# ---- cc_line_fill_flat ----
Fig. 1: cc_line_fill_flat, signal wires by layer
Scale: 1 px per um. Two of the layers only.
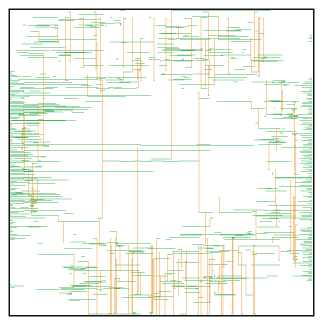
Fig. 2: cc_line_fill_flat, zoomed window
Window x 136 to 166, y 198 to 228 um. Cells in grey, sequential cells in the stronger grey; small squares are vias.
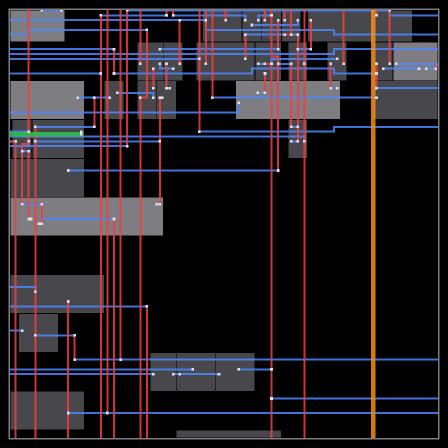
==> src/rtl/cc_pkg.sv <==
// Shared constants and types for the cache-controller line-fill path.
// Latency: n/a (declarations only).
// Backpressure: n/a.
package cc_pkg;

  localparam int TAG_W      = 17;
  localparam int IDX_W      = 9;
  localparam int OFF_W      = 6;
  localparam int DATA_W     = 64;
  localparam int ADDR_W     = TAG_W + IDX_W + OFF_W;
  localparam int LINE_BYTES = 2 ** OFF_W;
  localparam int BEATS      = LINE_BYTES * 8 / DATA_W;
  localparam int BEAT_W     = $clog2(BEATS);
  localparam int LINE_W     = DATA_W * BEATS;

  localparam logic [1:0]        BURST_INCR = 2'b01;
  localparam logic [1:0]        RESP_OKAY  = 2'b00;
  localparam logic [7:0]        AR_LEN     = 8'(BEATS - 1);
  localparam logic [2:0]        AR_SIZE    = 3'($clog2(DATA_W / 8));
  localparam logic [BEAT_W-1:0] LAST_BEAT  = BEAT_W'(BEATS - 1);

  typedef enum logic [1:0] {
    FILL_IDLE,
    FILL_AR,
    FILL_R,
    FILL_WR
  } fill_state_e;

  // Line-aligned byte address of a cache line.
  function automatic logic [ADDR_W-1:0] line_addr(input logic [TAG_W-1:0] tag,
                                                   input logic [IDX_W-1:0] idx);
    return {tag, idx, {OFF_W{1'b0}}};
  endfunction

endpackage

==> src/rtl/cc_line_fill_if.sv <==
// AXI-style read address / read data channel used by the line-fill engine.
// Latency: n/a (wires only).
// Backpressure: arvalid/arready and rvalid/rready handshakes.
interface cc_line_fill_if;
  import cc_pkg::*;

  logic [ADDR_W-1:0] araddr_o;
  logic [7:0]        arlen_o;
  logic [2:0]        arsize_o;
  logic [1:0]        arburst_o;
  logic              arvalid_o;
  logic              arready_i;
  logic [DATA_W-1:0] rdata_i;
  logic [1:0]        rresp_i;
  logic              rlast_i;
  logic              rvalid_i;
  logic              rready_o;

  modport master (
    output araddr_o, arlen_o, arsize_o, arburst_o, arvalid_o, rready_o,
    input  arready_i, rdata_i, rresp_i, rlast_i, rvalid_i
  );

  modport slave (
    input  araddr_o, arlen_o, arsize_o, arburst_o, arvalid_o, rready_o,
    output arready_i, rdata_i, rresp_i, rlast_i, rvalid_i
  );

endinterface

==> src/rtl/cc_line_buffer.sv <==
// Beat-assembly buffer for one cache line: BEATS x DATA_W registers.
// Latency: write visible on the next cycle; reads are combinational.
// Backpressure: none; writes whenever wen is high.
module cc_line_buffer
  import cc_pkg::*;
(
  input  logic              clk,
  input  logic              rst_n,
  input  logic              wen,
  input  logic [BEAT_W-1:0] widx,
  input  logic [DATA_W-1:0] wdat,
  input  logic [BEAT_W-1:0] ridx,
  output logic [LINE_W-1:0] line,
  output logic [DATA_W-1:0] rword
);

  logic [DATA_W-1:0] slot_q [BEATS];

  // Store one beat into its slot; reset clears the whole line.
  always_ff @(posedge clk) begin
    if (!rst_n) begin
      for (int i = 0; i < BEATS; i++) slot_q[i] <= '0;
    end else if (wen) begin
      slot_q[widx] <= wdat;
    end
  end

  // Flatten slots so beat k occupies bits [DATA_W*k +: DATA_W].
  always_comb begin
    line = '0;
    for (int i = 0; i < BEATS; i++) line[i*DATA_W +: DATA_W] = slot_q[i];
  end

  assign rword = slot_q[ridx];

endmodule

==> src/rtl/cc_line_fill.sv <==
// Miss-service engine: one INCR burst per miss, then a single-cycle tag+data SRAM write.
// Latency: miss to fill_done_o is 10 cycles with no AXI wait states.
// Backpressure: holds arvalid until arready; accepts R beats only when rvalid is high.
module cc_line_fill
  import cc_pkg::*;
(
  input  logic              clk,
  input  logic              rst_n,
  input  logic              miss_i,
  input  logic [TAG_W-1:0]  tag_i,
  input  logic [IDX_W-1:0]  index_i,
  input  logic [OFF_W-1:0]  offset_i,
  output logic              busy_o,
  cc_line_fill_if.master    axi,
  output logic              data_wen_o,
  output logic [IDX_W-1:0]  data_waddr_o,
  output logic [LINE_W-1:0] data_wdata_o,
  output logic              tag_wen_o,
  output logic [IDX_W-1:0]  tag_waddr_o,
  output logic [TAG_W:0]    tag_wdata_o,
  output logic              fill_done_o,
  output logic              fill_err_o,
  output logic [DATA_W-1:0] word_o
);

  fill_state_e       state_q, state_d;
  logic [TAG_W-1:0]  tag_q;
  logic [IDX_W-1:0]  idx_q;
  logic [BEAT_W-1:0] word_sel_q;
  logic [BEAT_W-1:0] cnt_q;
  logic              err_q;
  logic [DATA_W-1:0] word_q;
  logic [DATA_W-1:0] buf_word;
  logic [LINE_W-1:0] buf_line;
  logic              beat_fire;
  logic              beat_bad;
  logic              burst_end;
  logic              in_wr;
  logic              unused_off;

  // Byte-within-word offset bits do not affect which word is returned.
  assign unused_off = ^offset_i[OFF_W-BEAT_W-1:0];

  assign beat_fire = (state_q == FILL_R) && axi.rvalid_i;
  // A beat is bad on a non-OKAY response or when rlast disagrees with the beat count.
  assign beat_bad  = (axi.rresp_i != RESP_OKAY) || (axi.rlast_i != (cnt_q == LAST_BEAT));
  assign burst_end = beat_fire && (axi.rlast_i || (cnt_q == LAST_BEAT));
  assign in_wr     = (state_q == FILL_WR);

  // State register.
  always_ff @(posedge clk) begin
    if (!rst_n) state_q <= FILL_IDLE;
    else        state_q <= state_d;
  end

  // Next state and handshake / write-strobe outputs.
  always_comb begin
    state_d        = state_q;
    busy_o         = 1'b1;
    axi.arvalid_o  = 1'b0;
    axi.rready_o   = 1'b0;
    data_wen_o     = 1'b0;
    tag_wen_o      = 1'b0;
    fill_done_o    = 1'b0;
    fill_err_o     = 1'b0;
    unique case (state_q)
      FILL_IDLE: begin
        busy_o = 1'b0;
        if (miss_i) state_d = FILL_AR;
      end
      FILL_AR: begin
        axi.arvalid_o = 1'b1;
        if (axi.arready_i) state_d = FILL_R;
      end
      FILL_R: begin
        axi.rready_o = 1'b1;
        if (burst_end) state_d = FILL_WR;
      end
      FILL_WR: begin
        data_wen_o  = 1'b1;
        tag_wen_o   = 1'b1;
        fill_done_o = 1'b1;
        fill_err_o  = err_q;
        state_d     = FILL_IDLE;
      end
      default: state_d = FILL_IDLE;
    endcase
  end

  // Capture the miss, count beats, track sticky error, and latch the returned word.
  always_ff @(posedge clk) begin
    if (!rst_n) begin
      tag_q      <= '0;
      idx_q      <= '0;
      word_sel_q <= '0;
      cnt_q      <= '0;
      err_q      <= 1'b0;
      word_q     <= '0;
    end else begin
      if (state_q == FILL_IDLE && miss_i) begin
        tag_q      <= tag_i;
        idx_q      <= index_i;
        word_sel_q <= offset_i[OFF_W-1 -: BEAT_W];
        cnt_q      <= '0;
        err_q      <= 1'b0;
      end
      if (beat_fire) begin
        cnt_q <= cnt_q + BEAT_W'(1);
        if (beat_bad) err_q <= 1'b1;
      end
      if (in_wr) word_q <= buf_word;
    end
  end

  cc_line_buffer u_line_buffer (
    .clk   (clk),
    .rst_n (rst_n),
    .wen   (beat_fire),
    .widx  (cnt_q),
    .wdat  (axi.rdata_i),
    .ridx  (word_sel_q),
    .line  (buf_line),
    .rword (buf_word)
  );

  assign axi.araddr_o  = line_addr(tag_q, idx_q);
  assign axi.arlen_o   = AR_LEN;
  assign axi.arsize_o  = AR_SIZE;
  assign axi.arburst_o = BURST_INCR;

  assign data_waddr_o = idx_q;
  assign tag_waddr_o  = idx_q;
  assign data_wdata_o = buf_line;
  // An errored fill writes valid=0 so the entry is invalidated.
  assign tag_wdata_o  = in_wr ? {~err_q, tag_q} : '0;
  // The new word is visible during the write cycle and held afterwards.
  assign word_o       = in_wr ? buf_word : word_q;

endmodule

==> src/flat_wrapper.sv <==
// flat-port wrapper written by rule: the top's interface ports become plain ports
module cc_line_fill_flat import cc_pkg::*;
  (clk, rst_n, miss_i, tag_i, index_i, offset_i, busy_o, data_wen_o, data_waddr_o, data_wdata_o, tag_wen_o, tag_waddr_o, tag_wdata_o, fill_done_o, fill_err_o, word_o, axi_araddr_o, axi_arlen_o, axi_arsize_o, axi_arburst_o, axi_arvalid_o, axi_rready_o, axi_arready_i, axi_rdata_i, axi_rresp_i, axi_rlast_i, axi_rvalid_i);
  cc_line_fill_if axi_i ();
  input  logic clk;
  input  logic rst_n;
  input  logic miss_i;
  input  logic [TAG_W-1:0] tag_i;
  input  logic [IDX_W-1:0] index_i;
  input  logic [OFF_W-1:0] offset_i;
  output logic busy_o;
  output logic data_wen_o;
  output logic [IDX_W-1:0] data_waddr_o;
  output logic [LINE_W-1:0] data_wdata_o;
  output logic tag_wen_o;
  output logic [IDX_W-1:0] tag_waddr_o;
  output logic [TAG_W:0] tag_wdata_o;
  output logic fill_done_o;
  output logic fill_err_o;
  output logic [DATA_W-1:0] word_o;
  output wire logic [$bits(axi_i.araddr_o)-1:0] axi_araddr_o;
  output wire logic [$bits(axi_i.arlen_o)-1:0] axi_arlen_o;
  output wire logic [$bits(axi_i.arsize_o)-1:0] axi_arsize_o;
  output wire logic [$bits(axi_i.arburst_o)-1:0] axi_arburst_o;
  output wire logic [$bits(axi_i.arvalid_o)-1:0] axi_arvalid_o;
  output wire logic [$bits(axi_i.rready_o)-1:0] axi_rready_o;
  input wire logic [$bits(axi_i.arready_i)-1:0] axi_arready_i;
  input wire logic [$bits(axi_i.rdata_i)-1:0] axi_rdata_i;
  input wire logic [$bits(axi_i.rresp_i)-1:0] axi_rresp_i;
  input wire logic [$bits(axi_i.rlast_i)-1:0] axi_rlast_i;
  input wire logic [$bits(axi_i.rvalid_i)-1:0] axi_rvalid_i;
  assign axi_araddr_o = axi_i.araddr_o;
  assign axi_arlen_o = axi_i.arlen_o;
  assign axi_arsize_o = axi_i.arsize_o;
  assign axi_arburst_o = axi_i.arburst_o;
  assign axi_arvalid_o = axi_i.arvalid_o;
  assign axi_rready_o = axi_i.rready_o;
  assign axi_i.arready_i = axi_arready_i;
  assign axi_i.rdata_i = axi_rdata_i;
  assign axi_i.rresp_i = axi_rresp_i;
  assign axi_i.rlast_i = axi_rlast_i;
  assign axi_i.rvalid_i = axi_rvalid_i;
  cc_line_fill u_core (.clk(clk), .rst_n(rst_n), .miss_i(miss_i), .tag_i(tag_i), .index_i(index_i), .offset_i(offset_i), .busy_o(busy_o), .axi(axi_i), .data_wen_o(data_wen_o), .data_waddr_o(data_waddr_o), .data_wdata_o(data_wdata_o), .tag_wen_o(tag_wen_o), .tag_waddr_o(tag_waddr_o), .tag_wdata_o(tag_wdata_o), .fill_done_o(fill_done_o), .fill_err_o(fill_err_o), .word_o(word_o));
endmodule
==> config.mk <==
export PLATFORM = sky130hd
export DESIGN_NAME = cc_line_fill_flat
export DESIGN_NICKNAME = d
export VERILOG_FILES = /design/src/rtl/cc_pkg.sv /design/src/rtl/cc_line_fill_if.sv /design/src/rtl/cc_line_buffer.sv /design/src/rtl/cc_line_fill.sv /design/src/flat_wrapper.sv
export SDC_FILE = /design/constraint.sdc
export NUM_CORES = 1
export LEC_CHECK = 0
export ABC_AREA = 1
export CORE_AREA = 3 3 300 302
export DETAILED_ROUTE_END_ITERATION = 8
export DIE_AREA = 0 0 303 305
export PLACE_DENSITY = 0.66
export SLEW_MARGIN = 20
export SYNTH_ARGS = -nofsm -noshare
export SYNTH_HDL_FRONTEND = slang
export SYNTH_HIERARCHICAL = 1
export SYNTH_SLANG_ARGS = --single-unit
==> constraint.sdc <==
create_clock -name clk -period 3.24 [get_ports clk]
set_clock_uncertainty 0.05 [all_clocks]
set_input_delay 0.648 -clock clk [delete_from_list [all_inputs] [get_ports clk]]
set_output_delay 0.648 -clock clk [all_outputs]
set_load 0.05 [all_outputs]
==> impl_metrics.env <==
# physical design summary
export IMPL_status="finished, final reports clean"
export IMPL_use_met1=0.3020
export IMPL_die_h_um=305
export IMPL_ys_sh_mux=0
export IMPL_cts_setup_buffers=0
export IMPL_whs_endpoint="u_core/word_q[33]"
export IMPL_clkSinkCount=611
export IMPL_placed_area_um2=38390
export IMPL_power_switching_mw=9.563
export IMPL_p_sw_frac=0.3742
export IMPL_cts_root_buf="clkbuf_16"
export IMPL_flop_area_um2=17370
export IMPL_place_worst_setup_slack_ns=0.2329
export IMPL_final_nonclk_buf_share=0.2211
export IMPL_powerSeq_mw=9.33
export IMPL_sh_comb_area=0.2047
export IMPL_post_route_util=0.4628
export IMPL_cts_reportedPaths_clkPinSlew_ns=0.06
export IMPL_cts_buffer_depth=3
export IMPL_max_cap_viol_count=0
About Fig. 1:
[met3] green | wire length: 11300 um
[met4] orange | wire length: 5320 um

About Fig. 2:
[met4] orange
[met3] green
[met2] red
[met1] blue
netlist names of flops here include: u_core/word_q (2), u_core/u_line_buffer/slot_q (1)
most frequent: nand2_1 (8), buf_12 (5), buf_4 (4)
sequential cells in the window: 3
cells with their middle in the window: 29

flip-flops by register name (all words and copies together), names as in the netlist:
name and cells:
u_core/tag_q 17, u_core/word_q 64, u_core/word_sel_q 3, u_core/data_waddr_o 9, u_core/err_q 1, u_core/cnt_q 3
u_core/state_q 2, u_core/u_line_buffer/slot_q 512
worst max-delay path, cell delays in order (launching register included):
cell and delay [ns]:
dfxtp_4 0.47, buf_16 0.28, buf_8 0.23, nand2_1 0.07, nand3_1 0.08, nand2_1 0.05
nand2_1 0.15, nand2_1 0.13, nand2_1 0.10, nand2_1 0.09, buf_12 0.16

# ---- sop_table_engine ----
Fig. 3: sop_table_engine, met1 routing
Scale: 6 px per um. Supply wires on this layer in grey.
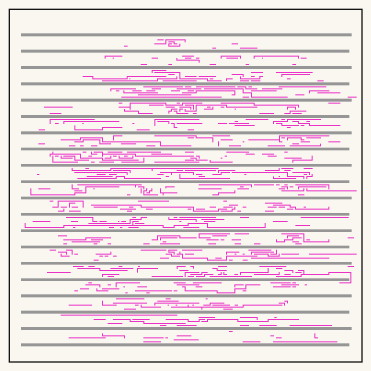
Fig. 4: sop_table_engine, routing congestion map
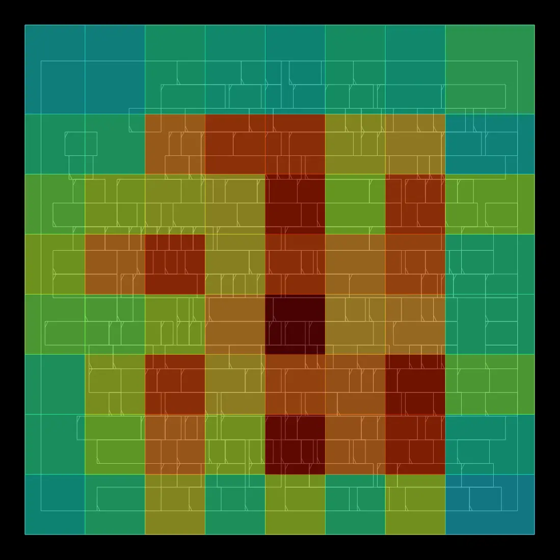
Fig. 5: sop_table_engine, logic cells by family
Scale: 8 px per um.
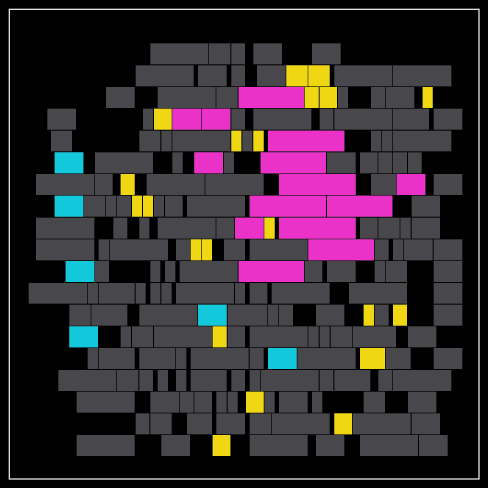
`config.mk`:
```
export PLATFORM = sky130hd
export DESIGN_NAME = sop_table_engine
export DESIGN_NICKNAME = d
export VERILOG_FILES = /design/src/rtl/sop_pkg.sv /design/src/rtl/sop_popcount.sv /design/src/rtl/sop_table_engine.sv
export SDC_FILE = /design/constraint.sdc
export NUM_CORES = 1
export LEC_CHECK = 0
export CAP_MARGIN = 5
export CORE_MARGIN = 1.5
export CORE_UTILIZATION = 57
export DETAILED_ROUTE_END_ITERATION = 8
export GPL_ROUTABILITY_DRIVEN = 0
export HOLD_SLACK_MARGIN = 0.1
export PLACE_DENSITY = 0.89
export SLEW_MARGIN = 20
export SYNTH_ARGS = -nofsm -noshare
export SYNTH_HDL_FRONTEND = slang
export SYNTH_SLANG_ARGS = --single-unit
```
`constraint.sdc`:
```
create_clock -name i_clk -period 10.9 [get_ports i_clk]
set_clock_uncertainty 0.1 [all_clocks]
set_input_delay 2.18 -clock i_clk [delete_from_list [all_inputs] [get_ports i_clk]]
set_output_delay 2.18 -clock i_clk [all_outputs]
set_load 0.005 [all_outputs]
```
`src/rtl/sop_pkg.sv`:
```
// Shared types and constants for the sum-of-products table engine.
// The default mask is built from its minterm list so it reads like the textbook form.
package sop_pkg;

  typedef enum logic {
    IDLE = 1'b0,
    RUN  = 1'b1
  } sop_state_t;

  localparam int SOP_N_MIN = 2;
  localparam int SOP_N_MAX = 8;

  // Up to eight byte-wide minterm numbers packed LSB-first; the first 'count' are set.
  function automatic logic [255:0] MINTERMS_TO_MASK(input logic [63:0] terms, input int count);
    logic [255:0] mask;
    mask = '0;
    for (int j = 0; j < 8; j++) begin
      if (j < count) mask[terms[8*j +: 8]] = 1'b1;
    end
    return mask;
  endfunction

  function automatic int POPCOUNT_CONST(input logic [255:0] v);
    int c;
    c = 0;
    for (int i = 0; i < 256; i++) c = c + int'(v[i]);
    return c;
  endfunction

  // m(0,2,6,7,9,10,12) -> 16'h16C5
  localparam logic [255:0] SOP_DEFAULT_MASK_W =
    MINTERMS_TO_MASK({8'd0, 8'd12, 8'd10, 8'd9, 8'd7, 8'd6, 8'd2, 8'd0}, 7);
  localparam logic [15:0] SOP_DEFAULT_MASK = SOP_DEFAULT_MASK_W[15:0];

endpackage

```
`src/rtl/sop_popcount.sv`:
```
// Combinational count of set bits in a W-bit vector; the caller registers the result.
module sop_popcount #(
  parameter int W  = 16,
  parameter int CW = $clog2(W + 1)
) (
  input  logic [W-1:0]  i_bits,
  output logic [CW-1:0] o_count
);

  logic [CW-1:0] w_sum;

  always_comb begin
    w_sum = '0;
    for (int i = 0; i < W; i++) w_sum = w_sum + CW'(i_bits[i]);
  end

  assign o_count = w_sum;

endmodule

```
`src/rtl/sop_table_engine.sv`:
```
// Programmable N-input sum-of-products function: live evaluation plus an
// exhaustive (index, value) sweep streamed over a valid/ready handshake.
//
// state | meaning
// IDLE  | mask loads accepted, waiting for sweep_start
// RUN   | streaming minterms 0..2^N-1, counter advances on each handshake
module sop_table_engine
  import sop_pkg::*;
#(
  parameter int              N          = 4,
  parameter logic [2**N-1:0] RESET_MASK = SOP_DEFAULT_MASK
) (
  input  logic         i_clk,
  input  logic         i_rst,
  input  logic         i_load_valid,
  output logic         o_load_ready,
  input  logic [N-1:0] i_load_index,
  input  logic         i_load_bit,
  input  logic [N-1:0] i_eval_in,
  output logic         o_eval_out,
  input  logic         i_sweep_start,
  output logic         o_sweep_busy,
  output logic         o_out_valid,
  input  logic         i_out_ready,
  output logic [N-1:0] o_out_index,
  output logic         o_out_value,
  output logic         o_sweep_done,
  output logic [N:0]   o_ones_count
);

  localparam int              M            = 2**N;
  localparam logic [N-1:0]    LAST_INDEX   = '1;
  localparam int              RESET_ONES_I = POPCOUNT_CONST(256'(RESET_MASK));
  localparam logic [N:0]      RESET_ONES   = RESET_ONES_I[N:0];

  if (N < SOP_N_MIN || N > SOP_N_MAX) begin : g_bad_n
    $error("sop_table_engine: N must be within 2..8");
  end

  sop_state_t   r_state;
  logic [M-1:0] r_mask;
  logic [N-1:0] r_cnt;
  logic         r_eval;
  logic         r_done;
  logic [N:0]   r_ones;
  logic [N:0]   w_pop;

  sop_popcount #(.W(M)) u_popcount (
    .i_bits  (r_mask),
    .o_count (w_pop)
  );

  always_ff @(posedge i_clk) begin
    if (i_rst) begin
      r_state <= IDLE;
      r_mask  <= RESET_MASK;
      r_cnt   <= '0;
      r_eval  <= RESET_MASK[0];
      r_done  <= 1'b0;
      r_ones  <= RESET_ONES;
    end else begin
      r_done <= 1'b0;
      r_eval <= r_mask[i_eval_in];
      r_ones <= w_pop;
      case (r_state)
        IDLE: begin
          // load and start may coincide; the sweep then reads the updated mask
          if (i_load_valid) r_mask[i_load_index] <= i_load_bit;
          if (i_sweep_start) begin
            r_state <= RUN;
            r_cnt   <= '0;
          end
        end
        RUN: begin
          if (i_out_ready) begin
            if (r_cnt == LAST_INDEX) begin
              r_state <= IDLE;
              r_cnt   <= '0;
              r_done  <= 1'b1;
            end else begin
              r_cnt <= r_cnt + 1'b1;
            end
          end
        end
        default: r_state <= IDLE;
      endcase
    end
  end

  assign o_load_ready = (r_state == IDLE) && !i_rst;
  assign o_eval_out   = r_eval;
  assign o_sweep_busy = (r_state == RUN);
  assign o_out_valid  = (r_state == RUN);
  assign o_out_index  = r_cnt;
  assign o_out_value  = r_mask[r_cnt];
  assign o_sweep_done = r_done;
  assign o_ones_count = r_ones;

endmodule

```
==> impl_metrics.env <==
# physical design summary
export IMPL_warnings=26
export IMPL_cp_slowest_cell="clkdlybuf4s50_1"
export IMPL_path_max_fanout=29
export IMPL_largest_reg_flops=16
export IMPL_wl_met3_um=253
export IMPL_finalSetupViolCount=0
export IMPL_status="finished, final reports clean"
export IMPL_power_leader="sequential cells"
export IMPL_ios=29
export IMPL_crit_type="primary input to output pin"
export IMPL_critPathMaxStageDelay_ns=0.94
export IMPL_drc=0
export IMPL_fin_tns_setup_ns=0
export IMPL_top_cell="dfxtp_1"
export IMPL_routed_via_density=6.384
export IMPL_busiest_layer="met2"
export IMPL_netlist_top_cells_area="dfxtp_1 (32%), fa_1 (11%), mux4_2 (6.4%)"
export IMPL_postRouteAntennaNets=0
export IMPL_yosys_most_used_dff="dfxtp_1"
## Picture notes: Fig. 3
wire length on this layer: 1510 um
share of all routed wire: 39%
main direction: horizontal
nets with wire on the layer: 215

## Picture notes: Fig. 4
grt met1 use: 0.3131
met3 global-route usage: 0.03736

## Picture notes: Fig. 5
[multiplexers] magenta | cells: 14
[AND-OR and OR-AND gates] cyan | cells: 6 | most used: a311o_1
[NAND gates] yellow | cells: 21 | most used: nand2_1
combinational share of cell area: 0.5181
non-filler cells, final: 232

==> through the flow <==
| stage | cells | worst slack, ns | power [mW] | cell area [um^2] | hold slack, ns |
|---|---|---|---|---|---|
| 2_1_floorplan | 176 | 5.843 | 0.1363 | 1758 | 0.3582 |
| 3_3_place_gp | 228 | 4.757 | 0.1533 | 2043 | 0.3915 |
| 3_5_place_dp | 228 | 4.752 | 0.1556 | 2043 | 0.4160 |
| 4_1_cts | 232 | 4.741 | 0.2076 | 2079 | 0.4351 |
| 5_1_grt | 232 | 4.633 | 0.2165 | 2079 | 0.4825 |
| 6_report | 232 | 4.715 | 0.2071 | 2079 | 0.4497 |

# ---- i2c_target_regfile ----
--- config.mk ---
export PLATFORM = sky130hd
export DESIGN_NAME = i2c_target_regfile
export DESIGN_NICKNAME = d
export VERILOG_FILES = /design/src/rtl/i2c_target_regfile.sv
export SDC_FILE = /design/constraint.sdc
export NUM_CORES = 1
export LEC_CHECK = 0
export CORE_ASPECT_RATIO = 0.8
export CORE_UTILIZATION = 60
export DETAILED_ROUTE_END_ITERATION = 16
export GPL_ROUTABILITY_DRIVEN = 0
export PLACE_DENSITY_LB_ADDON = 0.12
export SYNTH_ARGS = -nofsm -noshare
export SYNTH_HDL_FRONTEND = slang
export SYNTH_SLANG_ARGS = --single-unit
--- constraint.sdc ---
create_clock -name core_clk -period 6.1 [get_ports core_clk]
set_input_delay 0.915 -clock core_clk [delete_from_list [all_inputs] [get_ports core_clk]]
set_output_delay 0.915 -clock core_clk [all_outputs]
set_load 0.03 [all_outputs]
--- src/rtl/i2c_target_regfile.sv ---
// ----------------------------------------------------------------------------
// i2c_target_regfile
//
// I2C target that serves a small register file. It oversamples SCL/SDA on
// core_clk, decodes START/STOP, matches a 7-bit address and then either
// accepts a pointer byte followed by data bytes (write), or returns bytes
// starting at the pointer (read). The pointer auto-increments and wraps, and
// it is kept across STOP and START.
//
// Ports
//   core_clk  : single clock, at least 8x the SCL frequency
//   rst       : asynchronous active-high reset
//   scl_in    : raw SCL from the bus (asynchronous)
//   sda_in    : raw SDA from the bus (asynchronous)
//   sda_out   : open-drain SDA drive, 0 = pull low, 1 = release
//   busy      : high from an address-matched ACK until STOP or read NACK
//   wr_strobe : one-cycle pulse when a data byte is written to the file
//   wr_addr   : register index written (valid with wr_strobe)
//   wr_data   : byte written (valid with wr_strobe)
//   dbg_addr  : host-side peek index
//   dbg_data  : combinational regfile[dbg_addr]
// ----------------------------------------------------------------------------
module i2c_target_regfile #(
   parameter logic [6:0] SLAVE_ADDR   = 7'h50,
   parameter int         data_size    = 8,
   parameter int         address_size = 3
) (
   input  logic                    core_clk,
   input  logic                    rst,
   input  logic                    scl_in,
   input  logic                    sda_in,
   output logic                    sda_out,
   output logic                    busy,
   output logic                    wr_strobe,
   output logic [address_size-1:0] wr_addr,
   output logic [data_size-1:0]    wr_data,
   input  logic [address_size-1:0] dbg_addr,
   output logic [data_size-1:0]    dbg_data
);

   localparam int DEPTH = 2 ** address_size;

   typedef enum logic [3:0] {
      ST_IDLE,
      ST_ADDR,
      ST_ADDR_ACK,
      ST_PTR,
      ST_PTR_ACK,
      ST_WDATA,
      ST_WDATA_ACK,
      ST_RDATA,
      ST_RACK,
      ST_IGNORE
   } state_t;

   // ------------------------------------------------------------------------
   // Input conditioning: 2-FF synchronisers plus one history stage. Bus
   // events are registered so the FSM sees them 3 core_clk after the raw
   // edge, which puts every sda_out update 4 core_clk after a raw SCL fall.
   // ------------------------------------------------------------------------
   logic r_scl_s1, r_scl_s2, r_scl_d;
   logic r_sda_s1, r_sda_s2, r_sda_d;
   logic r_scl_rise, r_scl_fall, r_start, r_stop, r_bit;

   always_ff @(posedge core_clk or posedge rst) begin
      if (rst) begin
         r_scl_s1   <= 1'b1;
         r_scl_s2   <= 1'b1;
         r_scl_d    <= 1'b1;
         r_sda_s1   <= 1'b1;
         r_sda_s2   <= 1'b1;
         r_sda_d    <= 1'b1;
         r_scl_rise <= 1'b0;
         r_scl_fall <= 1'b0;
         r_start    <= 1'b0;
         r_stop     <= 1'b0;
         r_bit      <= 1'b1;
      end else begin
         r_scl_s1   <= scl_in;
         r_scl_s2   <= r_scl_s1;
         r_scl_d    <= r_scl_s2;
         r_sda_s1   <= sda_in;
         r_sda_s2   <= r_sda_s1;
         r_sda_d    <= r_sda_s2;
         r_scl_rise <= r_scl_s2 & ~r_scl_d;
         r_scl_fall <= ~r_scl_s2 & r_scl_d;
         // SCL must be high on both samples, so an SDA edge that lands in
         // the same sample as an SCL edge counts as data, not START/STOP.
         r_start    <= r_scl_s2 & r_scl_d & r_sda_d & ~r_sda_s2;
         r_stop     <= r_scl_s2 & r_scl_d & ~r_sda_d & r_sda_s2;
         r_bit      <= r_sda_s2;
      end
   end

   // ------------------------------------------------------------------------
   // Protocol state
   // ------------------------------------------------------------------------
   state_t                  r_state, w_state_next;
   logic [2:0]              r_cnt, w_cnt_next;
   logic [data_size-1:0]    r_rx, w_rx_next;
   logic [data_size-1:0]    r_tx, w_tx_next;
   logic [address_size-1:0] r_ptr, w_ptr_next;
   logic                    r_sda, w_sda_next;
   logic                    r_busy, w_busy_next;
   // Splits each ACK slot into "drive on first fall" / "finish on next fall"
   // and, in RACK, "wait for master bit" / "wait for fall to drive MSB".
   logic                    r_ack_ph, w_ack_ph_next;
   logic                    w_we;
   logic [data_size-1:0]    w_rx_byte;
   logic [data_size-1:0]    w_rd_byte;

   logic [data_size-1:0]    r_regs [DEPTH];
   logic                    r_wr_strobe;
   logic [address_size-1:0] r_wr_addr;
   logic [data_size-1:0]    r_wr_data;

   assign w_rx_byte = {r_rx[data_size-2:0], r_bit};
   assign w_rd_byte = r_regs[r_ptr];

   always_comb begin
      w_state_next  = r_state;
      w_cnt_next    = r_cnt;
      w_rx_next     = r_rx;
      w_tx_next     = r_tx;
      w_ptr_next    = r_ptr;
      w_sda_next    = r_sda;
      w_busy_next   = r_busy;
      w_ack_ph_next = r_ack_ph;
      w_we          = 1'b0;

      if (r_stop) begin
         w_state_next = ST_IDLE;
         w_sda_next   = 1'b1;
         w_busy_next  = 1'b0;
      end else if (r_start) begin
         // Also covers repeated START: restart address reception.
         w_state_next  = ST_ADDR;
         w_cnt_next    = 3'd0;
         w_sda_next    = 1'b1;
         w_ack_ph_next = 1'b0;
      end else begin
         case (r_state)
            ST_IDLE: begin
            end

            ST_ADDR: begin
               if (r_scl_rise) begin
                  w_rx_next  = w_rx_byte;
                  w_cnt_next = r_cnt + 3'd1;
                  if (r_cnt == 3'd7) begin
                     w_ack_ph_next = 1'b0;
                     if (w_rx_byte[data_size-1:1] == SLAVE_ADDR) begin
                        w_state_next = ST_ADDR_ACK;
                     end else begin
                        // Someone else's transfer: we are no longer addressed.
                        w_state_next = ST_IGNORE;
                        w_busy_next  = 1'b0;
                     end
                  end
               end
            end

            ST_ADDR_ACK, ST_PTR_ACK, ST_WDATA_ACK: begin
               if (r_scl_fall) begin
                  if (!r_ack_ph) begin
                     w_sda_next    = 1'b0;
                     w_ack_ph_next = 1'b1;
                     if (r_state == ST_ADDR_ACK) begin
                        w_busy_next = 1'b1;
                     end
                  end else begin
                     w_ack_ph_next = 1'b0;
                     w_cnt_next    = 3'd0;
                     w_sda_next    = 1'b1;
                     if (r_state == ST_ADDR_ACK) begin
                        // r_rx still holds the address byte; bit 0 is R/W.
                        if (r_rx[0]) begin
                           w_tx_next    = w_rd_byte;
                           w_sda_next   = w_rd_byte[data_size-1];
                           w_state_next = ST_RDATA;
                        end else begin
                           w_state_next = ST_PTR;
                        end
                     end else begin
                        w_state_next = ST_WDATA;
                     end
                  end
               end
            end

            ST_PTR: begin
               if (r_scl_rise) begin
                  w_rx_next  = w_rx_byte;
                  w_cnt_next = r_cnt + 3'd1;
                  if (r_cnt == 3'd7) begin
                     w_ptr_next    = w_rx_byte[address_size-1:0];
                     w_ack_ph_next = 1'b0;
                     w_state_next  = ST_PTR_ACK;
                  end
               end
            end

            ST_WDATA: begin
               if (r_scl_rise) begin
                  w_rx_next  = w_rx_byte;
                  w_cnt_next = r_cnt + 3'd1;
                  if (r_cnt == 3'd7) begin
                     w_we          = 1'b1;
                     w_ptr_next    = r_ptr + address_size'(1);
                     w_ack_ph_next = 1'b0;
                     w_state_next  = ST_WDATA_ACK;
                  end
               end
            end

            ST_RDATA: begin
               if (r_scl_fall) begin
                  if (r_cnt == 3'd7) begin
                     // Byte done: release so the master can ACK/NACK.
                     w_sda_next    = 1'b1;
                     w_cnt_next    = 3'd0;
                     w_ack_ph_next = 1'b0;
                     w_state_next  = ST_RACK;
                  end else begin
                     w_sda_next = r_tx[data_size-2];
                     w_tx_next  = {r_tx[data_size-2:0], 1'b0};
                     w_cnt_next = r_cnt + 3'd1;
                  end
               end
            end

            ST_RACK: begin
               if (!r_ack_ph) begin
                  if (r_scl_rise) begin
                     w_ptr_next = r_ptr + address_size'(1);
                     if (r_bit) begin
                        w_busy_next  = 1'b0;
                        w_state_next = ST_IGNORE;
                     end else begin
                        w_ack_ph_next = 1'b1;
                     end
                  end
               end else if (r_scl_fall) begin
                  // Pointer has already advanced; latch the next byte now.
                  w_tx_next     = w_rd_byte;
                  w_sda_next    = w_rd_byte[data_size-1];
                  w_cnt_next    = 3'd0;
                  w_ack_ph_next = 1'b0;
                  w_state_next  = ST_RDATA;
               end
            end

            ST_IGNORE: begin
               w_sda_next = 1'b1;
            end

            default: begin
               w_state_next = ST_IDLE;
               w_sda_next   = 1'b1;
            end
         endcase
      end
   end

   always_ff @(posedge core_clk or posedge rst) begin
      if (rst) begin
         r_state  <= ST_IDLE;
         r_cnt    <= 3'd0;
         r_rx     <= '0;
         r_tx     <= '0;
         r_ptr    <= '0;
         r_sda    <= 1'b1;
         r_busy   <= 1'b0;
         r_ack_ph <= 1'b0;
      end else begin
         r_state  <= w_state_next;
         r_cnt    <= w_cnt_next;
         r_rx     <= w_rx_next;
         r_tx     <= w_tx_next;
         r_ptr    <= w_ptr_next;
         r_sda    <= w_sda_next;
         r_busy   <= w_busy_next;
         r_ack_ph <= w_ack_ph_next;
      end
   end

   // ------------------------------------------------------------------------
   // Register file and write notification. Reads are combinational so the
   // host peek port and the read path see the current contents.
   // ------------------------------------------------------------------------
   always_ff @(posedge core_clk or posedge rst) begin
      if (rst) begin
         for (int i = 0; i < DEPTH; i++) begin
            r_regs[i] <= '0;
         end
      end else if (w_we) begin
         r_regs[r_ptr] <= w_rx_byte;
      end
   end

   always_ff @(posedge core_clk or posedge rst) begin
      if (rst) begin
         r_wr_strobe <= 1'b0;
         r_wr_addr   <= '0;
         r_wr_data   <= '0;
      end else begin
         r_wr_strobe <= w_we;
         if (w_we) begin
            r_wr_addr <= r_ptr;
            r_wr_data <= w_rx_byte;
         end
      end
   end

   assign sda_out   = r_sda;
   assign busy      = r_busy;
   assign wr_strobe = r_wr_strobe;
   assign wr_addr   = r_wr_addr;
   assign wr_data   = r_wr_data;
   assign dbg_data  = r_regs[dbg_addr];

endmodule

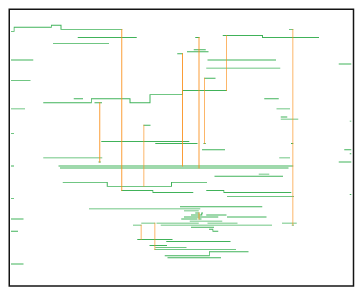
Fig. 6. Signal wires by layer (i2c_target_regfile).
Scale: 3 px per um. Two of the layers only.
[met4] orange | wire length: 296 um
[met3] green | wire length: 1010 um
Routed WL: 13950 um
via count: 4088
routed len/inst: 21.76 um
total global routing track utilization: 0.3006

==> impl_metrics.env <==
# physical design summary
export IMPL_status="finished, final reports clean"
export IMPL_synth_cells=481
export IMPL_area_growth_pct=15.21
export IMPL_cts_tree="built"
export IMPL_die_area_um2=10480
export IMPL_whs_endpoint="r_sda_s2"
export IMPL_die_h_um=91.79
export IMPL_ff2ff_path_depth=4
export IMPL_yosys_warnings=0
export IMPL_nets=502
export IMPL_nMultiInputCombCells=321
export IMPL_critical_path_endpoint="dbg_data[7]"
export IMPL_max_slew_margin=0.1549
export IMPL_clk_share=0.08874
export IMPL_cp_startpoint="dbg_addr[0]"
export IMPL_design_area_um2=6965
-- critical path, delay by kind of cell --
family	cells	cell delay, ns
buf+inv	2	1.78
mux	2	0.89
-- report_power, final --
part	switching, mW	internal [mW]
logic	0.323	0.290
registers	0.212	0.820
clock network	0.354	0.684
-- metal layers --
| metal | routed length [um] | GRT usage | vias up |
|---|---|---|---|
| li1 | - | - | 1818 |
| met1 | 6192 | 0.4208 | 2104 |
| met2 | 6451 | 0.4429 | 142 |
| met3 | 1009 | 0.09385 | 24 |
| met4 | 295 | 0.1093 | 0 |
| met5 | 0 | 0 | - |

# ---- uart_matrix_formatter ----
Fig. 7: uart_matrix_formatter, logic cells by family
Scale: 2 px per um.
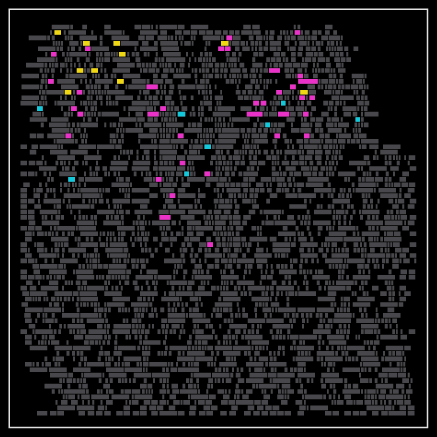
Fig. 8: uart_matrix_formatter, zoomed window
Window x 89 to 119, y 131 to 161 um. Cells in grey, sequential cells in the stronger grey; small squares are vias.
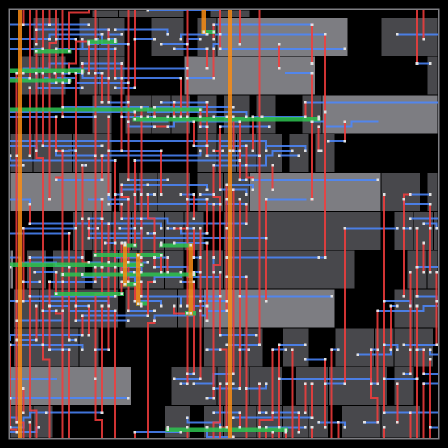
`src/rtl/uart_matrix_formatter_pkg.sv`:
```
// Shared constants and state encoding for the matrix text parser, formatter and UART blocks.
package uart_matrix_formatter_pkg;

  localparam logic [7:0] ASCII_SP   = 8'h20;
  localparam logic [7:0] ASCII_CR   = 8'h0D;
  localparam logic [7:0] ASCII_LF   = 8'h0A;
  localparam logic [7:0] ASCII_ZERO = 8'h30;

  localparam int MAT_MAX_DIM = 5;
  localparam int ELEM_W      = 8;
  localparam int FLAT_W      = MAT_MAX_DIM * MAT_MAX_DIM * ELEM_W;

  typedef enum logic [3:0] {
    ST_IDLE,
    ST_HDR_M,
    ST_HDR_SP,
    ST_HDR_N,
    ST_DIGIT,
    ST_SEP,
    ST_EOL_CR,
    ST_EOL_LF,
    ST_WAIT_TX,
    ST_FINISH
  } fmt_state_t;

  function automatic logic dim_ok(input logic [2:0] d);
    return (d != 3'd0) && (d <= 3'(MAT_MAX_DIM));
  endfunction

endpackage

```
`src/rtl/uart_matrix_formatter_bin2bcd8.sv`:
```
// Combinational 8-bit binary to 3-digit BCD via compare-subtract.
module bin2bcd8 (
  input  logic [7:0] bin,
  output logic [3:0] hundreds,
  output logic [3:0] tens,
  output logic [3:0] ones
);

  logic [7:0] rem;

  always_comb begin
    rem      = bin;
    hundreds = '0;
    tens     = '0;
    for (int unsigned i = 0; i < 2; i++) begin
      if (rem >= 8'd100) begin
        rem      = rem - 8'd100;
        hundreds = hundreds + 4'd1;
      end
    end
    for (int unsigned i = 0; i < 9; i++) begin
      if (rem >= 8'd10) begin
        rem  = rem - 8'd10;
        tens = tens + 4'd1;
      end
    end
    ones = rem[3:0];
  end

endmodule

```
`src/rtl/uart_matrix_formatter.sv`:
```
// Streams a matrix (optional "m n" header, then rows) as ASCII text to a UART transmitter.
module uart_matrix_formatter
  import uart_matrix_formatter_pkg::*;
#(
  parameter int CLK_FREQ_HZ       = 100_000_000,
  parameter int TX_TIMEOUT_CYCLES = CLK_FREQ_HZ / 10
) (
  input  logic              clk,
  input  logic              rst_n,
  input  logic              start,
  input  logic              print_header,
  input  logic [2:0]        mat_m,
  input  logic [2:0]        mat_n,
  input  logic [FLAT_W-1:0] matrix_flat,
  output logic [7:0]        tx_data,
  output logic              tx_start,
  input  logic              tx_done,
  output logic              busy,
  output logic              done,
  output logic              error
);

  localparam logic [31:0] WD_LAST = 32'(TX_TIMEOUT_CYCLES - 1);

  fmt_state_t        state, phase, nxt_phase;
  logic [2:0]        m_r, n_r, row, col;
  logic [2:0]        src_m, src_n, nxt_row, nxt_col;
  logic [1:0]        dig, nxt_dig;
  logic              in_hdr, nxt_hdr, nxt_last, pick_first, idle, emit;
  logic [FLAT_W-1:0] flat_r, src_flat;
  logic [4:0]        elem_k;
  logic [ELEM_W-1:0] elem;
  logic [3:0]        bcd_h, bcd_t, bcd_o;
  logic [7:0]        nxt_byte;
  logic [31:0]       wd;

  // The byte-emitting states are evaluated as a lookahead on the transition out of
  // IDLE/WAIT_TX, so tx_start lands one cycle after start or tx_done; `phase` records
  // which of them was last emitted while the FSM itself sits in WAIT_TX.
  always_comb begin
    idle       = (state == ST_IDLE);
    src_m      = idle ? mat_m : m_r;
    src_n      = idle ? mat_n : n_r;
    src_flat   = idle ? matrix_flat : flat_r;
    nxt_phase  = phase;
    nxt_row    = row;
    nxt_col    = col;
    nxt_hdr    = in_hdr;
    nxt_last   = 1'b0;
    pick_first = 1'b0;
    if (idle) begin
      nxt_row = '0;
      nxt_col = '0;
      nxt_hdr = print_header;
      if (print_header) begin
        nxt_phase = ST_HDR_M;
      end else begin
        nxt_phase  = ST_DIGIT;
        pick_first = 1'b1;
      end
    end else begin
      case (phase)
        ST_HDR_M:  nxt_phase = ST_HDR_SP;
        ST_HDR_SP: nxt_phase = ST_HDR_N;
        ST_HDR_N:  nxt_phase = ST_EOL_CR;
        ST_DIGIT: begin
          if (dig != 2'd2)            nxt_phase = ST_DIGIT;
          else if (col < src_n - 3'd1) nxt_phase = ST_SEP;
          else                         nxt_phase = ST_EOL_CR;
        end
        ST_SEP: begin
          nxt_phase  = ST_DIGIT;
          nxt_col    = col + 3'd1;
          pick_first = 1'b1;
        end
        ST_EOL_CR: nxt_phase = ST_EOL_LF;
        ST_EOL_LF: begin
          if (in_hdr) begin
            nxt_hdr    = 1'b0;
            nxt_phase  = ST_DIGIT;
            nxt_row    = '0;
            nxt_col    = '0;
            pick_first = 1'b1;
          end else if (row == src_m - 3'd1) begin
            nxt_last = 1'b1;
          end else begin
            nxt_phase  = ST_DIGIT;
            nxt_row    = row + 3'd1;
            nxt_col    = '0;
            pick_first = 1'b1;
          end
        end
        default: ;
      endcase
    end
    elem_k = 5'(nxt_row) * 5'(src_n) + 5'(nxt_col);
    elem   = (elem_k < 5'(MAT_MAX_DIM * MAT_MAX_DIM)) ? src_flat[{elem_k, 3'b000} +: ELEM_W] : '0;
  end

  bin2bcd8 u_bcd (
    .bin      (elem),
    .hundreds (bcd_h),
    .tens     (bcd_t),
    .ones     (bcd_o)
  );

  always_comb begin
    if (pick_first)
      nxt_dig = (bcd_h != 4'd0) ? 2'd0 : ((bcd_t != 4'd0) ? 2'd1 : 2'd2);
    else if (nxt_phase == ST_DIGIT)
      nxt_dig = dig + 2'd1;
    else
      nxt_dig = dig;

    nxt_byte = '0;
    case (nxt_phase)
      ST_HDR_M:  nxt_byte = ASCII_ZERO + {5'd0, src_m};
      ST_HDR_N:  nxt_byte = ASCII_ZERO + {5'd0, src_n};
      ST_HDR_SP,
      ST_SEP:    nxt_byte = ASCII_SP;
      ST_EOL_CR: nxt_byte = ASCII_CR;
      ST_EOL_LF: nxt_byte = ASCII_LF;
      ST_DIGIT: begin
        case (nxt_dig)
          2'd0:    nxt_byte = ASCII_ZERO + {4'd0, bcd_h};
          2'd1:    nxt_byte = ASCII_ZERO + {4'd0, bcd_t};
          default: nxt_byte = ASCII_ZERO + {4'd0, bcd_o};
        endcase
      end
      default: ;
    endcase

    emit = (idle && start && dim_ok(mat_m) && dim_ok(mat_n)) ||
           (state == ST_WAIT_TX && tx_done && !nxt_last);
  end

  always_ff @(posedge clk or negedge rst_n) begin
    if (!rst_n) begin
      state    <= ST_IDLE;
      phase    <= ST_IDLE;
      m_r      <= '0;
      n_r      <= '0;
      flat_r   <= '0;
      row      <= '0;
      col      <= '0;
      dig      <= '0;
      in_hdr   <= 1'b0;
      wd       <= '0;
      tx_data  <= '0;
      tx_start <= 1'b0;
      busy     <= 1'b0;
      done     <= 1'b0;
      error    <= 1'b0;
    end else begin
      tx_start <= 1'b0;
      done     <= 1'b0;
      error    <= 1'b0;
      if (emit) begin
        phase    <= nxt_phase;
        row      <= nxt_row;
        col      <= nxt_col;
        dig      <= nxt_dig;
        in_hdr   <= nxt_hdr;
        tx_data  <= nxt_byte;
        tx_start <= 1'b1;
        wd       <= '0;
        busy     <= 1'b1;
        state    <= ST_WAIT_TX;
      end
      case (state)
        ST_IDLE: begin
          if (start) begin
            if (dim_ok(mat_m) && dim_ok(mat_n)) begin
              m_r    <= mat_m;
              n_r    <= mat_n;
              flat_r <= matrix_flat;
            end else begin
              error <= 1'b1;
            end
          end
        end
        ST_WAIT_TX: begin
          if (tx_done) begin
            if (nxt_last) state <= ST_FINISH;
          end else if (wd == WD_LAST) begin
            error <= 1'b1;
            busy  <= 1'b0;
            state <= ST_IDLE;
          end else begin
            wd <= wd + 32'd1;
          end
        end
        ST_FINISH: begin
          done  <= 1'b1;
          busy  <= 1'b0;
          state <= ST_IDLE;
        end
        default: state <= ST_IDLE;
      endcase
    end
  end

endmodule
```
`config.mk`:
```
export PLATFORM = sky130hd
export DESIGN_NAME = uart_matrix_formatter
export DESIGN_NICKNAME = d
export VERILOG_FILES = /design/src/rtl/uart_matrix_formatter_pkg.sv /design/src/rtl/uart_matrix_formatter_bin2bcd8.sv /design/src/rtl/uart_matrix_formatter.sv
export SDC_FILE = /design/constraint.sdc
export NUM_CORES = 1
export LEC_CHECK = 0
export ABC_AREA = 1
export CAP_MARGIN = 20
export CORE_MARGIN = 5
export CORE_UTILIZATION = 50
export DETAILED_ROUTE_END_ITERATION = 8
export HOLD_SLACK_MARGIN = 0.15
export PLACE_DENSITY_LB_ADDON = 0.12
export REMOVE_ABC_BUFFERS = 1
export SLEW_MARGIN = 20
export SYNTH_ARGS = -nofsm -noshare
export SYNTH_HDL_FRONTEND = slang
export SYNTH_SLANG_ARGS = --single-unit
```
`constraint.sdc`:
```
create_clock -name clk -period 14.8 [get_ports clk]
set_input_delay 2.96 -clock clk [delete_from_list [all_inputs] [get_ports clk]]
set_output_delay 2.96 -clock clk [all_outputs]
set_load 0.01 [all_outputs]
```
==> impl_metrics.env <==
# physical design summary
export IMPL_timing_final_ws_setup_ns=0.8626
export IMPL_place_worst_setup_slack_ns=-0.5861
export IMPL_yosys_warnings=0
export IMPL_synthSimpleGateAreaFrac=0.2749
export IMPL_cp_common_cell="nand2_4"
export IMPL_rrSetupSlack_ns=1.78
export IMPL_hold_start="n_r[2]"
export IMPL_comb_area_um2=10690
export IMPL_wl_um=54370
export IMPL_drive_above_1_share=0.1922
export IMPL_critPathMaxStageDelay_ns=0.63
export IMPL_design_area_um2=24260
export IMPL_ys_area_um2=19690
export IMPL_rows=72
export IMPL_status="finished, final reports clean"
About Fig. 7:
[multiplexers] yellow | cells: 10 | most used: mux2i_1
[AND-OR and OR-AND gates] cyan | cells: 8
[XOR/XNOR gates] magenta | cells: 35 | most used: xor2_1

About Fig. 8:
[met2] red
[met4] orange
[met3] green
[met1] blue
cells with their middle in the window: 90
most frequent: nand2_1 (21), nor2_1 (9), o21ai_0 (9)
sequential cells in the window: 7
netlist names of flops here include: phase (4)

==> area by class of cell <==
class / count / area share
Timing Repair Buffer: 409 / 0.1557
Clock buffer: 47 / 0.03734
Tap cell: 518 / 0.02672
Sequential cell: 265 / 0.2734
Clock inverter: 10 / 0.008046
Inverter: 363 / 0.05813
Multi-Input combinational cell: 1845 / 0.4407
Antenna cell: 1 / 0.0001032
==> logic make-up after synthesis <==
kind of cell | after synthesis
adders and majority gates | 36
buffers and inverters | 500
AOI/OAI and AO/OA | 662
DFF | 265
and+or+nand+nor | 1097
xor gates and xnor gates | 35
other | 1
muxes | 10

# ---- load_store_unit ----
--- src/rtl/load_store_unit_pkg.sv ---
// ============================================================================
//  Module      : common (package)
//  Description : RV32I load/store funct3 encodings, LSU state type and the
//                alignment legality check shared by the load/store unit.
//  Revision    : 1.0 - initial release
// ============================================================================
`default_nettype none

package common;

    localparam logic [2:0] c_F3_LB  = 3'b000;
    localparam logic [2:0] c_F3_LH  = 3'b001;
    localparam logic [2:0] c_F3_LW  = 3'b010;
    localparam logic [2:0] c_F3_LBU = 3'b100;
    localparam logic [2:0] c_F3_LHU = 3'b101;
    localparam logic [2:0] c_F3_SB  = 3'b000;
    localparam logic [2:0] c_F3_SH  = 3'b001;
    localparam logic [2:0] c_F3_SW  = 3'b010;

    typedef enum logic [1:0] {
        IDLE  = 2'd0,
        READ  = 2'd1,
        WRITE = 2'd2,
        RESP  = 2'd3
    } lsu_state_t;

    // Unlisted funct3 encodings are rejected the same way as bad alignment.
    function automatic logic lsu_misaligned(input logic       is_store,
                                            input logic [2:0] funct3,
                                            input logic [1:0] byte_offset);
        logic bad;
        bad = 1'b1;
        if (is_store) begin
            case (funct3)
                c_F3_SB: bad = 1'b0;
                c_F3_SH: bad = byte_offset[0];
                c_F3_SW: bad = |byte_offset;
                default: bad = 1'b1;
            endcase
        end else begin
            case (funct3)
                c_F3_LB, c_F3_LBU: bad = 1'b0;
                c_F3_LH, c_F3_LHU: bad = byte_offset[0];
                c_F3_LW:           bad = |byte_offset;
                default:           bad = 1'b1;
            endcase
        end
        return bad;
    endfunction

endpackage

`default_nettype wire

--- src/rtl/lsu_align.sv ---
// ============================================================================
//  Module      : lsu_align
//  Description : Combinational lane handling: load extract/extend and store
//                lane merge into the previously read word.
//  Revision    : 1.0 - initial release
// ============================================================================
`default_nettype none

module lsu_align
    import common::*;
(
    input  logic [2:0]  funct3,
    input  logic [1:0]  byte_offset,
    input  logic [31:0] read_word,
    input  logic [31:0] store_data,
    output logic [31:0] load_data,
    output logic [31:0] merged_word
);

    logic [7:0]  w_byte;
    logic [15:0] w_half;

    always_comb begin
        w_byte    = read_word[{byte_offset, 3'b000} +: 8];
        w_half    = read_word[{byte_offset[1], 4'b0000} +: 16];
        load_data = '0;
        case (funct3)
            c_F3_LB:  load_data = {{24{w_byte[7]}}, w_byte};
            c_F3_LH:  load_data = {{16{w_half[15]}}, w_half};
            c_F3_LW:  load_data = read_word;
            c_F3_LBU: load_data = {24'd0, w_byte};
            c_F3_LHU: load_data = {16'd0, w_half};
            default:  load_data = '0;
        endcase
    end

    always_comb begin
        merged_word = read_word;
        case (funct3)
            c_F3_SB: merged_word[{byte_offset, 3'b000} +: 8]     = store_data[7:0];
            c_F3_SH: merged_word[{byte_offset[1], 4'b0000} +: 16] = store_data[15:0];
            c_F3_SW: merged_word = store_data;
            default: merged_word = read_word;
        endcase
    end

endmodule

`default_nettype wire

--- src/rtl/load_store_unit.sv ---
// ============================================================================
//  Module      : load_store_unit
//  Description : RV32I byte/half/word load-store unit in front of a word
//                memory; sub-word stores use read-modify-write.
//  Revision    : 1.0 - initial release
// ============================================================================
`default_nettype none

module load_store_unit
    import common::*;
#(
    parameter int ADDRESS_WIDTH = 6,
    parameter int DATA_WIDTH    = 32
) (
    input  logic                     clk,
    input  logic                     rst_n,
    input  logic                     req_valid,
    output logic                     req_ready,
    input  logic                     req_write,
    input  logic [2:0]               req_funct3,
    input  logic [ADDRESS_WIDTH+1:0] req_addr,
    input  logic [DATA_WIDTH-1:0]    req_wdata,
    output logic                     resp_valid,
    output logic [DATA_WIDTH-1:0]    resp_rdata,
    output logic                     resp_misaligned,
    output logic                     mem_write_en,
    output logic [ADDRESS_WIDTH+1:0] mem_address,
    output logic [DATA_WIDTH-1:0]    mem_write_data,
    input  logic [DATA_WIDTH-1:0]    mem_read_data
);

    lsu_state_t               r_state;
    lsu_state_t               w_next_state;
    logic                     r_write;
    logic [2:0]               r_funct3;
    logic [ADDRESS_WIDTH+1:0] r_addr;
    logic [DATA_WIDTH-1:0]    r_wdata;
    logic [DATA_WIDTH-1:0]    r_word;
    logic                     r_misaligned;
    logic                     w_handshake;
    logic                     w_req_misaligned;
    logic [DATA_WIDTH-1:0]    w_load_data;
    logic [DATA_WIDTH-1:0]    w_merged_word;

    assign req_ready        = (r_state == IDLE);
    assign w_handshake      = req_valid && req_ready;
    assign w_req_misaligned = lsu_misaligned(req_write, req_funct3, req_addr[1:0]);

    always_ff @(posedge clk or negedge rst_n) begin
        if (!rst_n) r_state <= IDLE;
        else        r_state <= w_next_state;
    end

    always_comb begin
        w_next_state = r_state;
        case (r_state)
            IDLE: begin
                if (w_handshake) begin
                    if (w_req_misaligned)                           w_next_state = RESP;
                    else if (req_write && req_funct3 == c_F3_SW)    w_next_state = WRITE;
                    else                                            w_next_state = READ;
                end
            end
            READ:    w_next_state = r_write ? WRITE : RESP;
            WRITE:   w_next_state = RESP;
            RESP:    w_next_state = IDLE;
            default: w_next_state = IDLE;
        endcase
    end

    always_ff @(posedge clk or negedge rst_n) begin
        if (!rst_n) begin
            r_write      <= 1'b0;
            r_funct3     <= 3'd0;
            r_addr       <= '0;
            r_wdata      <= '0;
            r_word       <= '0;
            r_misaligned <= 1'b0;
        end else begin
            if (w_handshake) begin
                r_write      <= req_write;
                r_funct3     <= req_funct3;
                r_addr       <= req_addr;
                r_wdata      <= req_wdata;
                r_misaligned <= w_req_misaligned;
            end
            if (r_state == READ) r_word <= mem_read_data;
        end
    end

    lsu_align u_align (
        .funct3      (r_funct3),
        .byte_offset (r_addr[1:0]),
        .read_word   (r_word),
        .store_data  (r_wdata),
        .load_data   (w_load_data),
        .merged_word (w_merged_word)
    );

    // Memory-side outputs are held at zero outside the states that use them.
    assign mem_write_en    = (r_state == WRITE);
    assign mem_write_data  = (r_state == WRITE) ? w_merged_word : '0;
    assign mem_address     = (r_state == READ || r_state == WRITE)
                           ? {r_addr[ADDRESS_WIDTH+1:2], 2'b00} : '0;

    assign resp_valid      = (r_state == RESP);
    assign resp_misaligned = (r_state == RESP) && r_misaligned;
    assign resp_rdata      = (r_state == RESP && !r_write && !r_misaligned) ? w_load_data : '0;

endmodule

`default_nettype wire
--- config.mk ---
export PLATFORM = sky130hd
export DESIGN_NAME = load_store_unit
export DESIGN_NICKNAME = d
export VERILOG_FILES = /design/src/rtl/load_store_unit_pkg.sv /design/src/rtl/lsu_align.sv /design/src/rtl/load_store_unit.sv
export SDC_FILE = /design/constraint.sdc
export NUM_CORES = 1
export LEC_CHECK = 0
export ABC_CLOCK_PERIOD_IN_PS = 3600
export CAP_MARGIN = 10
export CORE_MARGIN = 10
export CORE_UTILIZATION = 25
export CTS_CLUSTER_SIZE = 28
export DETAILED_ROUTE_END_ITERATION = 8
export PLACE_DENSITY_LB_ADDON = 0.15
export SYNTH_ARGS = -nofsm -noshare
export SYNTH_HDL_FRONTEND = slang
export SYNTH_SLANG_ARGS = --single-unit
--- constraint.sdc ---
create_clock -name clk -period 3.6 [get_ports clk]
set_input_delay 0.72 -clock clk [delete_from_list [all_inputs] [get_ports clk]]
set_output_delay 0.72 -clock clk [all_outputs]
set_load 0.05 [all_outputs]
==> impl_metrics.env <==
# physical design summary
export IMPL_worstPathRequired_ns=2.88
export IMPL_grt_met3_usage=0.03670
export IMPL_path_max_fanout=10
export IMPL_synth_cells=444
export IMPL_status="finished, final reports clean"
export IMPL_max_cap_viol_count=0
export IMPL_instances_no_fill=834
export IMPL_yosys_most_used_dff="dfrtp_1"
export IMPL_design_area_um2=7543
export IMPL_cts_hold_fix_buffers=0
export IMPL_synthSimpleGateAreaFrac=0.1188
export IMPL_xor_share=0
export IMPL_cp_cell_sequence="inv_1 -> ha_1 -> or4b_1 -> a31oi_4 -> buf_12 -> a22oi_1 -> nor2b_1 -> buf_12"
export IMPL_post_drt_wl_per_cell_um=22.09
export IMPL_largest_class="logic gates"
export IMPL_flops=79
export IMPL_first_global_vias=4449
export IMPL_nFillCells=1811
export IMPL_layout_top_cell="clkdlybuf4s50_1"
export IMPL_hpwl_um=14520
export IMPL_nets=683
export IMPL_rows=50
export IMPL_num_tap_cells=234
export IMPL_ys_seq_frac=0.4134
## worst paths after layout
check,endpoint,slack [ns],cells past startpoint,start
max in group asynchronous,r_addr[0],2.34,1,rst_n
hold / removal,r_addr[5],0.50,1,r_addr[5]
hold reg to reg,r_addr[5],0.50,1,r_addr[5]
min in group asynchronous,r_word[19],0.54,1,rst_n
setup reg to reg,r_wdata[5],1.59,5,r_state[0]
setup / recovery,mem_write_data[5],0.21,8,r_addr[0]
## power by group
group          switching [mW]  internal [mW]
Sequential              0.662           1.35
Clock                   0.379          0.538
Combinational            2.77           2.36
Total                    3.81           4.24
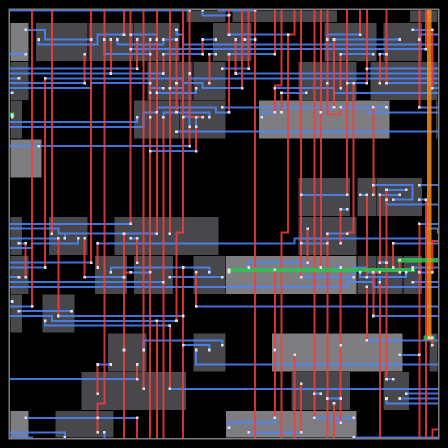
Fig. 9. Zoomed window (load_store_unit).
Window x 64 to 94, y 96 to 126 um. Cells in grey, sequential cells in the stronger grey; small squares are vias.
[met1] blue
[met4] orange
[met3] green
[met2] red
cells with their middle in the window: 35
sequential cells in the window: 4
most frequent: nor2b_1 (5), a22o_1 (5)
netlist names of flops here include: r_word (4)

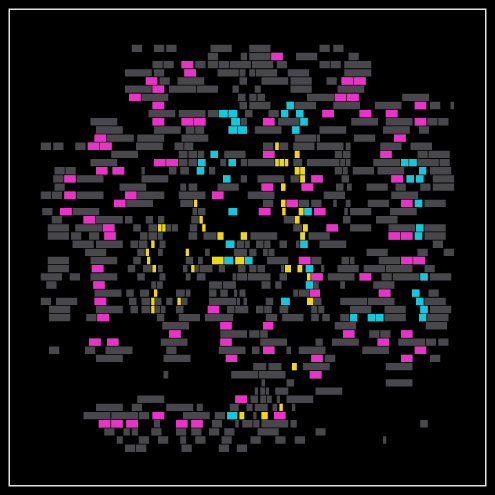
Fig. 10. Logic cells by family (load_store_unit).
Scale: 3 px per um.
[AND-OR and OR-AND gates] cyan | cells: 41 | most used: a21o_1
[NAND gates] yellow | cells: 42 | most used: nand2_1 | where: centre
[multiplexers] magenta | cells: 85 | most used: mux2_2


# ---- cmp_match_scanner ----
Fig. 11: cmp_match_scanner, routing congestion map
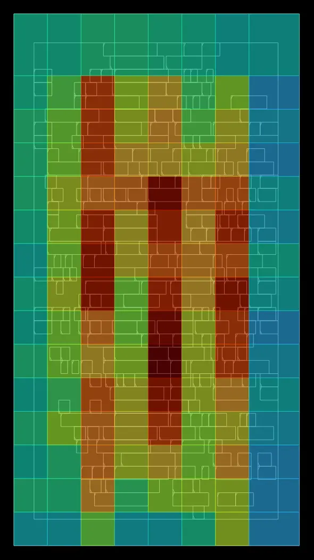
<file path="config.mk">
export PLATFORM = sky130hd
export DESIGN_NAME = cmp_match_scanner
export DESIGN_NICKNAME = d
export VERILOG_FILES = /design/src/rtl/cmp_match_scanner.sv
export SDC_FILE = /design/constraint.sdc
export NUM_CORES = 1
export LEC_CHECK = 0
export CAP_MARGIN = 15
export CORE_ASPECT_RATIO = 2
export CORE_MARGIN = 4
export CORE_UTILIZATION = 50
export CTS_BUF_LIST = sky130_fd_sc_hd__clkbuf_4 sky130_fd_sc_hd__clkbuf_8 sky130_fd_sc_hd__clkbuf_16
export DETAILED_ROUTE_END_ITERATION = 8
export PLACE_DENSITY = 0.74
export SLEW_MARGIN = 40
export SYNTH_ARGS = -nofsm -noshare
export SYNTH_HDL_FRONTEND = slang
export SYNTH_SLANG_ARGS = --single-unit
</file>
<file path="constraint.sdc">
create_clock -name clk -period 5.13 [get_ports clk]
set_input_delay 0.513 -clock clk [delete_from_list [all_inputs] [get_ports clk]]
set_output_delay 0.513 -clock clk [all_outputs]
set_load 0.005 [all_outputs]
</file>
<file path="src/rtl/cmp_match_scanner.sv">
// cmp_match_scanner: steps one 4-bit equality compare per clock across a small table against a latched key
//
// Ports:
//   clk, rst                  rising-edge clock, synchronous active-high reset
//   wr_en, wr_addr, wr_data   host table write, honoured only while idle
//   start, key, first_only    scan request; key and mode latched when accepted in IDLE
//   busy                      high in SCAN and DONE
//   done                      one-cycle pulse when results are valid
//   found, match_idx          any match / lowest matching index (0 if none)
//   match_count               number of matching entries scanned
module cmp_match_scanner #(
   parameter int DEPTH = 8,
   parameter int AW    = 3
) (
   input  logic          clk,
   input  logic          rst,
   input  logic          wr_en,
   input  logic [AW-1:0] wr_addr,
   input  logic [3:0]    wr_data,
   input  logic          start,
   input  logic [3:0]    key,
   input  logic          first_only,
   output logic          busy,
   output logic          done,
   output logic          found,
   output logic [AW-1:0] match_idx,
   output logic [AW:0]   match_count
);
   typedef enum logic [1:0] {IDLE, SCAN, DONE} state_t;
   state_t        state;
   logic [3:0]    tbl [DEPTH];
   logic [3:0]    key_q;
   logic          first_only_q;
   logic [AW-1:0] idx;
   logic          hit;
   logic          last;
   // Shared equality datapath: every bit of entry XNOR key must be 1.
   assign hit  = &(tbl[idx] ~^ key_q);
   assign last = (idx == AW'(DEPTH - 1)) || (first_only_q && hit);
   always_ff @(posedge clk) begin
      if (rst) begin
         state        <= IDLE;
         busy         <= 1'b0;
         done         <= 1'b0;
         found        <= 1'b0;
         match_idx    <= '0;
         match_count  <= '0;
         idx          <= '0;
         key_q        <= '0;
         first_only_q <= 1'b0;
         for (int i = 0; i < DEPTH; i++) tbl[i] <= 4'b0000;
      end else begin
         done <= 1'b0;
         case (state)
            IDLE: begin
               // A write in the same cycle as start lands before the first compare.
               if (wr_en) tbl[wr_addr] <= wr_data;
               if (start) begin
                  state        <= SCAN;
                  busy         <= 1'b1;
                  key_q        <= key;
                  first_only_q <= first_only;
                  idx          <= '0;
                  found        <= 1'b0;
                  match_idx    <= '0;
                  match_count  <= '0;
               end
            end
            SCAN: begin
               if (hit) begin
                  match_count <= match_count + (AW+1)'(1);
                  if (!found) begin
                     found     <= 1'b1;
                     match_idx <= idx;
                  end
               end
               if (last) begin
                  state <= DONE;
                  done  <= 1'b1;
               end else begin
                  idx <= idx + AW'(1);
               end
            end
            default: begin
               state <= IDLE;
               busy  <= 1'b0;
            end
         endcase
      end
   end
endmodule

</file>
==> impl_metrics.env <==
# physical design summary
export IMPL_p_total_mw=0.8195
export IMPL_synth_cell_types=28
export IMPL_first_global_vias=1621
export IMPL_ys_cells=219
export IMPL_cts_root_buf="clkbuf_8"
export IMPL_portBuffers=25
export IMPL_cp_cell_sequence="mux2i_1 -> mux4_2 -> xor2_1 -> nand4_1 -> nor3_1 -> mux2i_1"
export IMPL_comb_area_um2=1091
export IMPL_cts_setup_buffers=0
export IMPL_status="finished, final reports clean"
export IMPL_routed_via_density=5.359
export IMPL_ys_ff=55
export IMPL_power_frac_seq=0.609
export IMPL_worstPathArrival_ns=2.91
export IMPL_met1Wirelength_um=1678
export IMPL_end_kind="flip-flop"
export IMPL_power_leakage_nw=1.054
export IMPL_synth_cells=219
export IMPL_critPathBufInv=0
export IMPL_grt_max_degree=33
export IMPL_whs_endpoint="busy"
export IMPL_path_depth=6
export IMPL_top_cells_by_count="and2_1 (34), edfxtp_1 (32), dfxtp_1 (23)"
export IMPL_design_core_area_um2=4910
export IMPL_place_worst_setup_slack_ns=2.266
export IMPL_warnings=26
export IMPL_powerSeq_mw=0.499
export IMPL_synthDominantCellAreaShare=0.3745
export IMPL_area_growth_pct=14.33
## Picture notes: Fig. 11
global routing's busiest layer: met2
routed len/inst: 17.37 um
met3 global-route usage: 0.02703
total global routing track utilization: 0.1791

==> worst max-delay path by stage <==
| stage | startpoint | to |
|---|---|---|
| after floorplan | flip-flop | flip-flop |
| after global placement | rst | tbl[7][1] |
| after detailed placement | rst | tbl[0][1] |
| after CTS | flip-flop | match_idx[1] |
| after global routing | flip-flop | match_idx[2] |
| final | flip-flop | match_idx[1] |
==> state kept, by name (all words and copies together) (netlist names), named ones only <==
name,count
done,1
tbl,32
state,2
found,1
idx,3
first_only_q,1
match_idx,3
busy,1
key_q,4
match_count,4

# ---- aip_crc32_flat ----
## src/rtl/aip_crc32_pkg.sv

```systemverilog
// ============================================================================
// Module      : aip_crc32_pkg
// Description : Shared constants and types for the aip_crc32 CRC engine.
// Revision    : 1.0 - initial release
// ============================================================================
`default_nettype none

package aip_crc32_pkg;

    localparam logic [4:0]  c_code_mem_in = 5'h00;
    localparam logic [4:0]  c_code_config = 5'h01;
    localparam logic [4:0]  c_code_result = 5'h02;
    localparam logic [4:0]  c_code_status = 5'h03;
    localparam logic [4:0]  c_code_clear  = 5'h04;

    localparam logic [31:0] c_crc_init    = 32'hFFFF_FFFF;

    typedef enum logic [1:0] {
        ST_IDLE = 2'd0,
        ST_RUN  = 2'd1,
        ST_DONE = 2'd2
    } state_t;

endpackage

`default_nettype wire

```

## src/rtl/aip_crc32_if.sv

```systemverilog
// ============================================================================
// Module      : aip_crc32_if
// Description : IP-side access port of aip_crc32 (bus master / CRC slave).
// Revision    : 1.0 - initial release
// ============================================================================
`default_nettype none

interface aip_crc32_if;
    logic [31:0] data_in;
    logic [31:0] data_out;
    logic [4:0]  conf_dbus;
    logic        read;
    logic        write;
    logic        start;
    logic        int_req;

    modport master (
        output data_in, conf_dbus, read, write, start,
        input  data_out, int_req
    );

    modport slave (
        input  data_in, conf_dbus, read, write, start,
        output data_out, int_req
    );
endinterface

`default_nettype wire

```

## src/rtl/aip_crc32_step.sv

```systemverilog
// ============================================================================
// Module      : aip_crc32_step
// Description : Combinational reflected CRC-32 update over one 32-bit word,
//               consumed byte [7:0] first, each byte LSB-first.
// Revision    : 1.0 - initial release
// ============================================================================
`default_nettype none

module aip_crc32_step #(
    parameter logic [31:0] POLY = 32'hEDB8_8320
) (
    input  wire logic [31:0] i_crc_in,
    input  wire logic [31:0] i_word,
    output logic      [31:0] o_crc_out
);

    logic [31:0] w_crc;

    // Reflected CRC: folding the whole word in first and shifting 32 times is
    // identical to processing its four bytes low byte first.
    always_comb begin
        w_crc = i_crc_in ^ i_word;
        for (int i = 0; i < 32; i++) begin
            if (w_crc[0]) begin
                w_crc = (w_crc >> 1) ^ POLY;
            end else begin
                w_crc = w_crc >> 1;
            end
        end
    end

    assign o_crc_out = w_crc;

endmodule

`default_nettype wire

```

## src/rtl/aip_crc32.sv

```systemverilog
// ============================================================================
// Module      : aip_crc32
// Description : Memory-buffered CRC-32 engine with register access port and
//               level interrupt on completion.
// Revision    : 1.0 - initial release
// ============================================================================
`default_nettype none

module aip_crc32
    import aip_crc32_pkg::*;
#(
    parameter int          MEM_DEPTH = 16,
    parameter logic [31:0] POLY      = 32'hEDB8_8320
) (
    input  wire logic   clk,
    input  wire logic   rst,
    aip_crc32_if.slave  bus
);

    localparam int AW = (MEM_DEPTH > 1) ? $clog2(MEM_DEPTH) : 1;
    localparam int LW = AW + 1;

    logic [31:0]   mem [MEM_DEPTH];
    logic          mem_we;

    state_t        state_q,    state_d;
    logic [AW-1:0] wr_ptr_q,   wr_ptr_d;
    logic [LW-1:0] rd_idx_q,   rd_idx_d;
    logic [LW-1:0] length_q,   length_d;
    logic          int_en_q,   int_en_d;
    logic          done_q,     done_d;
    logic          int_req_q,  int_req_d;
    logic [31:0]   crc_q,      crc_d;
    logic [31:0]   result_q,   result_d;
    logic [31:0]   data_out_q, data_out_d;
    logic [31:0]   word_q,     word_d;
    logic          vld_q,      vld_d;

    logic          w_busy;
    logic          w_wr_ok;
    logic [31:0]   w_step_crc;
    logic          w_unused;

    assign w_busy   = (state_q != ST_IDLE);
    // The start cycle itself blocks buffer/config writes so the operation
    // sees only the pre-start length and memory contents.
    assign w_wr_ok  = bus.write && !w_busy && !bus.start;
    assign w_unused = &{1'b0, bus.data_in[30:9]};

    aip_crc32_step #(
        .POLY (POLY)
    ) u_step (
        .i_crc_in  (crc_q),
        .i_word    (word_q),
        .o_crc_out (w_step_crc)
    );

    always_comb begin
        state_d    = state_q;
        wr_ptr_d   = wr_ptr_q;
        rd_idx_d   = rd_idx_q;
        length_d   = length_q;
        int_en_d   = int_en_q;
        done_d     = done_q;
        int_req_d  = int_req_q;
        crc_d      = crc_q;
        result_d   = result_q;
        data_out_d = data_out_q;
        word_d     = word_q;
        vld_d      = vld_q;
        mem_we     = 1'b0;

        if (bus.write) begin
            case (bus.conf_dbus)
                c_code_mem_in: begin
                    if (w_wr_ok) begin
                        mem_we   = 1'b1;
                        wr_ptr_d = wr_ptr_q + AW'(1);
                    end
                end
                c_code_config: begin
                    if (w_wr_ok) begin
                        if (bus.data_in[8:0] > 9'(MEM_DEPTH)) begin
                            length_d = LW'(MEM_DEPTH);
                        end else begin
                            length_d = LW'(bus.data_in[8:0]);
                        end
                        int_en_d = bus.data_in[31];
                        wr_ptr_d = '0;
                    end
                end
                c_code_clear: begin
                    done_d    = 1'b0;
                    int_req_d = 1'b0;
                end
                default: ;
            endcase
        end

        if (bus.read) begin
            case (bus.conf_dbus)
                c_code_result: data_out_d = result_q;
                c_code_status: data_out_d = {29'b0, int_req_q, w_busy, done_q};
                default: ;
            endcase
        end

        // FSM updates come last so a completing operation wins over CLEAR.
        case (state_q)
            ST_IDLE: begin
                if (bus.start) begin
                    crc_d    = c_crc_init;
                    rd_idx_d = '0;
                    vld_d    = 1'b0;
                    done_d   = 1'b0;
                    state_d  = (length_q == '0) ? ST_DONE : ST_RUN;
                end
            end
            ST_RUN: begin
                // Fetch of word n overlaps the CRC update of word n-1.
                if (rd_idx_q != length_q) begin
                    word_d   = mem[rd_idx_q[AW-1:0]];
                    vld_d    = 1'b1;
                    rd_idx_d = rd_idx_q + LW'(1);
                end else begin
                    vld_d    = 1'b0;
                end
                if (vld_q) begin
                    crc_d = w_step_crc;
                    if (rd_idx_q == length_q) begin
                        state_d = ST_DONE;
                    end
                end
            end
            ST_DONE: begin
                result_d  = ~crc_q;
                done_d    = 1'b1;
                int_req_d = int_en_q;
                state_d   = ST_IDLE;
            end
            default: state_d = ST_IDLE;
        endcase
    end

    always_ff @(posedge clk) begin
        if (!rst) begin
            state_q    <= ST_IDLE;
            wr_ptr_q   <= '0;
            rd_idx_q   <= '0;
            length_q   <= '0;
            int_en_q   <= 1'b0;
            done_q     <= 1'b0;
            int_req_q  <= 1'b0;
            crc_q      <= c_crc_init;
            result_q   <= '0;
            data_out_q <= '0;
            word_q     <= '0;
            vld_q      <= 1'b0;
        end else begin
            state_q    <= state_d;
            wr_ptr_q   <= wr_ptr_d;
            rd_idx_q   <= rd_idx_d;
            length_q   <= length_d;
            int_en_q   <= int_en_d;
            done_q     <= done_d;
            int_req_q  <= int_req_d;
            crc_q      <= crc_d;
            result_q   <= result_d;
            data_out_q <= data_out_d;
            word_q     <= word_d;
            vld_q      <= vld_d;
        end
    end

    always_ff @(posedge clk) begin
        if (mem_we) begin
            mem[wr_ptr_q] <= bus.data_in;
        end
    end

    assign bus.data_out = data_out_q;
    assign bus.int_req  = int_req_q;

endmodule

`default_nettype wire

```

## src/flat_wrapper.sv

```systemverilog
// flat-port wrapper written by rule: the top's interface ports become plain ports
module aip_crc32_flat import aip_crc32_pkg::*;
#(
    parameter int          MEM_DEPTH = 16,
    parameter logic [31:0] POLY      = 32'hEDB8_8320
)
  (clk, rst, bus_data_in, bus_conf_dbus, bus_read, bus_write, bus_start, bus_data_out, bus_int_req);
  aip_crc32_if bus_i ();
  input  wire logic clk;
  input  wire logic rst;
  input wire logic [$bits(bus_i.data_in)-1:0] bus_data_in;
  input wire logic [$bits(bus_i.conf_dbus)-1:0] bus_conf_dbus;
  input wire logic [$bits(bus_i.read)-1:0] bus_read;
  input wire logic [$bits(bus_i.write)-1:0] bus_write;
  input wire logic [$bits(bus_i.start)-1:0] bus_start;
  output wire logic [$bits(bus_i.data_out)-1:0] bus_data_out;
  output wire logic [$bits(bus_i.int_req)-1:0] bus_int_req;
  assign bus_i.data_in = bus_data_in;
  assign bus_i.conf_dbus = bus_conf_dbus;
  assign bus_i.read = bus_read;
  assign bus_i.write = bus_write;
  assign bus_i.start = bus_start;
  assign bus_data_out = bus_i.data_out;
  assign bus_int_req = bus_i.int_req;
  aip_crc32 #(.MEM_DEPTH(MEM_DEPTH), .POLY(POLY)) u_core (.clk(clk), .rst(rst), .bus(bus_i));
endmodule
```

## config.mk

```make
export PLATFORM = sky130hd
export DESIGN_NAME = aip_crc32_flat
export DESIGN_NICKNAME = d
export VERILOG_FILES = /design/src/rtl/aip_crc32_pkg.sv /design/src/rtl/aip_crc32_if.sv /design/src/rtl/aip_crc32_step.sv /design/src/rtl/aip_crc32.sv /design/src/flat_wrapper.sv
export SDC_FILE = /design/constraint.sdc
export NUM_CORES = 1
export LEC_CHECK = 0
export CAP_MARGIN = 10
export CELL_PAD_IN_SITES_DETAIL_PLACEMENT = 1
export CELL_PAD_IN_SITES_GLOBAL_PLACEMENT = 2
export CORE_MARGIN = 4
export CORE_UTILIZATION = 46
export DETAILED_ROUTE_END_ITERATION = 8
export GPL_TIMING_DRIVEN = 1
export PLACE_DENSITY_LB_ADDON = 0.1
export SYNTH_ARGS = -nofsm -noshare
export SYNTH_HDL_FRONTEND = slang
export SYNTH_SLANG_ARGS = --single-unit
```

## constraint.sdc

```tcl
create_clock -name clk -period 5.7 [get_ports clk]
set_clock_uncertainty 0.15 [all_clocks]
set_input_delay 0.57 -clock clk [delete_from_list [all_inputs] [get_ports clk]]
set_output_delay 0.57 -clock clk [all_outputs]
set_load 0.01 [all_outputs]
```

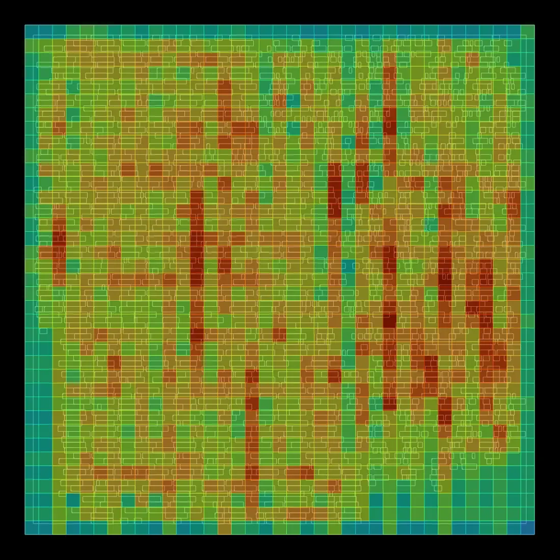
Fig. 12. Routing congestion map (aip_crc32_flat).
global routing's busiest layer: met2
routed len/inst: 27.53 um
met3 global-route usage: 0.04169
grt met1 use: 0.2841
final core occ: 0.5354

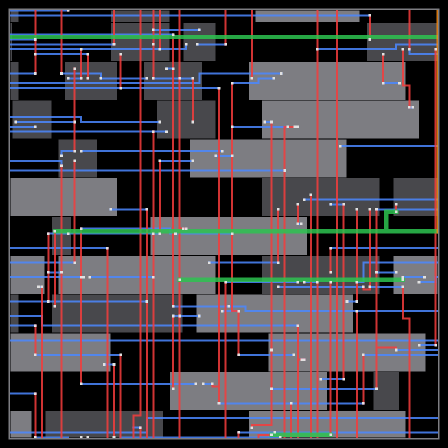
Fig. 13. Zoomed window (aip_crc32_flat).
Window x 113 to 143, y 164 to 194 um. Cells in grey, sequential cells in the stronger grey; small squares are vias.
[met3] green
[met1] blue
[met4] orange
[met2] red
netlist names of flops here include: u_core.mem (11)
most frequent: edfxtp_1 (11), mux4_2 (4), nor2_4 (3)
sequential cells in the window: 11
cells with their middle in the window: 25

==> impl_metrics.env <==
# physical design summary
export IMPL_portBuffers=74
export IMPL_critical_path_endpoint="u_core.crc_q[7]"
export IMPL_max_slew_margin=0.3789
export IMPL_placed_area_um2=29980
export IMPL_status="finished, final reports clean"
export IMPL_hp_class="primary input to flip-flop"
export IMPL_grtUsageMet2=0.3650
export IMPL_finalSetupViolCount=0
export IMPL_end_kind="flip-flop"
export IMPL_cts_setup_buffers=0
export IMPL_first_global_vias=15380
export IMPL_wl_met3_um=3542
export IMPL_instances_no_fill=2546
export IMPL_hold_start="rst"
export IMPL_die_area_um2=65180
export IMPL_synthSimpleGateAreaFrac=0.04617
export IMPL_max_cap_viol_count=0
export IMPL_hold_path_depth=2
export IMPL_fin_hold_ws_ns=0.2704
export IMPL_cp_cell_sequence="xnor2_2 -> xnor3_1 -> xor2_2 -> xor3_2 -> xor3_1 -> xnor3_2 -> xor2_1 -> o22a_1"
export IMPL_path_depth=8
export IMPL_dpl_cell_count=2412
export IMPL_grt_max_degree=109
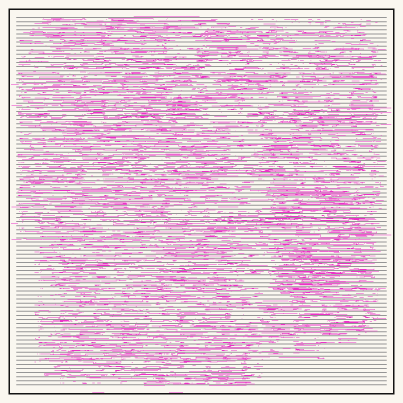
Fig. 14. Met1 routing (aip_crc32_flat).
Scale: 1.5 px per um. Supply wires on this layer in grey.
wire length on this layer: 29.0 mm
nets with wire on the layer: 1684
main direction: horizontal
longest straight run: 98.0 um
share of all routed wire: 41%

[cell usage after synthesis, types with 33 or more instances]
master / number
edfxtp_1: 512
mux4_2: 160
xnor2_1: 149
dfxtp_1: 148
nand2_1: 105
clkbuf_1: 62
xnor3_1: 51
xor2_1: 46
nand3_1: 38
a21boi_0: 37
and2_1: 35
o21ai_0: 35
mux2i_1: 34
nor2b_1: 33
[final cells by class]
cell class              count  area [um^2]
fillers                  5446        28100
flip-flops and latches    660        18350
multi-input cells         855         9584
clock buffers              88         1923
repair buffers            112         1061
well taps                 782        978.4
clock inverters            45        465.4
inverters                   3        11.26
diodes                      1        2.502

# ---- snn_output_spike_monitor ----
[src/rtl/snn_spike_pkg.sv]
// Output spike word layout shared by the spike generator and the output monitor.
package snn_spike_pkg;

  localparam int WORD_W      = 32;
  localparam int TS_MSB      = 31;
  localparam int TS_LSB      = 18;
  localparam int PAYLOAD_MSB = 17;
  localparam int PAYLOAD_LSB = 10;
  localparam int NID_MSB     = 9;
  localparam int NID_LSB     = 0;
  localparam int NID_W       = NID_MSB - NID_LSB + 1;
  localparam int TS_W        = TS_MSB - TS_LSB + 1;
  localparam int PAYLOAD_W   = PAYLOAD_MSB - PAYLOAD_LSB + 1;

  typedef struct packed {
    logic [TS_W-1:0]      timestamp;
    logic [PAYLOAD_W-1:0] payload;
    logic [NID_W-1:0]     neuron_id;
  } spike_word_t;

endpackage

[src/rtl/snn_spike_fifo.sv]
// Synchronous first-word-fall-through FIFO; full/empty come from the registered level.
module snn_spike_fifo
  import snn_spike_pkg::*;
#(
  parameter int  DEPTH = 16,
  parameter int  WIDTH = WORD_W,
  localparam int AW    = $clog2(DEPTH),
  localparam int LW    = AW + 1
) (
  input  logic             clk_100mhz,
  input  logic             sys_rst_n,
  input  logic             clear,
  input  logic             push,
  input  logic             pop,
  input  logic [WIDTH-1:0] wdata,
  output logic [WIDTH-1:0] rdata,
  output logic             full,
  output logic             empty,
  output logic [LW-1:0]    level
);

  logic [WIDTH-1:0] mem [DEPTH];
  logic [AW-1:0]    wr_ptr;
  logic [AW-1:0]    rd_ptr;
  logic             do_push;
  logic             do_pop;

  assign full    = (level == LW'(DEPTH));
  assign empty   = (level == '0);
  assign do_push = push & ~full & ~clear;
  assign do_pop  = pop & ~empty & ~clear;

  always_ff @(posedge clk_100mhz or negedge sys_rst_n) begin
    if (!sys_rst_n) begin
      wr_ptr <= '0;
      rd_ptr <= '0;
      level  <= '0;
    end else if (clear) begin
      wr_ptr <= '0;
      rd_ptr <= '0;
      level  <= '0;
    end else begin
      if (do_push) wr_ptr <= wr_ptr + 1'b1;
      if (do_pop)  rd_ptr <= rd_ptr + 1'b1;
      level <= level + LW'(do_push) - LW'(do_pop);
    end
  end

  always_ff @(posedge clk_100mhz) begin
    if (do_push) mem[wr_ptr] <= wdata;
  end

  // Storage is never reset, so the head is masked while nothing valid is held.
  assign rdata = empty ? '0 : mem[rd_ptr];

endmodule

[src/rtl/snn_output_spike_monitor.sv]
// Sink for the accelerator's output spike stream: FIFO for a pop reader plus
// total/drop/window statistics and a stretched activity LED.
module snn_output_spike_monitor
  import snn_spike_pkg::*;
#(
  parameter int  FIFO_DEPTH     = 16,
  parameter int  WINDOW_CYCLES  = 1000000,
  parameter int  STRETCH_CYCLES = 4000000,
  parameter int  DROP_WHEN_FULL = 1,
  localparam int LVL_W          = $clog2(FIFO_DEPTH) + 1
) (
  input  logic              clk_100mhz,
  input  logic              sys_rst_n,
  input  logic [31:0]       s_axis_tdata,
  input  logic              s_axis_tvalid,
  output logic              s_axis_tready,
  input  logic              s_axis_tlast,
  input  logic              enable,
  input  logic              clear,
  input  logic              pop_ready,
  output logic              pop_valid,
  output logic [31:0]       pop_data,
  output logic [LVL_W-1:0]  fifo_level,
  output logic [31:0]       total_count,
  output logic [31:0]       drop_count,
  output logic [31:0]       window_count,
  output logic              window_done,
  output logic [NID_W-1:0]  last_neuron_id,
  output logic [TS_W-1:0]   last_timestamp,
  output logic              overflow,
  output logic              led_activity
);

  localparam int WIN_W = $clog2(WINDOW_CYCLES);
  localparam int STR_W = $clog2(STRETCH_CYCLES + 1);

  function automatic logic [31:0] sat_inc(input logic [31:0] v, input logic inc);
    return (inc && (v != 32'hFFFF_FFFF)) ? v + 32'd1 : v;
  endfunction

  logic             full;
  logic             empty;
  logic             run;
  logic             accept;
  logic             drop;
  logic             win_wrap;
  logic [WIN_W-1:0] win_cnt;
  logic [31:0]      accum;
  logic [STR_W-1:0] stretch_cnt;
  logic             unused_tlast;

  assign unused_tlast = s_axis_tlast;

  // run holds backpressure-mode tready low while in reset and for the first edge after.
  assign s_axis_tready = (DROP_WHEN_FULL != 0) ? 1'b1 : (run & ~full & ~clear);
  assign accept        = s_axis_tvalid & s_axis_tready & enable & ~clear;
  assign drop          = accept & full;
  assign win_wrap      = (win_cnt == WIN_W'(WINDOW_CYCLES - 1));
  assign window_done   = win_wrap & ~clear;
  assign led_activity  = (stretch_cnt != '0);
  assign pop_valid     = ~empty;

  snn_spike_fifo #(
    .DEPTH (FIFO_DEPTH),
    .WIDTH (WORD_W)
  ) u_fifo (
    .clk_100mhz (clk_100mhz),
    .sys_rst_n  (sys_rst_n),
    .clear      (clear),
    .push       (accept),
    .pop        (pop_ready),
    .wdata      (s_axis_tdata),
    .rdata      (pop_data),
    .full       (full),
    .empty      (empty),
    .level      (fifo_level)
  );

  always_ff @(posedge clk_100mhz or negedge sys_rst_n) begin
    if (!sys_rst_n) begin
      run            <= 1'b0;
      total_count    <= '0;
      drop_count     <= '0;
      overflow       <= 1'b0;
      last_neuron_id <= '0;
      last_timestamp <= '0;
      win_cnt        <= '0;
      accum          <= '0;
      window_count   <= '0;
      stretch_cnt    <= '0;
    end else if (clear) begin
      run            <= 1'b1;
      total_count    <= '0;
      drop_count     <= '0;
      overflow       <= 1'b0;
      last_neuron_id <= '0;
      last_timestamp <= '0;
      win_cnt        <= '0;
      accum          <= '0;
      window_count   <= '0;
      stretch_cnt    <= '0;
    end else begin
      run         <= 1'b1;
      total_count <= sat_inc(total_count, accept);
      drop_count  <= sat_inc(drop_count, drop);
      if (drop) overflow <= 1'b1;
      if (accept) begin
        last_neuron_id <= s_axis_tdata[NID_MSB:NID_LSB];
        last_timestamp <= s_axis_tdata[TS_MSB:TS_LSB];
      end
      // A spike landing on the wrap cycle is credited to the window that is closing.
      if (win_wrap) begin
        win_cnt      <= '0;
        window_count <= sat_inc(accum, accept);
        accum        <= '0;
      end else begin
        win_cnt <= win_cnt + 1'b1;
        accum   <= sat_inc(accum, accept);
      end
      if (accept) begin
        stretch_cnt <= STR_W'(STRETCH_CYCLES);
      end else if (stretch_cnt != '0) begin
        stretch_cnt <= stretch_cnt - 1'b1;
      end
    end
  end

endmodule

[config.mk]
export PLATFORM = sky130hd
export DESIGN_NAME = snn_output_spike_monitor
export DESIGN_NICKNAME = d
export VERILOG_FILES = /design/src/rtl/snn_spike_pkg.sv /design/src/rtl/snn_spike_fifo.sv /design/src/rtl/snn_output_spike_monitor.sv
export SDC_FILE = /design/constraint.sdc
export NUM_CORES = 1
export LEC_CHECK = 0
export CAP_MARGIN = 20
export CORE_ASPECT_RATIO = 1.4
export CORE_MARGIN = 5
export CORE_UTILIZATION = 55
export CTS_CLUSTER_SIZE = 20
export DETAILED_ROUTE_END_ITERATION = 7
export GPL_ROUTABILITY_DRIVEN = 0
export PLACE_DENSITY = 0.78
export REMOVE_ABC_BUFFERS = 1
export SLEW_MARGIN = 0
export SYNTH_ARGS = -nofsm -noshare
export SYNTH_HDL_FRONTEND = slang
export SYNTH_SLANG_ARGS = --single-unit
[constraint.sdc]
create_clock -name clk_100mhz -period 5.5 [get_ports clk_100mhz]
set_clock_uncertainty 0.2 [all_clocks]
set_input_delay 0.55 -clock clk_100mhz [delete_from_list [all_inputs] [get_ports clk_100mhz]]
set_output_delay 0.55 -clock clk_100mhz [all_outputs]
set_load 0.005 [all_outputs]
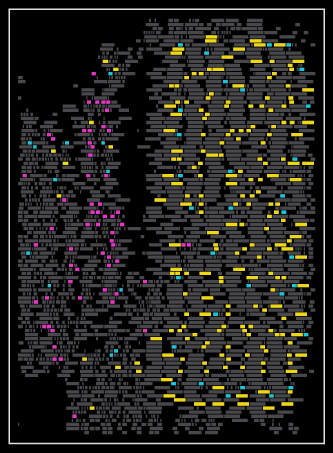
Fig. 15. Logic cells by family (snn_output_spike_monitor).
Scale: 1.5 px per um.
[AND-OR and OR-AND gates] cyan | cells: 44 | most used: o32a_1 | where: all over the die
[XOR/XNOR gates] magenta | cells: 59 | most used: xnor2_1
[multiplexers] yellow | cells: 204 | most used: mux2i_1
combinational share of cell area: 0.2628
non-filler cells, final: 3112
Commonest Layout Cell: edfxtp_1

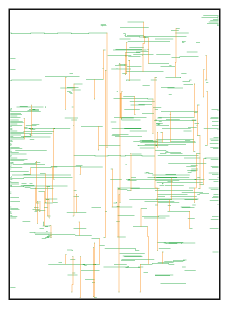
Fig. 16. Signal wires by layer (snn_output_spike_monitor).
Scale: 1 px per um. Two of the layers only.
[met3] green | wire length: 5180 um
[met4] orange | wire length: 2510 um

==> impl_metrics.env <==
# physical design summary
export IMPL_worstPathArrival_ns=3.68
export IMPL_cts_tree="built"
export IMPL_top_area_cell="edfxtp_1"
export IMPL_timing_final_ws_setup_ns=1.068
export IMPL_ys_ff=720
export IMPL_core_util_floorplan=0.5527
export IMPL_critPathMaxStageDelay_ns=1.01
export IMPL_rows=102
export IMPL_place_worst_setup_slack_ns=1.566
export IMPL_cts_reportedPaths_clkPinSlew_ns=0.06
export IMPL_powerSeq_mw=6.12
export IMPL_cp_startpoint="u_fifo.rd_ptr[0]"
export IMPL_cts_made_buffers=70
export IMPL_synth_cells=2140
export IMPL_nets=2385
export IMPL_hp_class="primary input to flip-flop"
export IMPL_status="finished, final reports clean"
export IMPL_worstPathRequired_ns=4.75
export IMPL_aoi_share=0.08860
export IMPL_wl_met3_um=5179
export IMPL_rsz0062_at_grt="false"
export IMPL_ys_sh_mux=0.09353
export IMPL_portBuffers=198
export IMPL_clkPwrFrac=0.345
export IMPL_syn_area_per_cell_um2=14.24
export IMPL_drive_above_1_share=0.1133
export IMPL_ff2ff_path_depth=15
export IMPL_synthArstFlopShare=0.2889
export IMPL_wl_met2_um=38190
-- state kept, by name, summed over array words and instances, names as in the netlist, 5 cells and up --
register        cells
u_fifo.level        5
last_timestamp     14
last_neuron_id     10
stretch_cnt        22
window_count       32
win_cnt            20
u_fifo.mem        512
total_count        32
drop_count         32
accum              32
-- final cells by class --
type                    instances  area [um^2]
diodes                          1        2.502
clock inverters                38        322.8
clock buffers                  89         1863
fillers                      3917        19630
well taps                     728        910.9
multi-input cells            1264         9333
repair buffers                238         2362
inverters                      34        127.6
flip-flops and latches        720        20590

# ---- mem_arbiter ----
--- src/rtl/mem_arbiter.sv ---
// mem_arbiter: shares one single-ported RAM between the fetch and data requesters.
// Data wins by default; a starvation guard and a busy timeout keep both moving.
module mem_arbiter #(
    parameter int STARVE_MAX = 4,
    parameter int TIMEOUT    = 64
) (
    input  logic        CLK,
    input  logic        nRST,
    input  logic        iREN,
    input  logic [31:0] iaddr,
    input  logic        dREN,
    input  logic        dWEN,
    input  logic [31:0] daddr,
    input  logic [31:0] dstore,
    output logic        ihit,
    output logic [31:0] iload,
    output logic        dhit,
    output logic [31:0] dload,
    output logic        ram_ren,
    output logic        ram_wen,
    output logic [31:0] ram_addr,
    output logic [31:0] ram_store,
    input  logic [31:0] ram_load,
    input  logic        ram_ready,
    output logic        err
);

    localparam int SW = $clog2(STARVE_MAX + 1);
    localparam int TW = $clog2(TIMEOUT) + 1;
    localparam logic [SW-1:0] SMAX = SW'(STARVE_MAX);
    localparam logic [TW-1:0] TLIM = TW'(TIMEOUT - 1);

    typedef enum logic [1:0] {
        IDLE,
        IBUSY,
        DBUSY
    } state_t;

    state_t        state, nstate;
    logic [SW-1:0] starve, nstarve;
    logic [TW-1:0] tcnt, ntcnt;
    logic [31:0]   laddr, naddr;
    logic [31:0]   ldata, ndata;
    logic          lwr, nwr;
    logic          err_r, nerr;

    logic dreq;
    logic ibusy;
    logic dbusy;

    assign dreq  = dREN | dWEN;
    assign ibusy = (state == IBUSY);
    assign dbusy = (state == DBUSY);
    assign err   = err_r;

    always_ff @(posedge CLK or negedge nRST) begin
        if (!nRST) begin
            state  <= IDLE;
            starve <= '0;
            tcnt   <= '0;
            laddr  <= '0;
            ldata  <= '0;
            lwr    <= 1'b0;
            err_r  <= 1'b0;
        end else begin
            state  <= nstate;
            starve <= nstarve;
            tcnt   <= ntcnt;
            laddr  <= naddr;
            ldata  <= ndata;
            lwr    <= nwr;
            err_r  <= nerr;
        end
    end

    always_comb begin
        nstate  = state;
        nstarve = starve;
        ntcnt   = tcnt;
        naddr   = laddr;
        ndata   = ldata;
        nwr     = lwr;
        nerr    = err_r;
        unique case (state)
            IDLE: begin
                ntcnt = '0;
                if (dreq && !(iREN && starve == SMAX)) begin
                    nstate = DBUSY;
                    naddr  = daddr;
                    ndata  = dstore;
                    // a simultaneous read+write is issued as a write
                    nwr    = dWEN;
                    if (iREN) begin
                        nstarve = (starve == SMAX) ? starve : starve + 1'b1;
                    end else begin
                        nstarve = '0;
                    end
                end else if (iREN) begin
                    nstate  = IBUSY;
                    naddr   = iaddr;
                    nwr     = 1'b0;
                    nstarve = '0;
                end
            end
            IBUSY, DBUSY: begin
                if (ram_ready) begin
                    nstate = IDLE;
                end else if (tcnt == TLIM) begin
                    nstate = IDLE;
                    nerr   = 1'b1;
                end else begin
                    ntcnt = tcnt + 1'b1;
                end
            end
            default: nstate = IDLE;
        endcase
    end

    always_comb begin
        ram_ren   = 1'b0;
        ram_wen   = 1'b0;
        ram_addr  = '0;
        ram_store = '0;
        ihit      = 1'b0;
        iload     = '0;
        dhit      = 1'b0;
        dload     = '0;
        unique case (1'b1)
            ibusy: begin
                ram_ren  = 1'b1;
                ram_addr = laddr;
                ihit     = ram_ready;
                iload    = ram_ready ? ram_load : '0;
            end
            dbusy: begin
                ram_ren   = !lwr;
                ram_wen   = lwr;
                ram_addr  = laddr;
                ram_store = lwr ? ldata : '0;
                dhit      = ram_ready;
                dload     = (ram_ready && !lwr) ? ram_load : '0;
            end
            default: ;
        endcase
    end

endmodule

--- config.mk ---
export PLATFORM = sky130hd
export DESIGN_NAME = mem_arbiter
export DESIGN_NICKNAME = d
export VERILOG_FILES = /design/src/rtl/mem_arbiter.sv
export SDC_FILE = /design/constraint.sdc
export NUM_CORES = 1
export LEC_CHECK = 0
export CAP_MARGIN = 20
export CORE_AREA = 2 2 113 115
export CTS_CLUSTER_SIZE = 20
export DETAILED_ROUTE_END_ITERATION = 6
export DIE_AREA = 0 0 115 117
export MAX_ROUTING_LAYER = met4
export PLACE_DENSITY = 0.79
export SLEW_MARGIN = 15
export SYNTH_ARGS = -nofsm -noshare
export SYNTH_HDL_FRONTEND = slang
export SYNTH_SLANG_ARGS = --single-unit
export TNS_END_PERCENT = 10
--- constraint.sdc ---
create_clock -name CLK -period 2.5 [get_ports CLK]
set_clock_uncertainty 0.2 [all_clocks]
set_input_delay 0.75 -clock CLK [delete_from_list [all_inputs] [get_ports CLK]]
set_output_delay 0.75 -clock CLK [all_outputs]
set_load 0.03 [all_outputs]
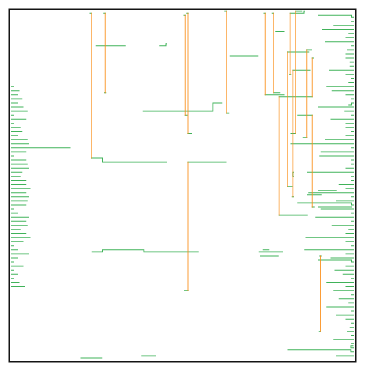
Fig. 17. Signal wires by layer (mem_arbiter).
Scale: 3 px per um. Two of the layers only.
[met4] orange | wire length: 564 um
[met3] green | wire length: 874 um

==> impl_metrics.env <==
# physical design summary
export IMPL_status="complete, but fails checks"
export IMPL_violations="setup timing"
export IMPL_clkPwrFrac=0.137
export IMPL_finalSetupViolCount=103
export IMPL_die_h_um=117
export IMPL_nMultiInputCombCells=326
export IMPL_fin_tns_setup_ns=-13.55
export IMPL_rsz0062_at_grt="true"
export IMPL_synthSimpleGateAreaFrac=0.2508
export IMPL_met1Wirelength_um=5778
export IMPL_ys_ff=78
export IMPL_rrSetupSlack_ns=0.55
export IMPL_hp_class="primary input to async pin"
export IMPL_final_cell_mix="clkdlybuf4s50_1 (131), buf_6 (106), dfrtp_1 (78), and3_1 (53), buf_4 (47)"
export IMPL_worstPathRequired_ns=1.55
export IMPL_cp_slowest_cell="dfrtp_1"
export IMPL_synth_area_um2=4534
export IMPL_wl_um=15390
export IMPL_layout_top_cell="clkdlybuf4s50_1"
export IMPL_power_switching_mw=3.616
export IMPL_design_area_um2=8270
export IMPL_timing_final_ws_setup_ns=-0.2275
export IMPL_power_leakage_nw=4.156
export IMPL_routed_via_density=4.986
export IMPL_yosys_most_used_dff="dfrtp_1"
export IMPL_warnings=33
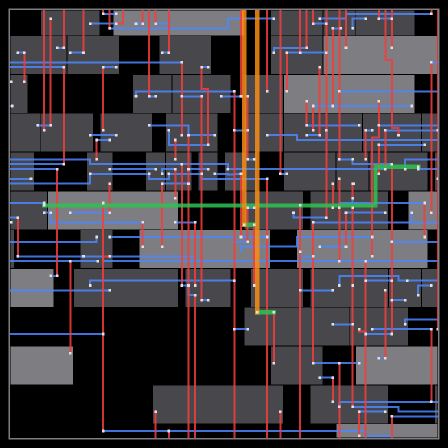
Fig. 18. Zoomed window (mem_arbiter).
Window x 42 to 72, y 67 to 97 um. Cells in grey, sequential cells in the stronger grey; small squares are vias.
[met1] blue
[met3] green
[met4] orange
[met2] red
most frequent: clkdlybuf4s50_1 (8), dfrtp_1 (7), buf_6 (7)
netlist names of flops here include: ldata (5), laddr (2)
cells with their middle in the window: 47
sequential cells in the window: 7

-- Yosys cell counts, drive strengths merged (2+ instances only) --
cell type	n	share of area
a32o	2	0.0044
o21a	4	0.0066
mux2	33	0.11
o21ai	34	0.038
and2	67	0.092
inv	6	0.0050
dfrtp	78	0.43
buf	12	0.022
mux2i	33	0.073
nand2	44	0.038
nor3	2	0.0022
ha	7	0.019
nor2b	3	0.0058
clkbuf	23	0.019
a22o	3	0.0058
nand2b	2	0.0028
nor2	4	0.0033
nand3	7	0.0088
and3	65	0.090
a21o	3	0.0050

# ---- fir_coeff_seq_ctrl ----
Fig. 19: fir_coeff_seq_ctrl, routing congestion map
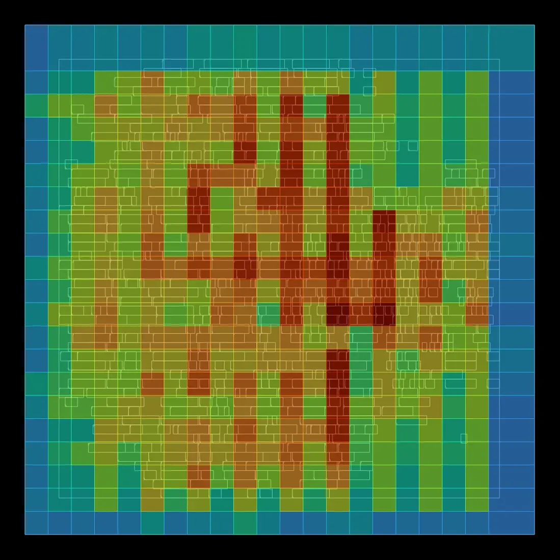
Fig. 20: fir_coeff_seq_ctrl, signal wires by layer
Scale: 2 px per um. Two of the layers only.
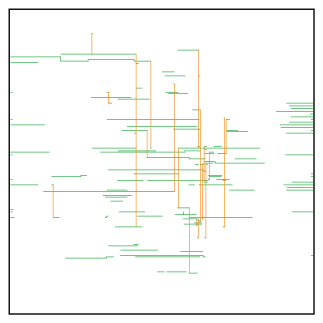
[src/rtl/fir_coeff_seq_ctrl.sv]
`default_nettype none
// ============================================================================
// Module      : fir_coeff_seq_ctrl
// Description : Host-side sequencer for the reconfigurable FIR filter. Buffers
//               one module's worth of coefficients from a valid/ready stream,
//               bursts them into filter RAM, then issues one sample plus one
//               read window per 600 kHz sample strobe.
// Revision    : 1.0 - initial release
// ============================================================================
module fir_coeff_seq_ctrl #(
  parameter int TAPS        = 10,
  parameter int NUM_MODULES = 4,
  parameter int GAP         = 5,
  parameter int DW          = 16
) (
  input  logic          iClk12M,
  input  logic          iRsn,
  input  logic          iEnSample600k,
  input  logic          iLoadReq,
  input  logic          iCoeffValid,
  input  logic [DW-1:0] iCoeffData,
  output logic          oCoeffReady,
  input  logic [2:0]    iSample,
  input  logic [1:0]    iRunSel,
  output logic          oCoeffUpdateFlag,
  output logic [1:0]    oModuleSel,
  output logic [DW-1:0] oWtDtRam,
  output logic          oMemRdFlag,
  output logic [2:0]    oFirIn,
  output logic          oBusy,
  output logic          oLoadDone,
  output logic          oOverrun
);

  // k indexes the buffer during FILL/BURST and counts the read window (0..TAPS)
  localparam int KW = $clog2(TAPS + 1);
  localparam int GW = (GAP > 1) ? $clog2(GAP) : 1;
  localparam int MW = $clog2(NUM_MODULES + 1);

  localparam logic [KW-1:0] K_LAST = KW'(TAPS - 1);
  localparam logic [KW-1:0] K_TAPS = KW'(TAPS);
  localparam logic [GW-1:0] G_LAST = GW'(GAP - 1);
  localparam logic [MW-1:0] M_LAST = MW'(NUM_MODULES - 1);

  localparam logic [2:0] S_IDLE     = 3'd0;
  localparam logic [2:0] S_FILL     = 3'd1;
  localparam logic [2:0] S_PRE      = 3'd2;
  localparam logic [2:0] S_BURST    = 3'd3;
  localparam logic [2:0] S_GAP      = 3'd4;
  localparam logic [2:0] S_RUN_WAIT = 3'd5;
  localparam logic [2:0] S_RUN_RD   = 3'd6;

  logic [2:0]    state, state_nx;
  logic [KW-1:0] k, k_nx;
  logic [MW-1:0] m, m_nx;
  logic [GW-1:0] g, g_nx;
  logic          pending, pending_nx;

  logic [DW-1:0] coeff_buf [TAPS];

  logic          ready_nx;
  logic          flag_nx;
  logic [1:0]    sel_nx;
  logic [DW-1:0] wt_nx;
  logic          rd_nx;
  logic [2:0]    fir_nx;
  logic          busy_nx;
  logic          done_nx;
  logic          ovr_nx;

  // State and counter registers
  always_ff @(posedge iClk12M or negedge iRsn) begin
    if (!iRsn) begin
      state   <= S_IDLE;
      k       <= '0;
      m       <= '0;
      g       <= '0;
      pending <= 1'b0;
    end else begin
      state   <= state_nx;
      k       <= k_nx;
      m       <= m_nx;
      g       <= g_nx;
      pending <= pending_nx;
    end
  end

  // Next-state and counter update logic
  always_comb begin
    state_nx   = state;
    k_nx       = k;
    m_nx       = m;
    g_nx       = g;
    pending_nx = pending;
    case (state)
      S_IDLE: begin
        if (iLoadReq) begin
          state_nx = S_FILL;
          k_nx     = '0;
          m_nx     = '0;
        end
      end
      S_FILL: begin
        if (iCoeffValid && oCoeffReady) begin
          if (k == K_LAST) begin
            state_nx = S_PRE;
            k_nx     = '0;
          end else begin
            k_nx = k + 1'b1;
          end
        end
      end
      S_PRE: begin
        state_nx = S_BURST;
        k_nx     = '0;
      end
      S_BURST: begin
        if (k == K_LAST) begin
          state_nx = S_GAP;
          g_nx     = '0;
        end else begin
          k_nx = k + 1'b1;
        end
      end
      S_GAP: begin
        if (g == G_LAST) begin
          m_nx = m + 1'b1;
          k_nx = '0;
          state_nx = (m == M_LAST) ? S_RUN_WAIT : S_FILL;
        end else begin
          g_nx = g + 1'b1;
        end
      end
      S_RUN_WAIT: begin
        // A load request beats a coincident sample strobe
        if (iLoadReq) begin
          state_nx = S_FILL;
          k_nx     = '0;
          m_nx     = '0;
        end else if (iEnSample600k) begin
          state_nx = S_RUN_RD;
          k_nx     = '0;
        end
      end
      S_RUN_RD: begin
        if (k == K_TAPS) begin
          if (pending || iLoadReq) begin
            state_nx   = S_FILL;
            k_nx       = '0;
            m_nx       = '0;
            pending_nx = 1'b0;
          end else begin
            state_nx = S_RUN_WAIT;
          end
        end else begin
          k_nx = k + 1'b1;
          if (iLoadReq) pending_nx = 1'b1;
        end
      end
      default: begin
        state_nx   = S_IDLE;
        k_nx       = '0;
        m_nx       = '0;
        pending_nx = 1'b0;
      end
    endcase
  end

  // Output values for the coming cycle, derived from the next state
  always_comb begin
    ready_nx = (state_nx == S_FILL);
    flag_nx  = (state_nx == S_PRE) || (state_nx == S_BURST);
    sel_nx   = oModuleSel;
    if ((state_nx == S_PRE) || (state_nx == S_BURST) || (state_nx == S_GAP))
      sel_nx = 2'(m_nx);
    else if ((state == S_RUN_WAIT) && (state_nx == S_RUN_RD))
      sel_nx = iRunSel;
    wt_nx    = (state_nx == S_BURST) ? coeff_buf[k_nx] : '0;
    rd_nx    = (state_nx == S_RUN_RD);
    fir_nx   = ((state == S_RUN_WAIT) && (state_nx == S_RUN_RD)) ? iSample : 3'd0;
    busy_nx  = (state_nx == S_FILL) || (state_nx == S_PRE) ||
               (state_nx == S_BURST) || (state_nx == S_GAP);
    done_nx  = (state == S_GAP) && (state_nx == S_RUN_WAIT);
    ovr_nx   = oOverrun || ((state == S_RUN_RD) && iEnSample600k);
  end

  // Output registers
  always_ff @(posedge iClk12M or negedge iRsn) begin
    if (!iRsn) begin
      oCoeffReady      <= 1'b0;
      oCoeffUpdateFlag <= 1'b0;
      oModuleSel       <= 2'd0;
      oWtDtRam         <= '0;
      oMemRdFlag       <= 1'b0;
      oFirIn           <= 3'd0;
      oBusy            <= 1'b0;
      oLoadDone        <= 1'b0;
      oOverrun         <= 1'b0;
    end else begin
      oCoeffReady      <= ready_nx;
      oCoeffUpdateFlag <= flag_nx;
      oModuleSel       <= sel_nx;
      oWtDtRam         <= wt_nx;
      oMemRdFlag       <= rd_nx;
      oFirIn           <= fir_nx;
      oBusy            <= busy_nx;
      oLoadDone        <= done_nx;
      oOverrun         <= ovr_nx;
    end
  end

  // Coefficient buffer; contents need no reset
  always_ff @(posedge iClk12M) begin
    if ((state == S_FILL) && iCoeffValid && oCoeffReady)
      coeff_buf[k] <= iCoeffData;
  end

endmodule
`default_nettype wire

[config.mk]
export PLATFORM = sky130hd
export DESIGN_NAME = fir_coeff_seq_ctrl
export DESIGN_NICKNAME = d
export VERILOG_FILES = /design/src/rtl/fir_coeff_seq_ctrl.sv
export SDC_FILE = /design/constraint.sdc
export NUM_CORES = 1
export LEC_CHECK = 0
export ABC_CLOCK_PERIOD_IN_PS = 3090
export CAP_MARGIN = 10
export CORE_MARGIN = 10
export CORE_UTILIZATION = 50
export CTS_CLUSTER_SIZE = 12
export DETAILED_ROUTE_END_ITERATION = 10
export PLACE_DENSITY = 0.75
export SYNTH_ARGS = -nofsm -noshare
export SYNTH_HDL_FRONTEND = slang
export SYNTH_SLANG_ARGS = --single-unit
[constraint.sdc]
create_clock -name iClk12M -period 3.09 [get_ports iClk12M]
set_input_delay 0.7725 -clock iClk12M [delete_from_list [all_inputs] [get_ports iClk12M]]
set_output_delay 0.7725 -clock iClk12M [all_outputs]
set_load 0.03 [all_outputs]
==> impl_metrics.env <==
# physical design summary
export IMPL_status="finished, final reports clean"
export IMPL_antenna_found_initial=0
export IMPL_nFillCells=1268
export IMPL_wl_um=19780
export IMPL_area_growth_pct=22.35
export IMPL_hpwl_um=12250
export IMPL_top_area_cell="edfxtp_1"
export IMPL_sh_comb_area=0.2473
export IMPL_path_depth=8
export IMPL_placed_area_um2=9798
export IMPL_ys_cells=601
export IMPL_syn_area_per_cell_um2=14.42
export IMPL_p_int_mw=6.400
export IMPL_num_tap_cells=225
export IMPL_cp_slowest_cell="dfrtp_1"
export IMPL_p_total_mw=9.560
export IMPL_powerDensity_nw_per_um2=901.7
export IMPL_fin_tns_setup_ns=0
export IMPL_rrSetupSlack_ns=0.12
## Picture notes: Fig. 19
met2 usage: 0.2861
total global routing track utilization: 0.1708

## Picture notes: Fig. 20
[met3] green | wire length: 1400 um
[met4] orange | wire length: 574 um

==> power by group through the flow <==
| stage | combinational [mW] | clock (mW) | sequential [mW] |
|---|---|---|---|
| after floorplan | 2.18 | 0 | 3.52 |
| after CTS | 3.45 | 2.55 | 3.40 |
| after global placement | 3.31 | 0 | 3.44 |
| after detailed placement | 3.41 | 0 | 3.45 |
| after global routing | 3.90 | 2.67 | 3.43 |
| final | 3.64 | 2.52 | 3.40 |
==> metal layers <==
metal,share of wire,vias up
li1,-,2503
met1,0.41,2729
met2,0.49,199
met3,0.071,46
met4,0.029,0
met5,0,-

# ---- hazard_stall_unit ----
<file path="src/rtl/mips_pkg.sv">
// Shared MIPS decode constants and the hazard unit state type.
package mips_pkg;

  localparam logic [5:0] OP_RTYPE = 6'b000000;
  localparam logic [5:0] OP_J     = 6'b000010;
  localparam logic [5:0] OP_JAL   = 6'b000011;
  localparam logic [5:0] OP_BEQ   = 6'b000100;
  localparam logic [5:0] OP_BNE   = 6'b000101;
  localparam logic [5:0] OP_LB    = 6'b100000;
  localparam logic [5:0] OP_LH    = 6'b100001;
  localparam logic [5:0] OP_LW    = 6'b100011;
  localparam logic [5:0] OP_SB    = 6'b101000;
  localparam logic [5:0] OP_SH    = 6'b101001;
  localparam logic [5:0] OP_SW    = 6'b101011;

  localparam logic [5:0] FN_SLL   = 6'b000000;
  localparam logic [5:0] FN_SRL   = 6'b000010;

  typedef enum logic {
    RUN  = 1'b0,
    HOLD = 1'b1
  } state_t;

endpackage

</file>
<file path="src/rtl/hazard_stall_unit_src_use_decode.sv">
// Source-register usage decoder; shared with the forwarding logic.
module src_use_decode
  import mips_pkg::*;
(
  input  logic [5:0] op,
  input  logic [5:0] fn,
  output logic       UsesRs,
  output logic       UsesRt,
  output logic       IsBranch
);

  always_comb begin
    UsesRs   = !((op == OP_J) || (op == OP_JAL) ||
                 ((op == OP_RTYPE) && ((fn == FN_SLL) || (fn == FN_SRL))));
    UsesRt   = (op == OP_RTYPE) || (op == OP_BEQ) || (op == OP_BNE) ||
               (op == OP_SW) || (op == OP_SH) || (op == OP_SB);
    IsBranch = (op == OP_BEQ) || (op == OP_BNE);
  end

endmodule

</file>
<file path="src/rtl/hazard_stall_unit.sv">
// Stall/flush controller for hazards the forwarding paths cannot cover,
// plus a saturating count of stalled cycles.
module hazard_stall_unit
  import mips_pkg::*;
#(
  parameter int unsigned CNT_WIDTH    = 32,
  parameter bit          BRANCH_IN_ID = 1'b1
) (
  input  logic                 Clk,
  input  logic                 Rst,
  input  logic [31:0]          ID_Instruction,
  input  logic [4:0]           EX_RegisterRd,
  input  logic                 EX_RegisterWrite,
  input  logic                 EX_MemRead,
  input  logic [4:0]           MEM_RegisterRd,
  input  logic                 MEM_MemRead,
  input  logic                 BranchTaken,
  input  logic                 Jump,
  output logic                 PCWrite,
  output logic                 IF_ID_Write,
  output logic                 ID_EX_Bubble,
  output logic                 IF_ID_Flush,
  output logic [CNT_WIDTH-1:0] StallCycleCount
);

  logic [5:0] op, fn;
  logic [4:0] rs, rt;
  logic       uses_rs, uses_rt, is_branch;
  logic       unused_instr_bits;

  assign op = ID_Instruction[31:26];
  assign rs = ID_Instruction[25:21];
  assign rt = ID_Instruction[20:16];
  assign fn = ID_Instruction[5:0];
  assign unused_instr_bits = ^ID_Instruction[15:6];

  src_use_decode u_decode (
    .op       (op),
    .fn       (fn),
    .UsesRs   (uses_rs),
    .UsesRt   (uses_rt),
    .IsBranch (is_branch)
  );

  logic match_ex, match_mem, branch_chk;
  logic need2, need1;

  // $0 is hardwired to zero, so it can never be a real dependency.
  assign match_ex  = (EX_RegisterRd != 5'd0) &&
                     ((uses_rs && (rs == EX_RegisterRd)) ||
                      (uses_rt && (rt == EX_RegisterRd)));
  assign match_mem = (MEM_RegisterRd != 5'd0) &&
                     ((uses_rs && (rs == MEM_RegisterRd)) ||
                      (uses_rt && (rt == MEM_RegisterRd)));

  assign branch_chk = BRANCH_IN_ID && is_branch;
  assign need2 = branch_chk && EX_MemRead && match_ex;
  assign need1 = (EX_MemRead && match_ex) ||
                 (branch_chk && ((EX_RegisterWrite && match_ex) ||
                                 (MEM_MemRead && match_mem)));

  state_t state_q, state_d;
  logic   rem_q, rem_d;
  logic   stall;

  always_comb begin
    state_d = state_q;
    rem_d   = rem_q;
    stall   = 1'b0;
    case (state_q)
      RUN: begin
        if (need2) begin
          stall   = 1'b1;
          state_d = HOLD;
          rem_d   = 1'b1;
        end else if (need1) begin
          stall = 1'b1;
        end
      end
      HOLD: begin
        stall = 1'b1;
        if (rem_q != 1'b0) rem_d = rem_q - 1'b1;
        if (rem_d == 1'b0) state_d = RUN;
      end
      default: begin
        state_d = RUN;
        rem_d   = 1'b0;
      end
    endcase
  end

  always_ff @(posedge Clk) begin
    if (Rst) begin
      state_q <= RUN;
      rem_q   <= 1'b0;
    end else begin
      state_q <= state_d;
      rem_q   <= rem_d;
    end
  end

  always_comb begin
    PCWrite      = Rst || !stall;
    IF_ID_Write  = Rst || !stall;
    ID_EX_Bubble = !Rst && stall;
    IF_ID_Flush  = !Rst && !stall && (BranchTaken || Jump);
  end

  always_ff @(posedge Clk) begin
    if (Rst) begin
      StallCycleCount <= '0;
    end else if (!PCWrite && (StallCycleCount != '1)) begin
      StallCycleCount <= StallCycleCount + CNT_WIDTH'(1);
    end
  end

endmodule

</file>
<file path="config.mk">
export PLATFORM = sky130hd
export DESIGN_NAME = hazard_stall_unit
export DESIGN_NICKNAME = d
export VERILOG_FILES = /design/src/rtl/mips_pkg.sv /design/src/rtl/hazard_stall_unit_src_use_decode.sv /design/src/rtl/hazard_stall_unit.sv
export SDC_FILE = /design/constraint.sdc
export NUM_CORES = 1
export LEC_CHECK = 0
export CAP_MARGIN = 10
export CORE_MARGIN = 3
export CORE_UTILIZATION = 48
export CTS_BUF_LIST = sky130_fd_sc_hd__clkbuf_4 sky130_fd_sc_hd__clkbuf_8
export DETAILED_ROUTE_END_ITERATION = 6
export PLACE_DENSITY = 0.87
export SETUP_SLACK_MARGIN = 0.3
export SLEW_MARGIN = 20
export SYNTH_ARGS = -nofsm -noshare
export SYNTH_HDL_FRONTEND = slang
export SYNTH_SLANG_ARGS = --single-unit
</file>
<file path="constraint.sdc">
create_clock -name Clk -period 5 [get_ports Clk]
set_clock_uncertainty 0.1 [all_clocks]
set_input_delay 1 -clock Clk [delete_from_list [all_inputs] [get_ports Clk]]
set_output_delay 1 -clock Clk [all_outputs]
set_load 0.005 [all_outputs]
</file>
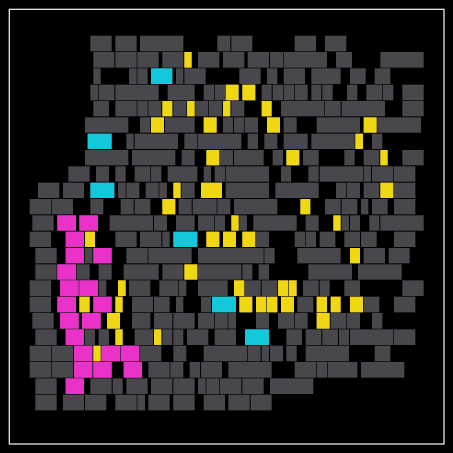
Fig. 21. Logic cells by family (hazard_stall_unit).
Scale: 6 px per um.
[multiplexers] cyan | cells: 6 | most used: mux2_2
[XOR/XNOR gates] magenta | cells: 20 | most used: xnor2_1
[NAND gates] yellow | cells: 46 | most used: nand4_1
combinational share of cell area: 0.4533
Commonest Layout Cell: clkdlybuf4s50_1
non-filler cells, final: 382

==> impl_metrics.env <==
# physical design summary
export IMPL_ys_ff=33
export IMPL_hp_class="flip-flop to flip-flop"
export IMPL_design_core_area_um2=4115
export IMPL_num_tap_cells=50
export IMPL_nMultiInputCombCells=211
export IMPL_edf_count=0
export IMPL_overflow=0
export IMPL_first_pass_iters=4
export IMPL_whs_endpoint="StallCycleCount[9]"
export IMPL_aoi_share=0.1706
export IMPL_status="finished, final reports clean"
export IMPL_diodes=0
export IMPL_buffers=76
export IMPL_timing_final_ws_setup_ns=0.7876
export IMPL_final_nonclk_buf_share=0.2555
export IMPL_drc=0
export IMPL_fin_tns_setup_ns=0
export IMPL_die_area_um2=5215
export IMPL_busiest_layer="met2"
export IMPL_grt_pass1_wl_um=9666
export IMPL_placed_area_um2=2828
export IMPL_r2r_start="StallCycleCount[13]"
export IMPL_antenna_found_initial=0
export IMPL_finalCritPeriodShare=0.8425
export IMPL_grt_usage=0.2301
export IMPL_path_max_fanout=3
export IMPL_cp_common_cell="clkdlybuf4s50_1"
export IMPL_ys_cells=265
## power by group
group / total, mW / internal (mW) / leakage [nW] / switching (mW)
combinational: 0.0710 / 0.0418 / 0.604 / 0.0292
sequential: 0.263 / 0.263 / 0.266 / 0.000322
clock: 0.269 / 0.168 / 0.0619 / 0.101
total: 0.603 / 0.473 / 0.931 / 0.130
## registers in the layout (all words and copies together) (netlist names)
signal / flops
StallCycleCount: 32
state_q: 1
## layer usage
metal,wire length (um),vias to the layer above,share of wire
li1,-,1130,-
met5,0,-,0
met3,378,13,0.065
met1,2326,1080,0.40
met2,2946,90,0.51
met4,130,0,0.022


==> screenshots <==
Logic cells by family.
Plate I
Scale: 4 px per um.
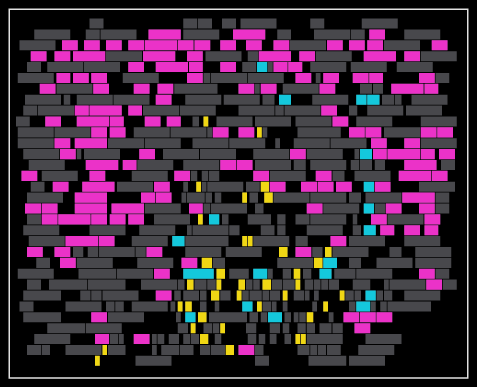
Plate II
Scale: 3 px per um.
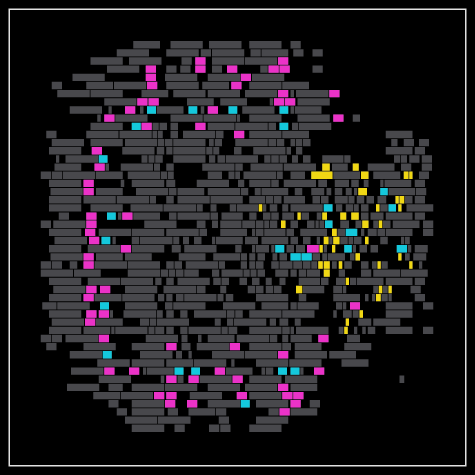
Plate III
Scale: 4 px per um.
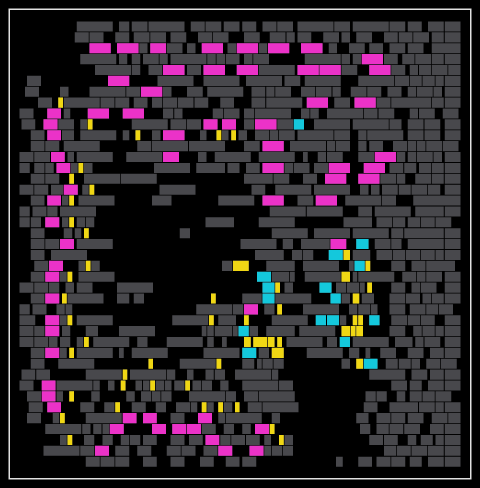
Plate IV
Scale: 6 px per um.
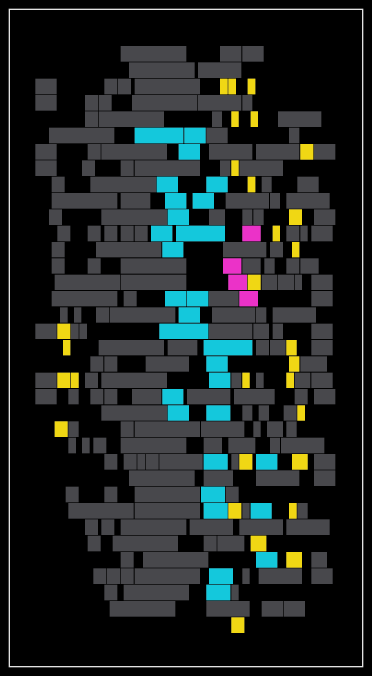
Plate V
Scale: 2 px per um.
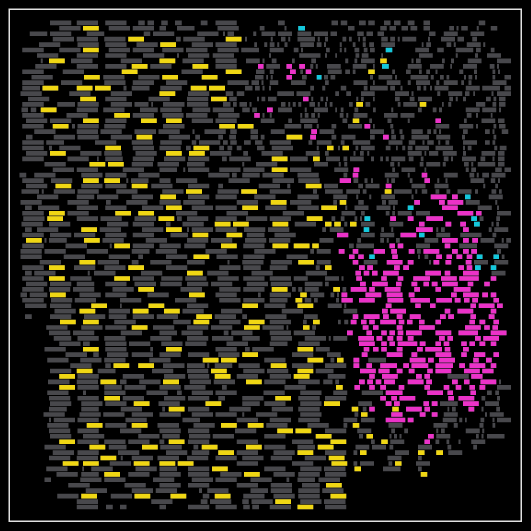
Plate VI
Scale: 1.5 px per um.
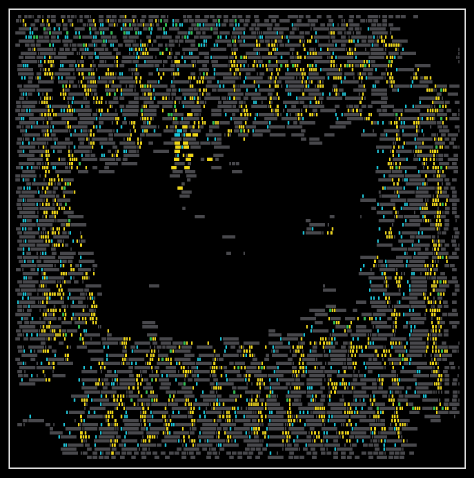
The one with the largest die is Plate VI.
The one with the smallest die is Plate IV.
For aip_crc32_flat, see Plate V.
For cmp_match_scanner, see Plate IV.
For i2c_target_regfile, see Plate I.
For fir_coeff_seq_ctrl, see Plate II.
For cc_line_fill_flat, see Plate VI.
For mem_arbiter, see Plate III.

Key to Plate III:
[NAND gates] yellow | cells: 54 | most used: nand2_1
[AND-OR and OR-AND gates] cyan | cells: 16 | most used: o21a_1
[multiplexers] magenta | cells: 66 | most used: mux2i_1 | where: all over the die


## Gallery

Signal wires by layer.
panel A
Scale: 4 px per um. Two of the layers only.
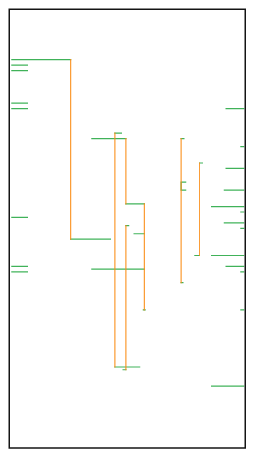
panel B
Scale: 4 px per um. Two of the layers only.
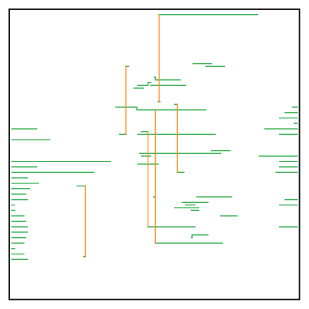
panel C
Scale: 1.5 px per um. Two of the layers only.
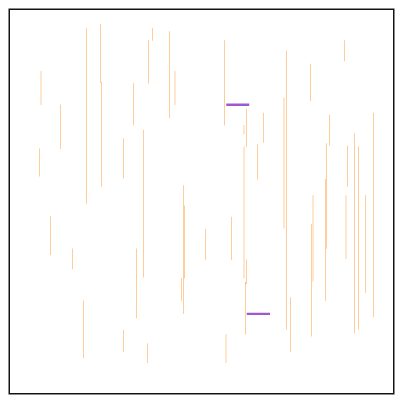
panel D
Scale: 2 px per um. Two of the layers only.
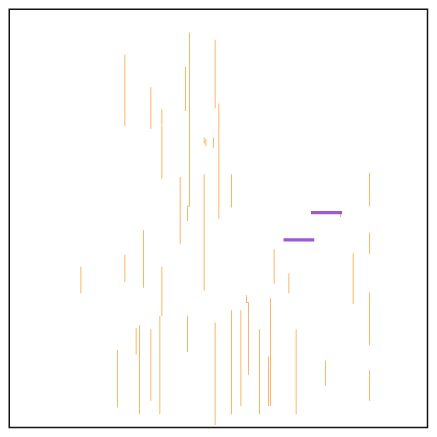
panel E
Scale: 6 px per um. Two of the layers only.
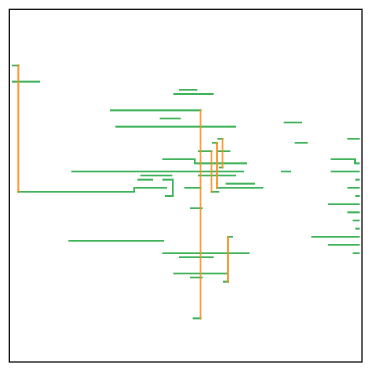
panel F
Scale: 2 px per um. Two of the layers only.
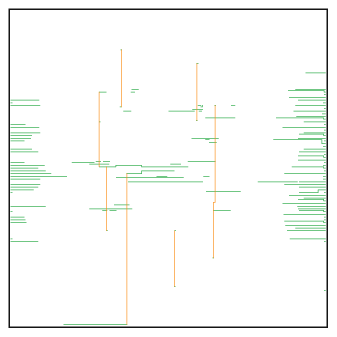
load_store_unit -> panel F
hazard_stall_unit -> panel B
aip_crc32_flat -> panel C
sop_table_engine -> panel E
uart_matrix_formatter -> panel D
cmp_match_scanner -> panel A

Key to panel C:
[met5] purple | wire length: 27.6 um
[met4] orange | wire length: 2380 um

Power and IR drop assume default switching activity.
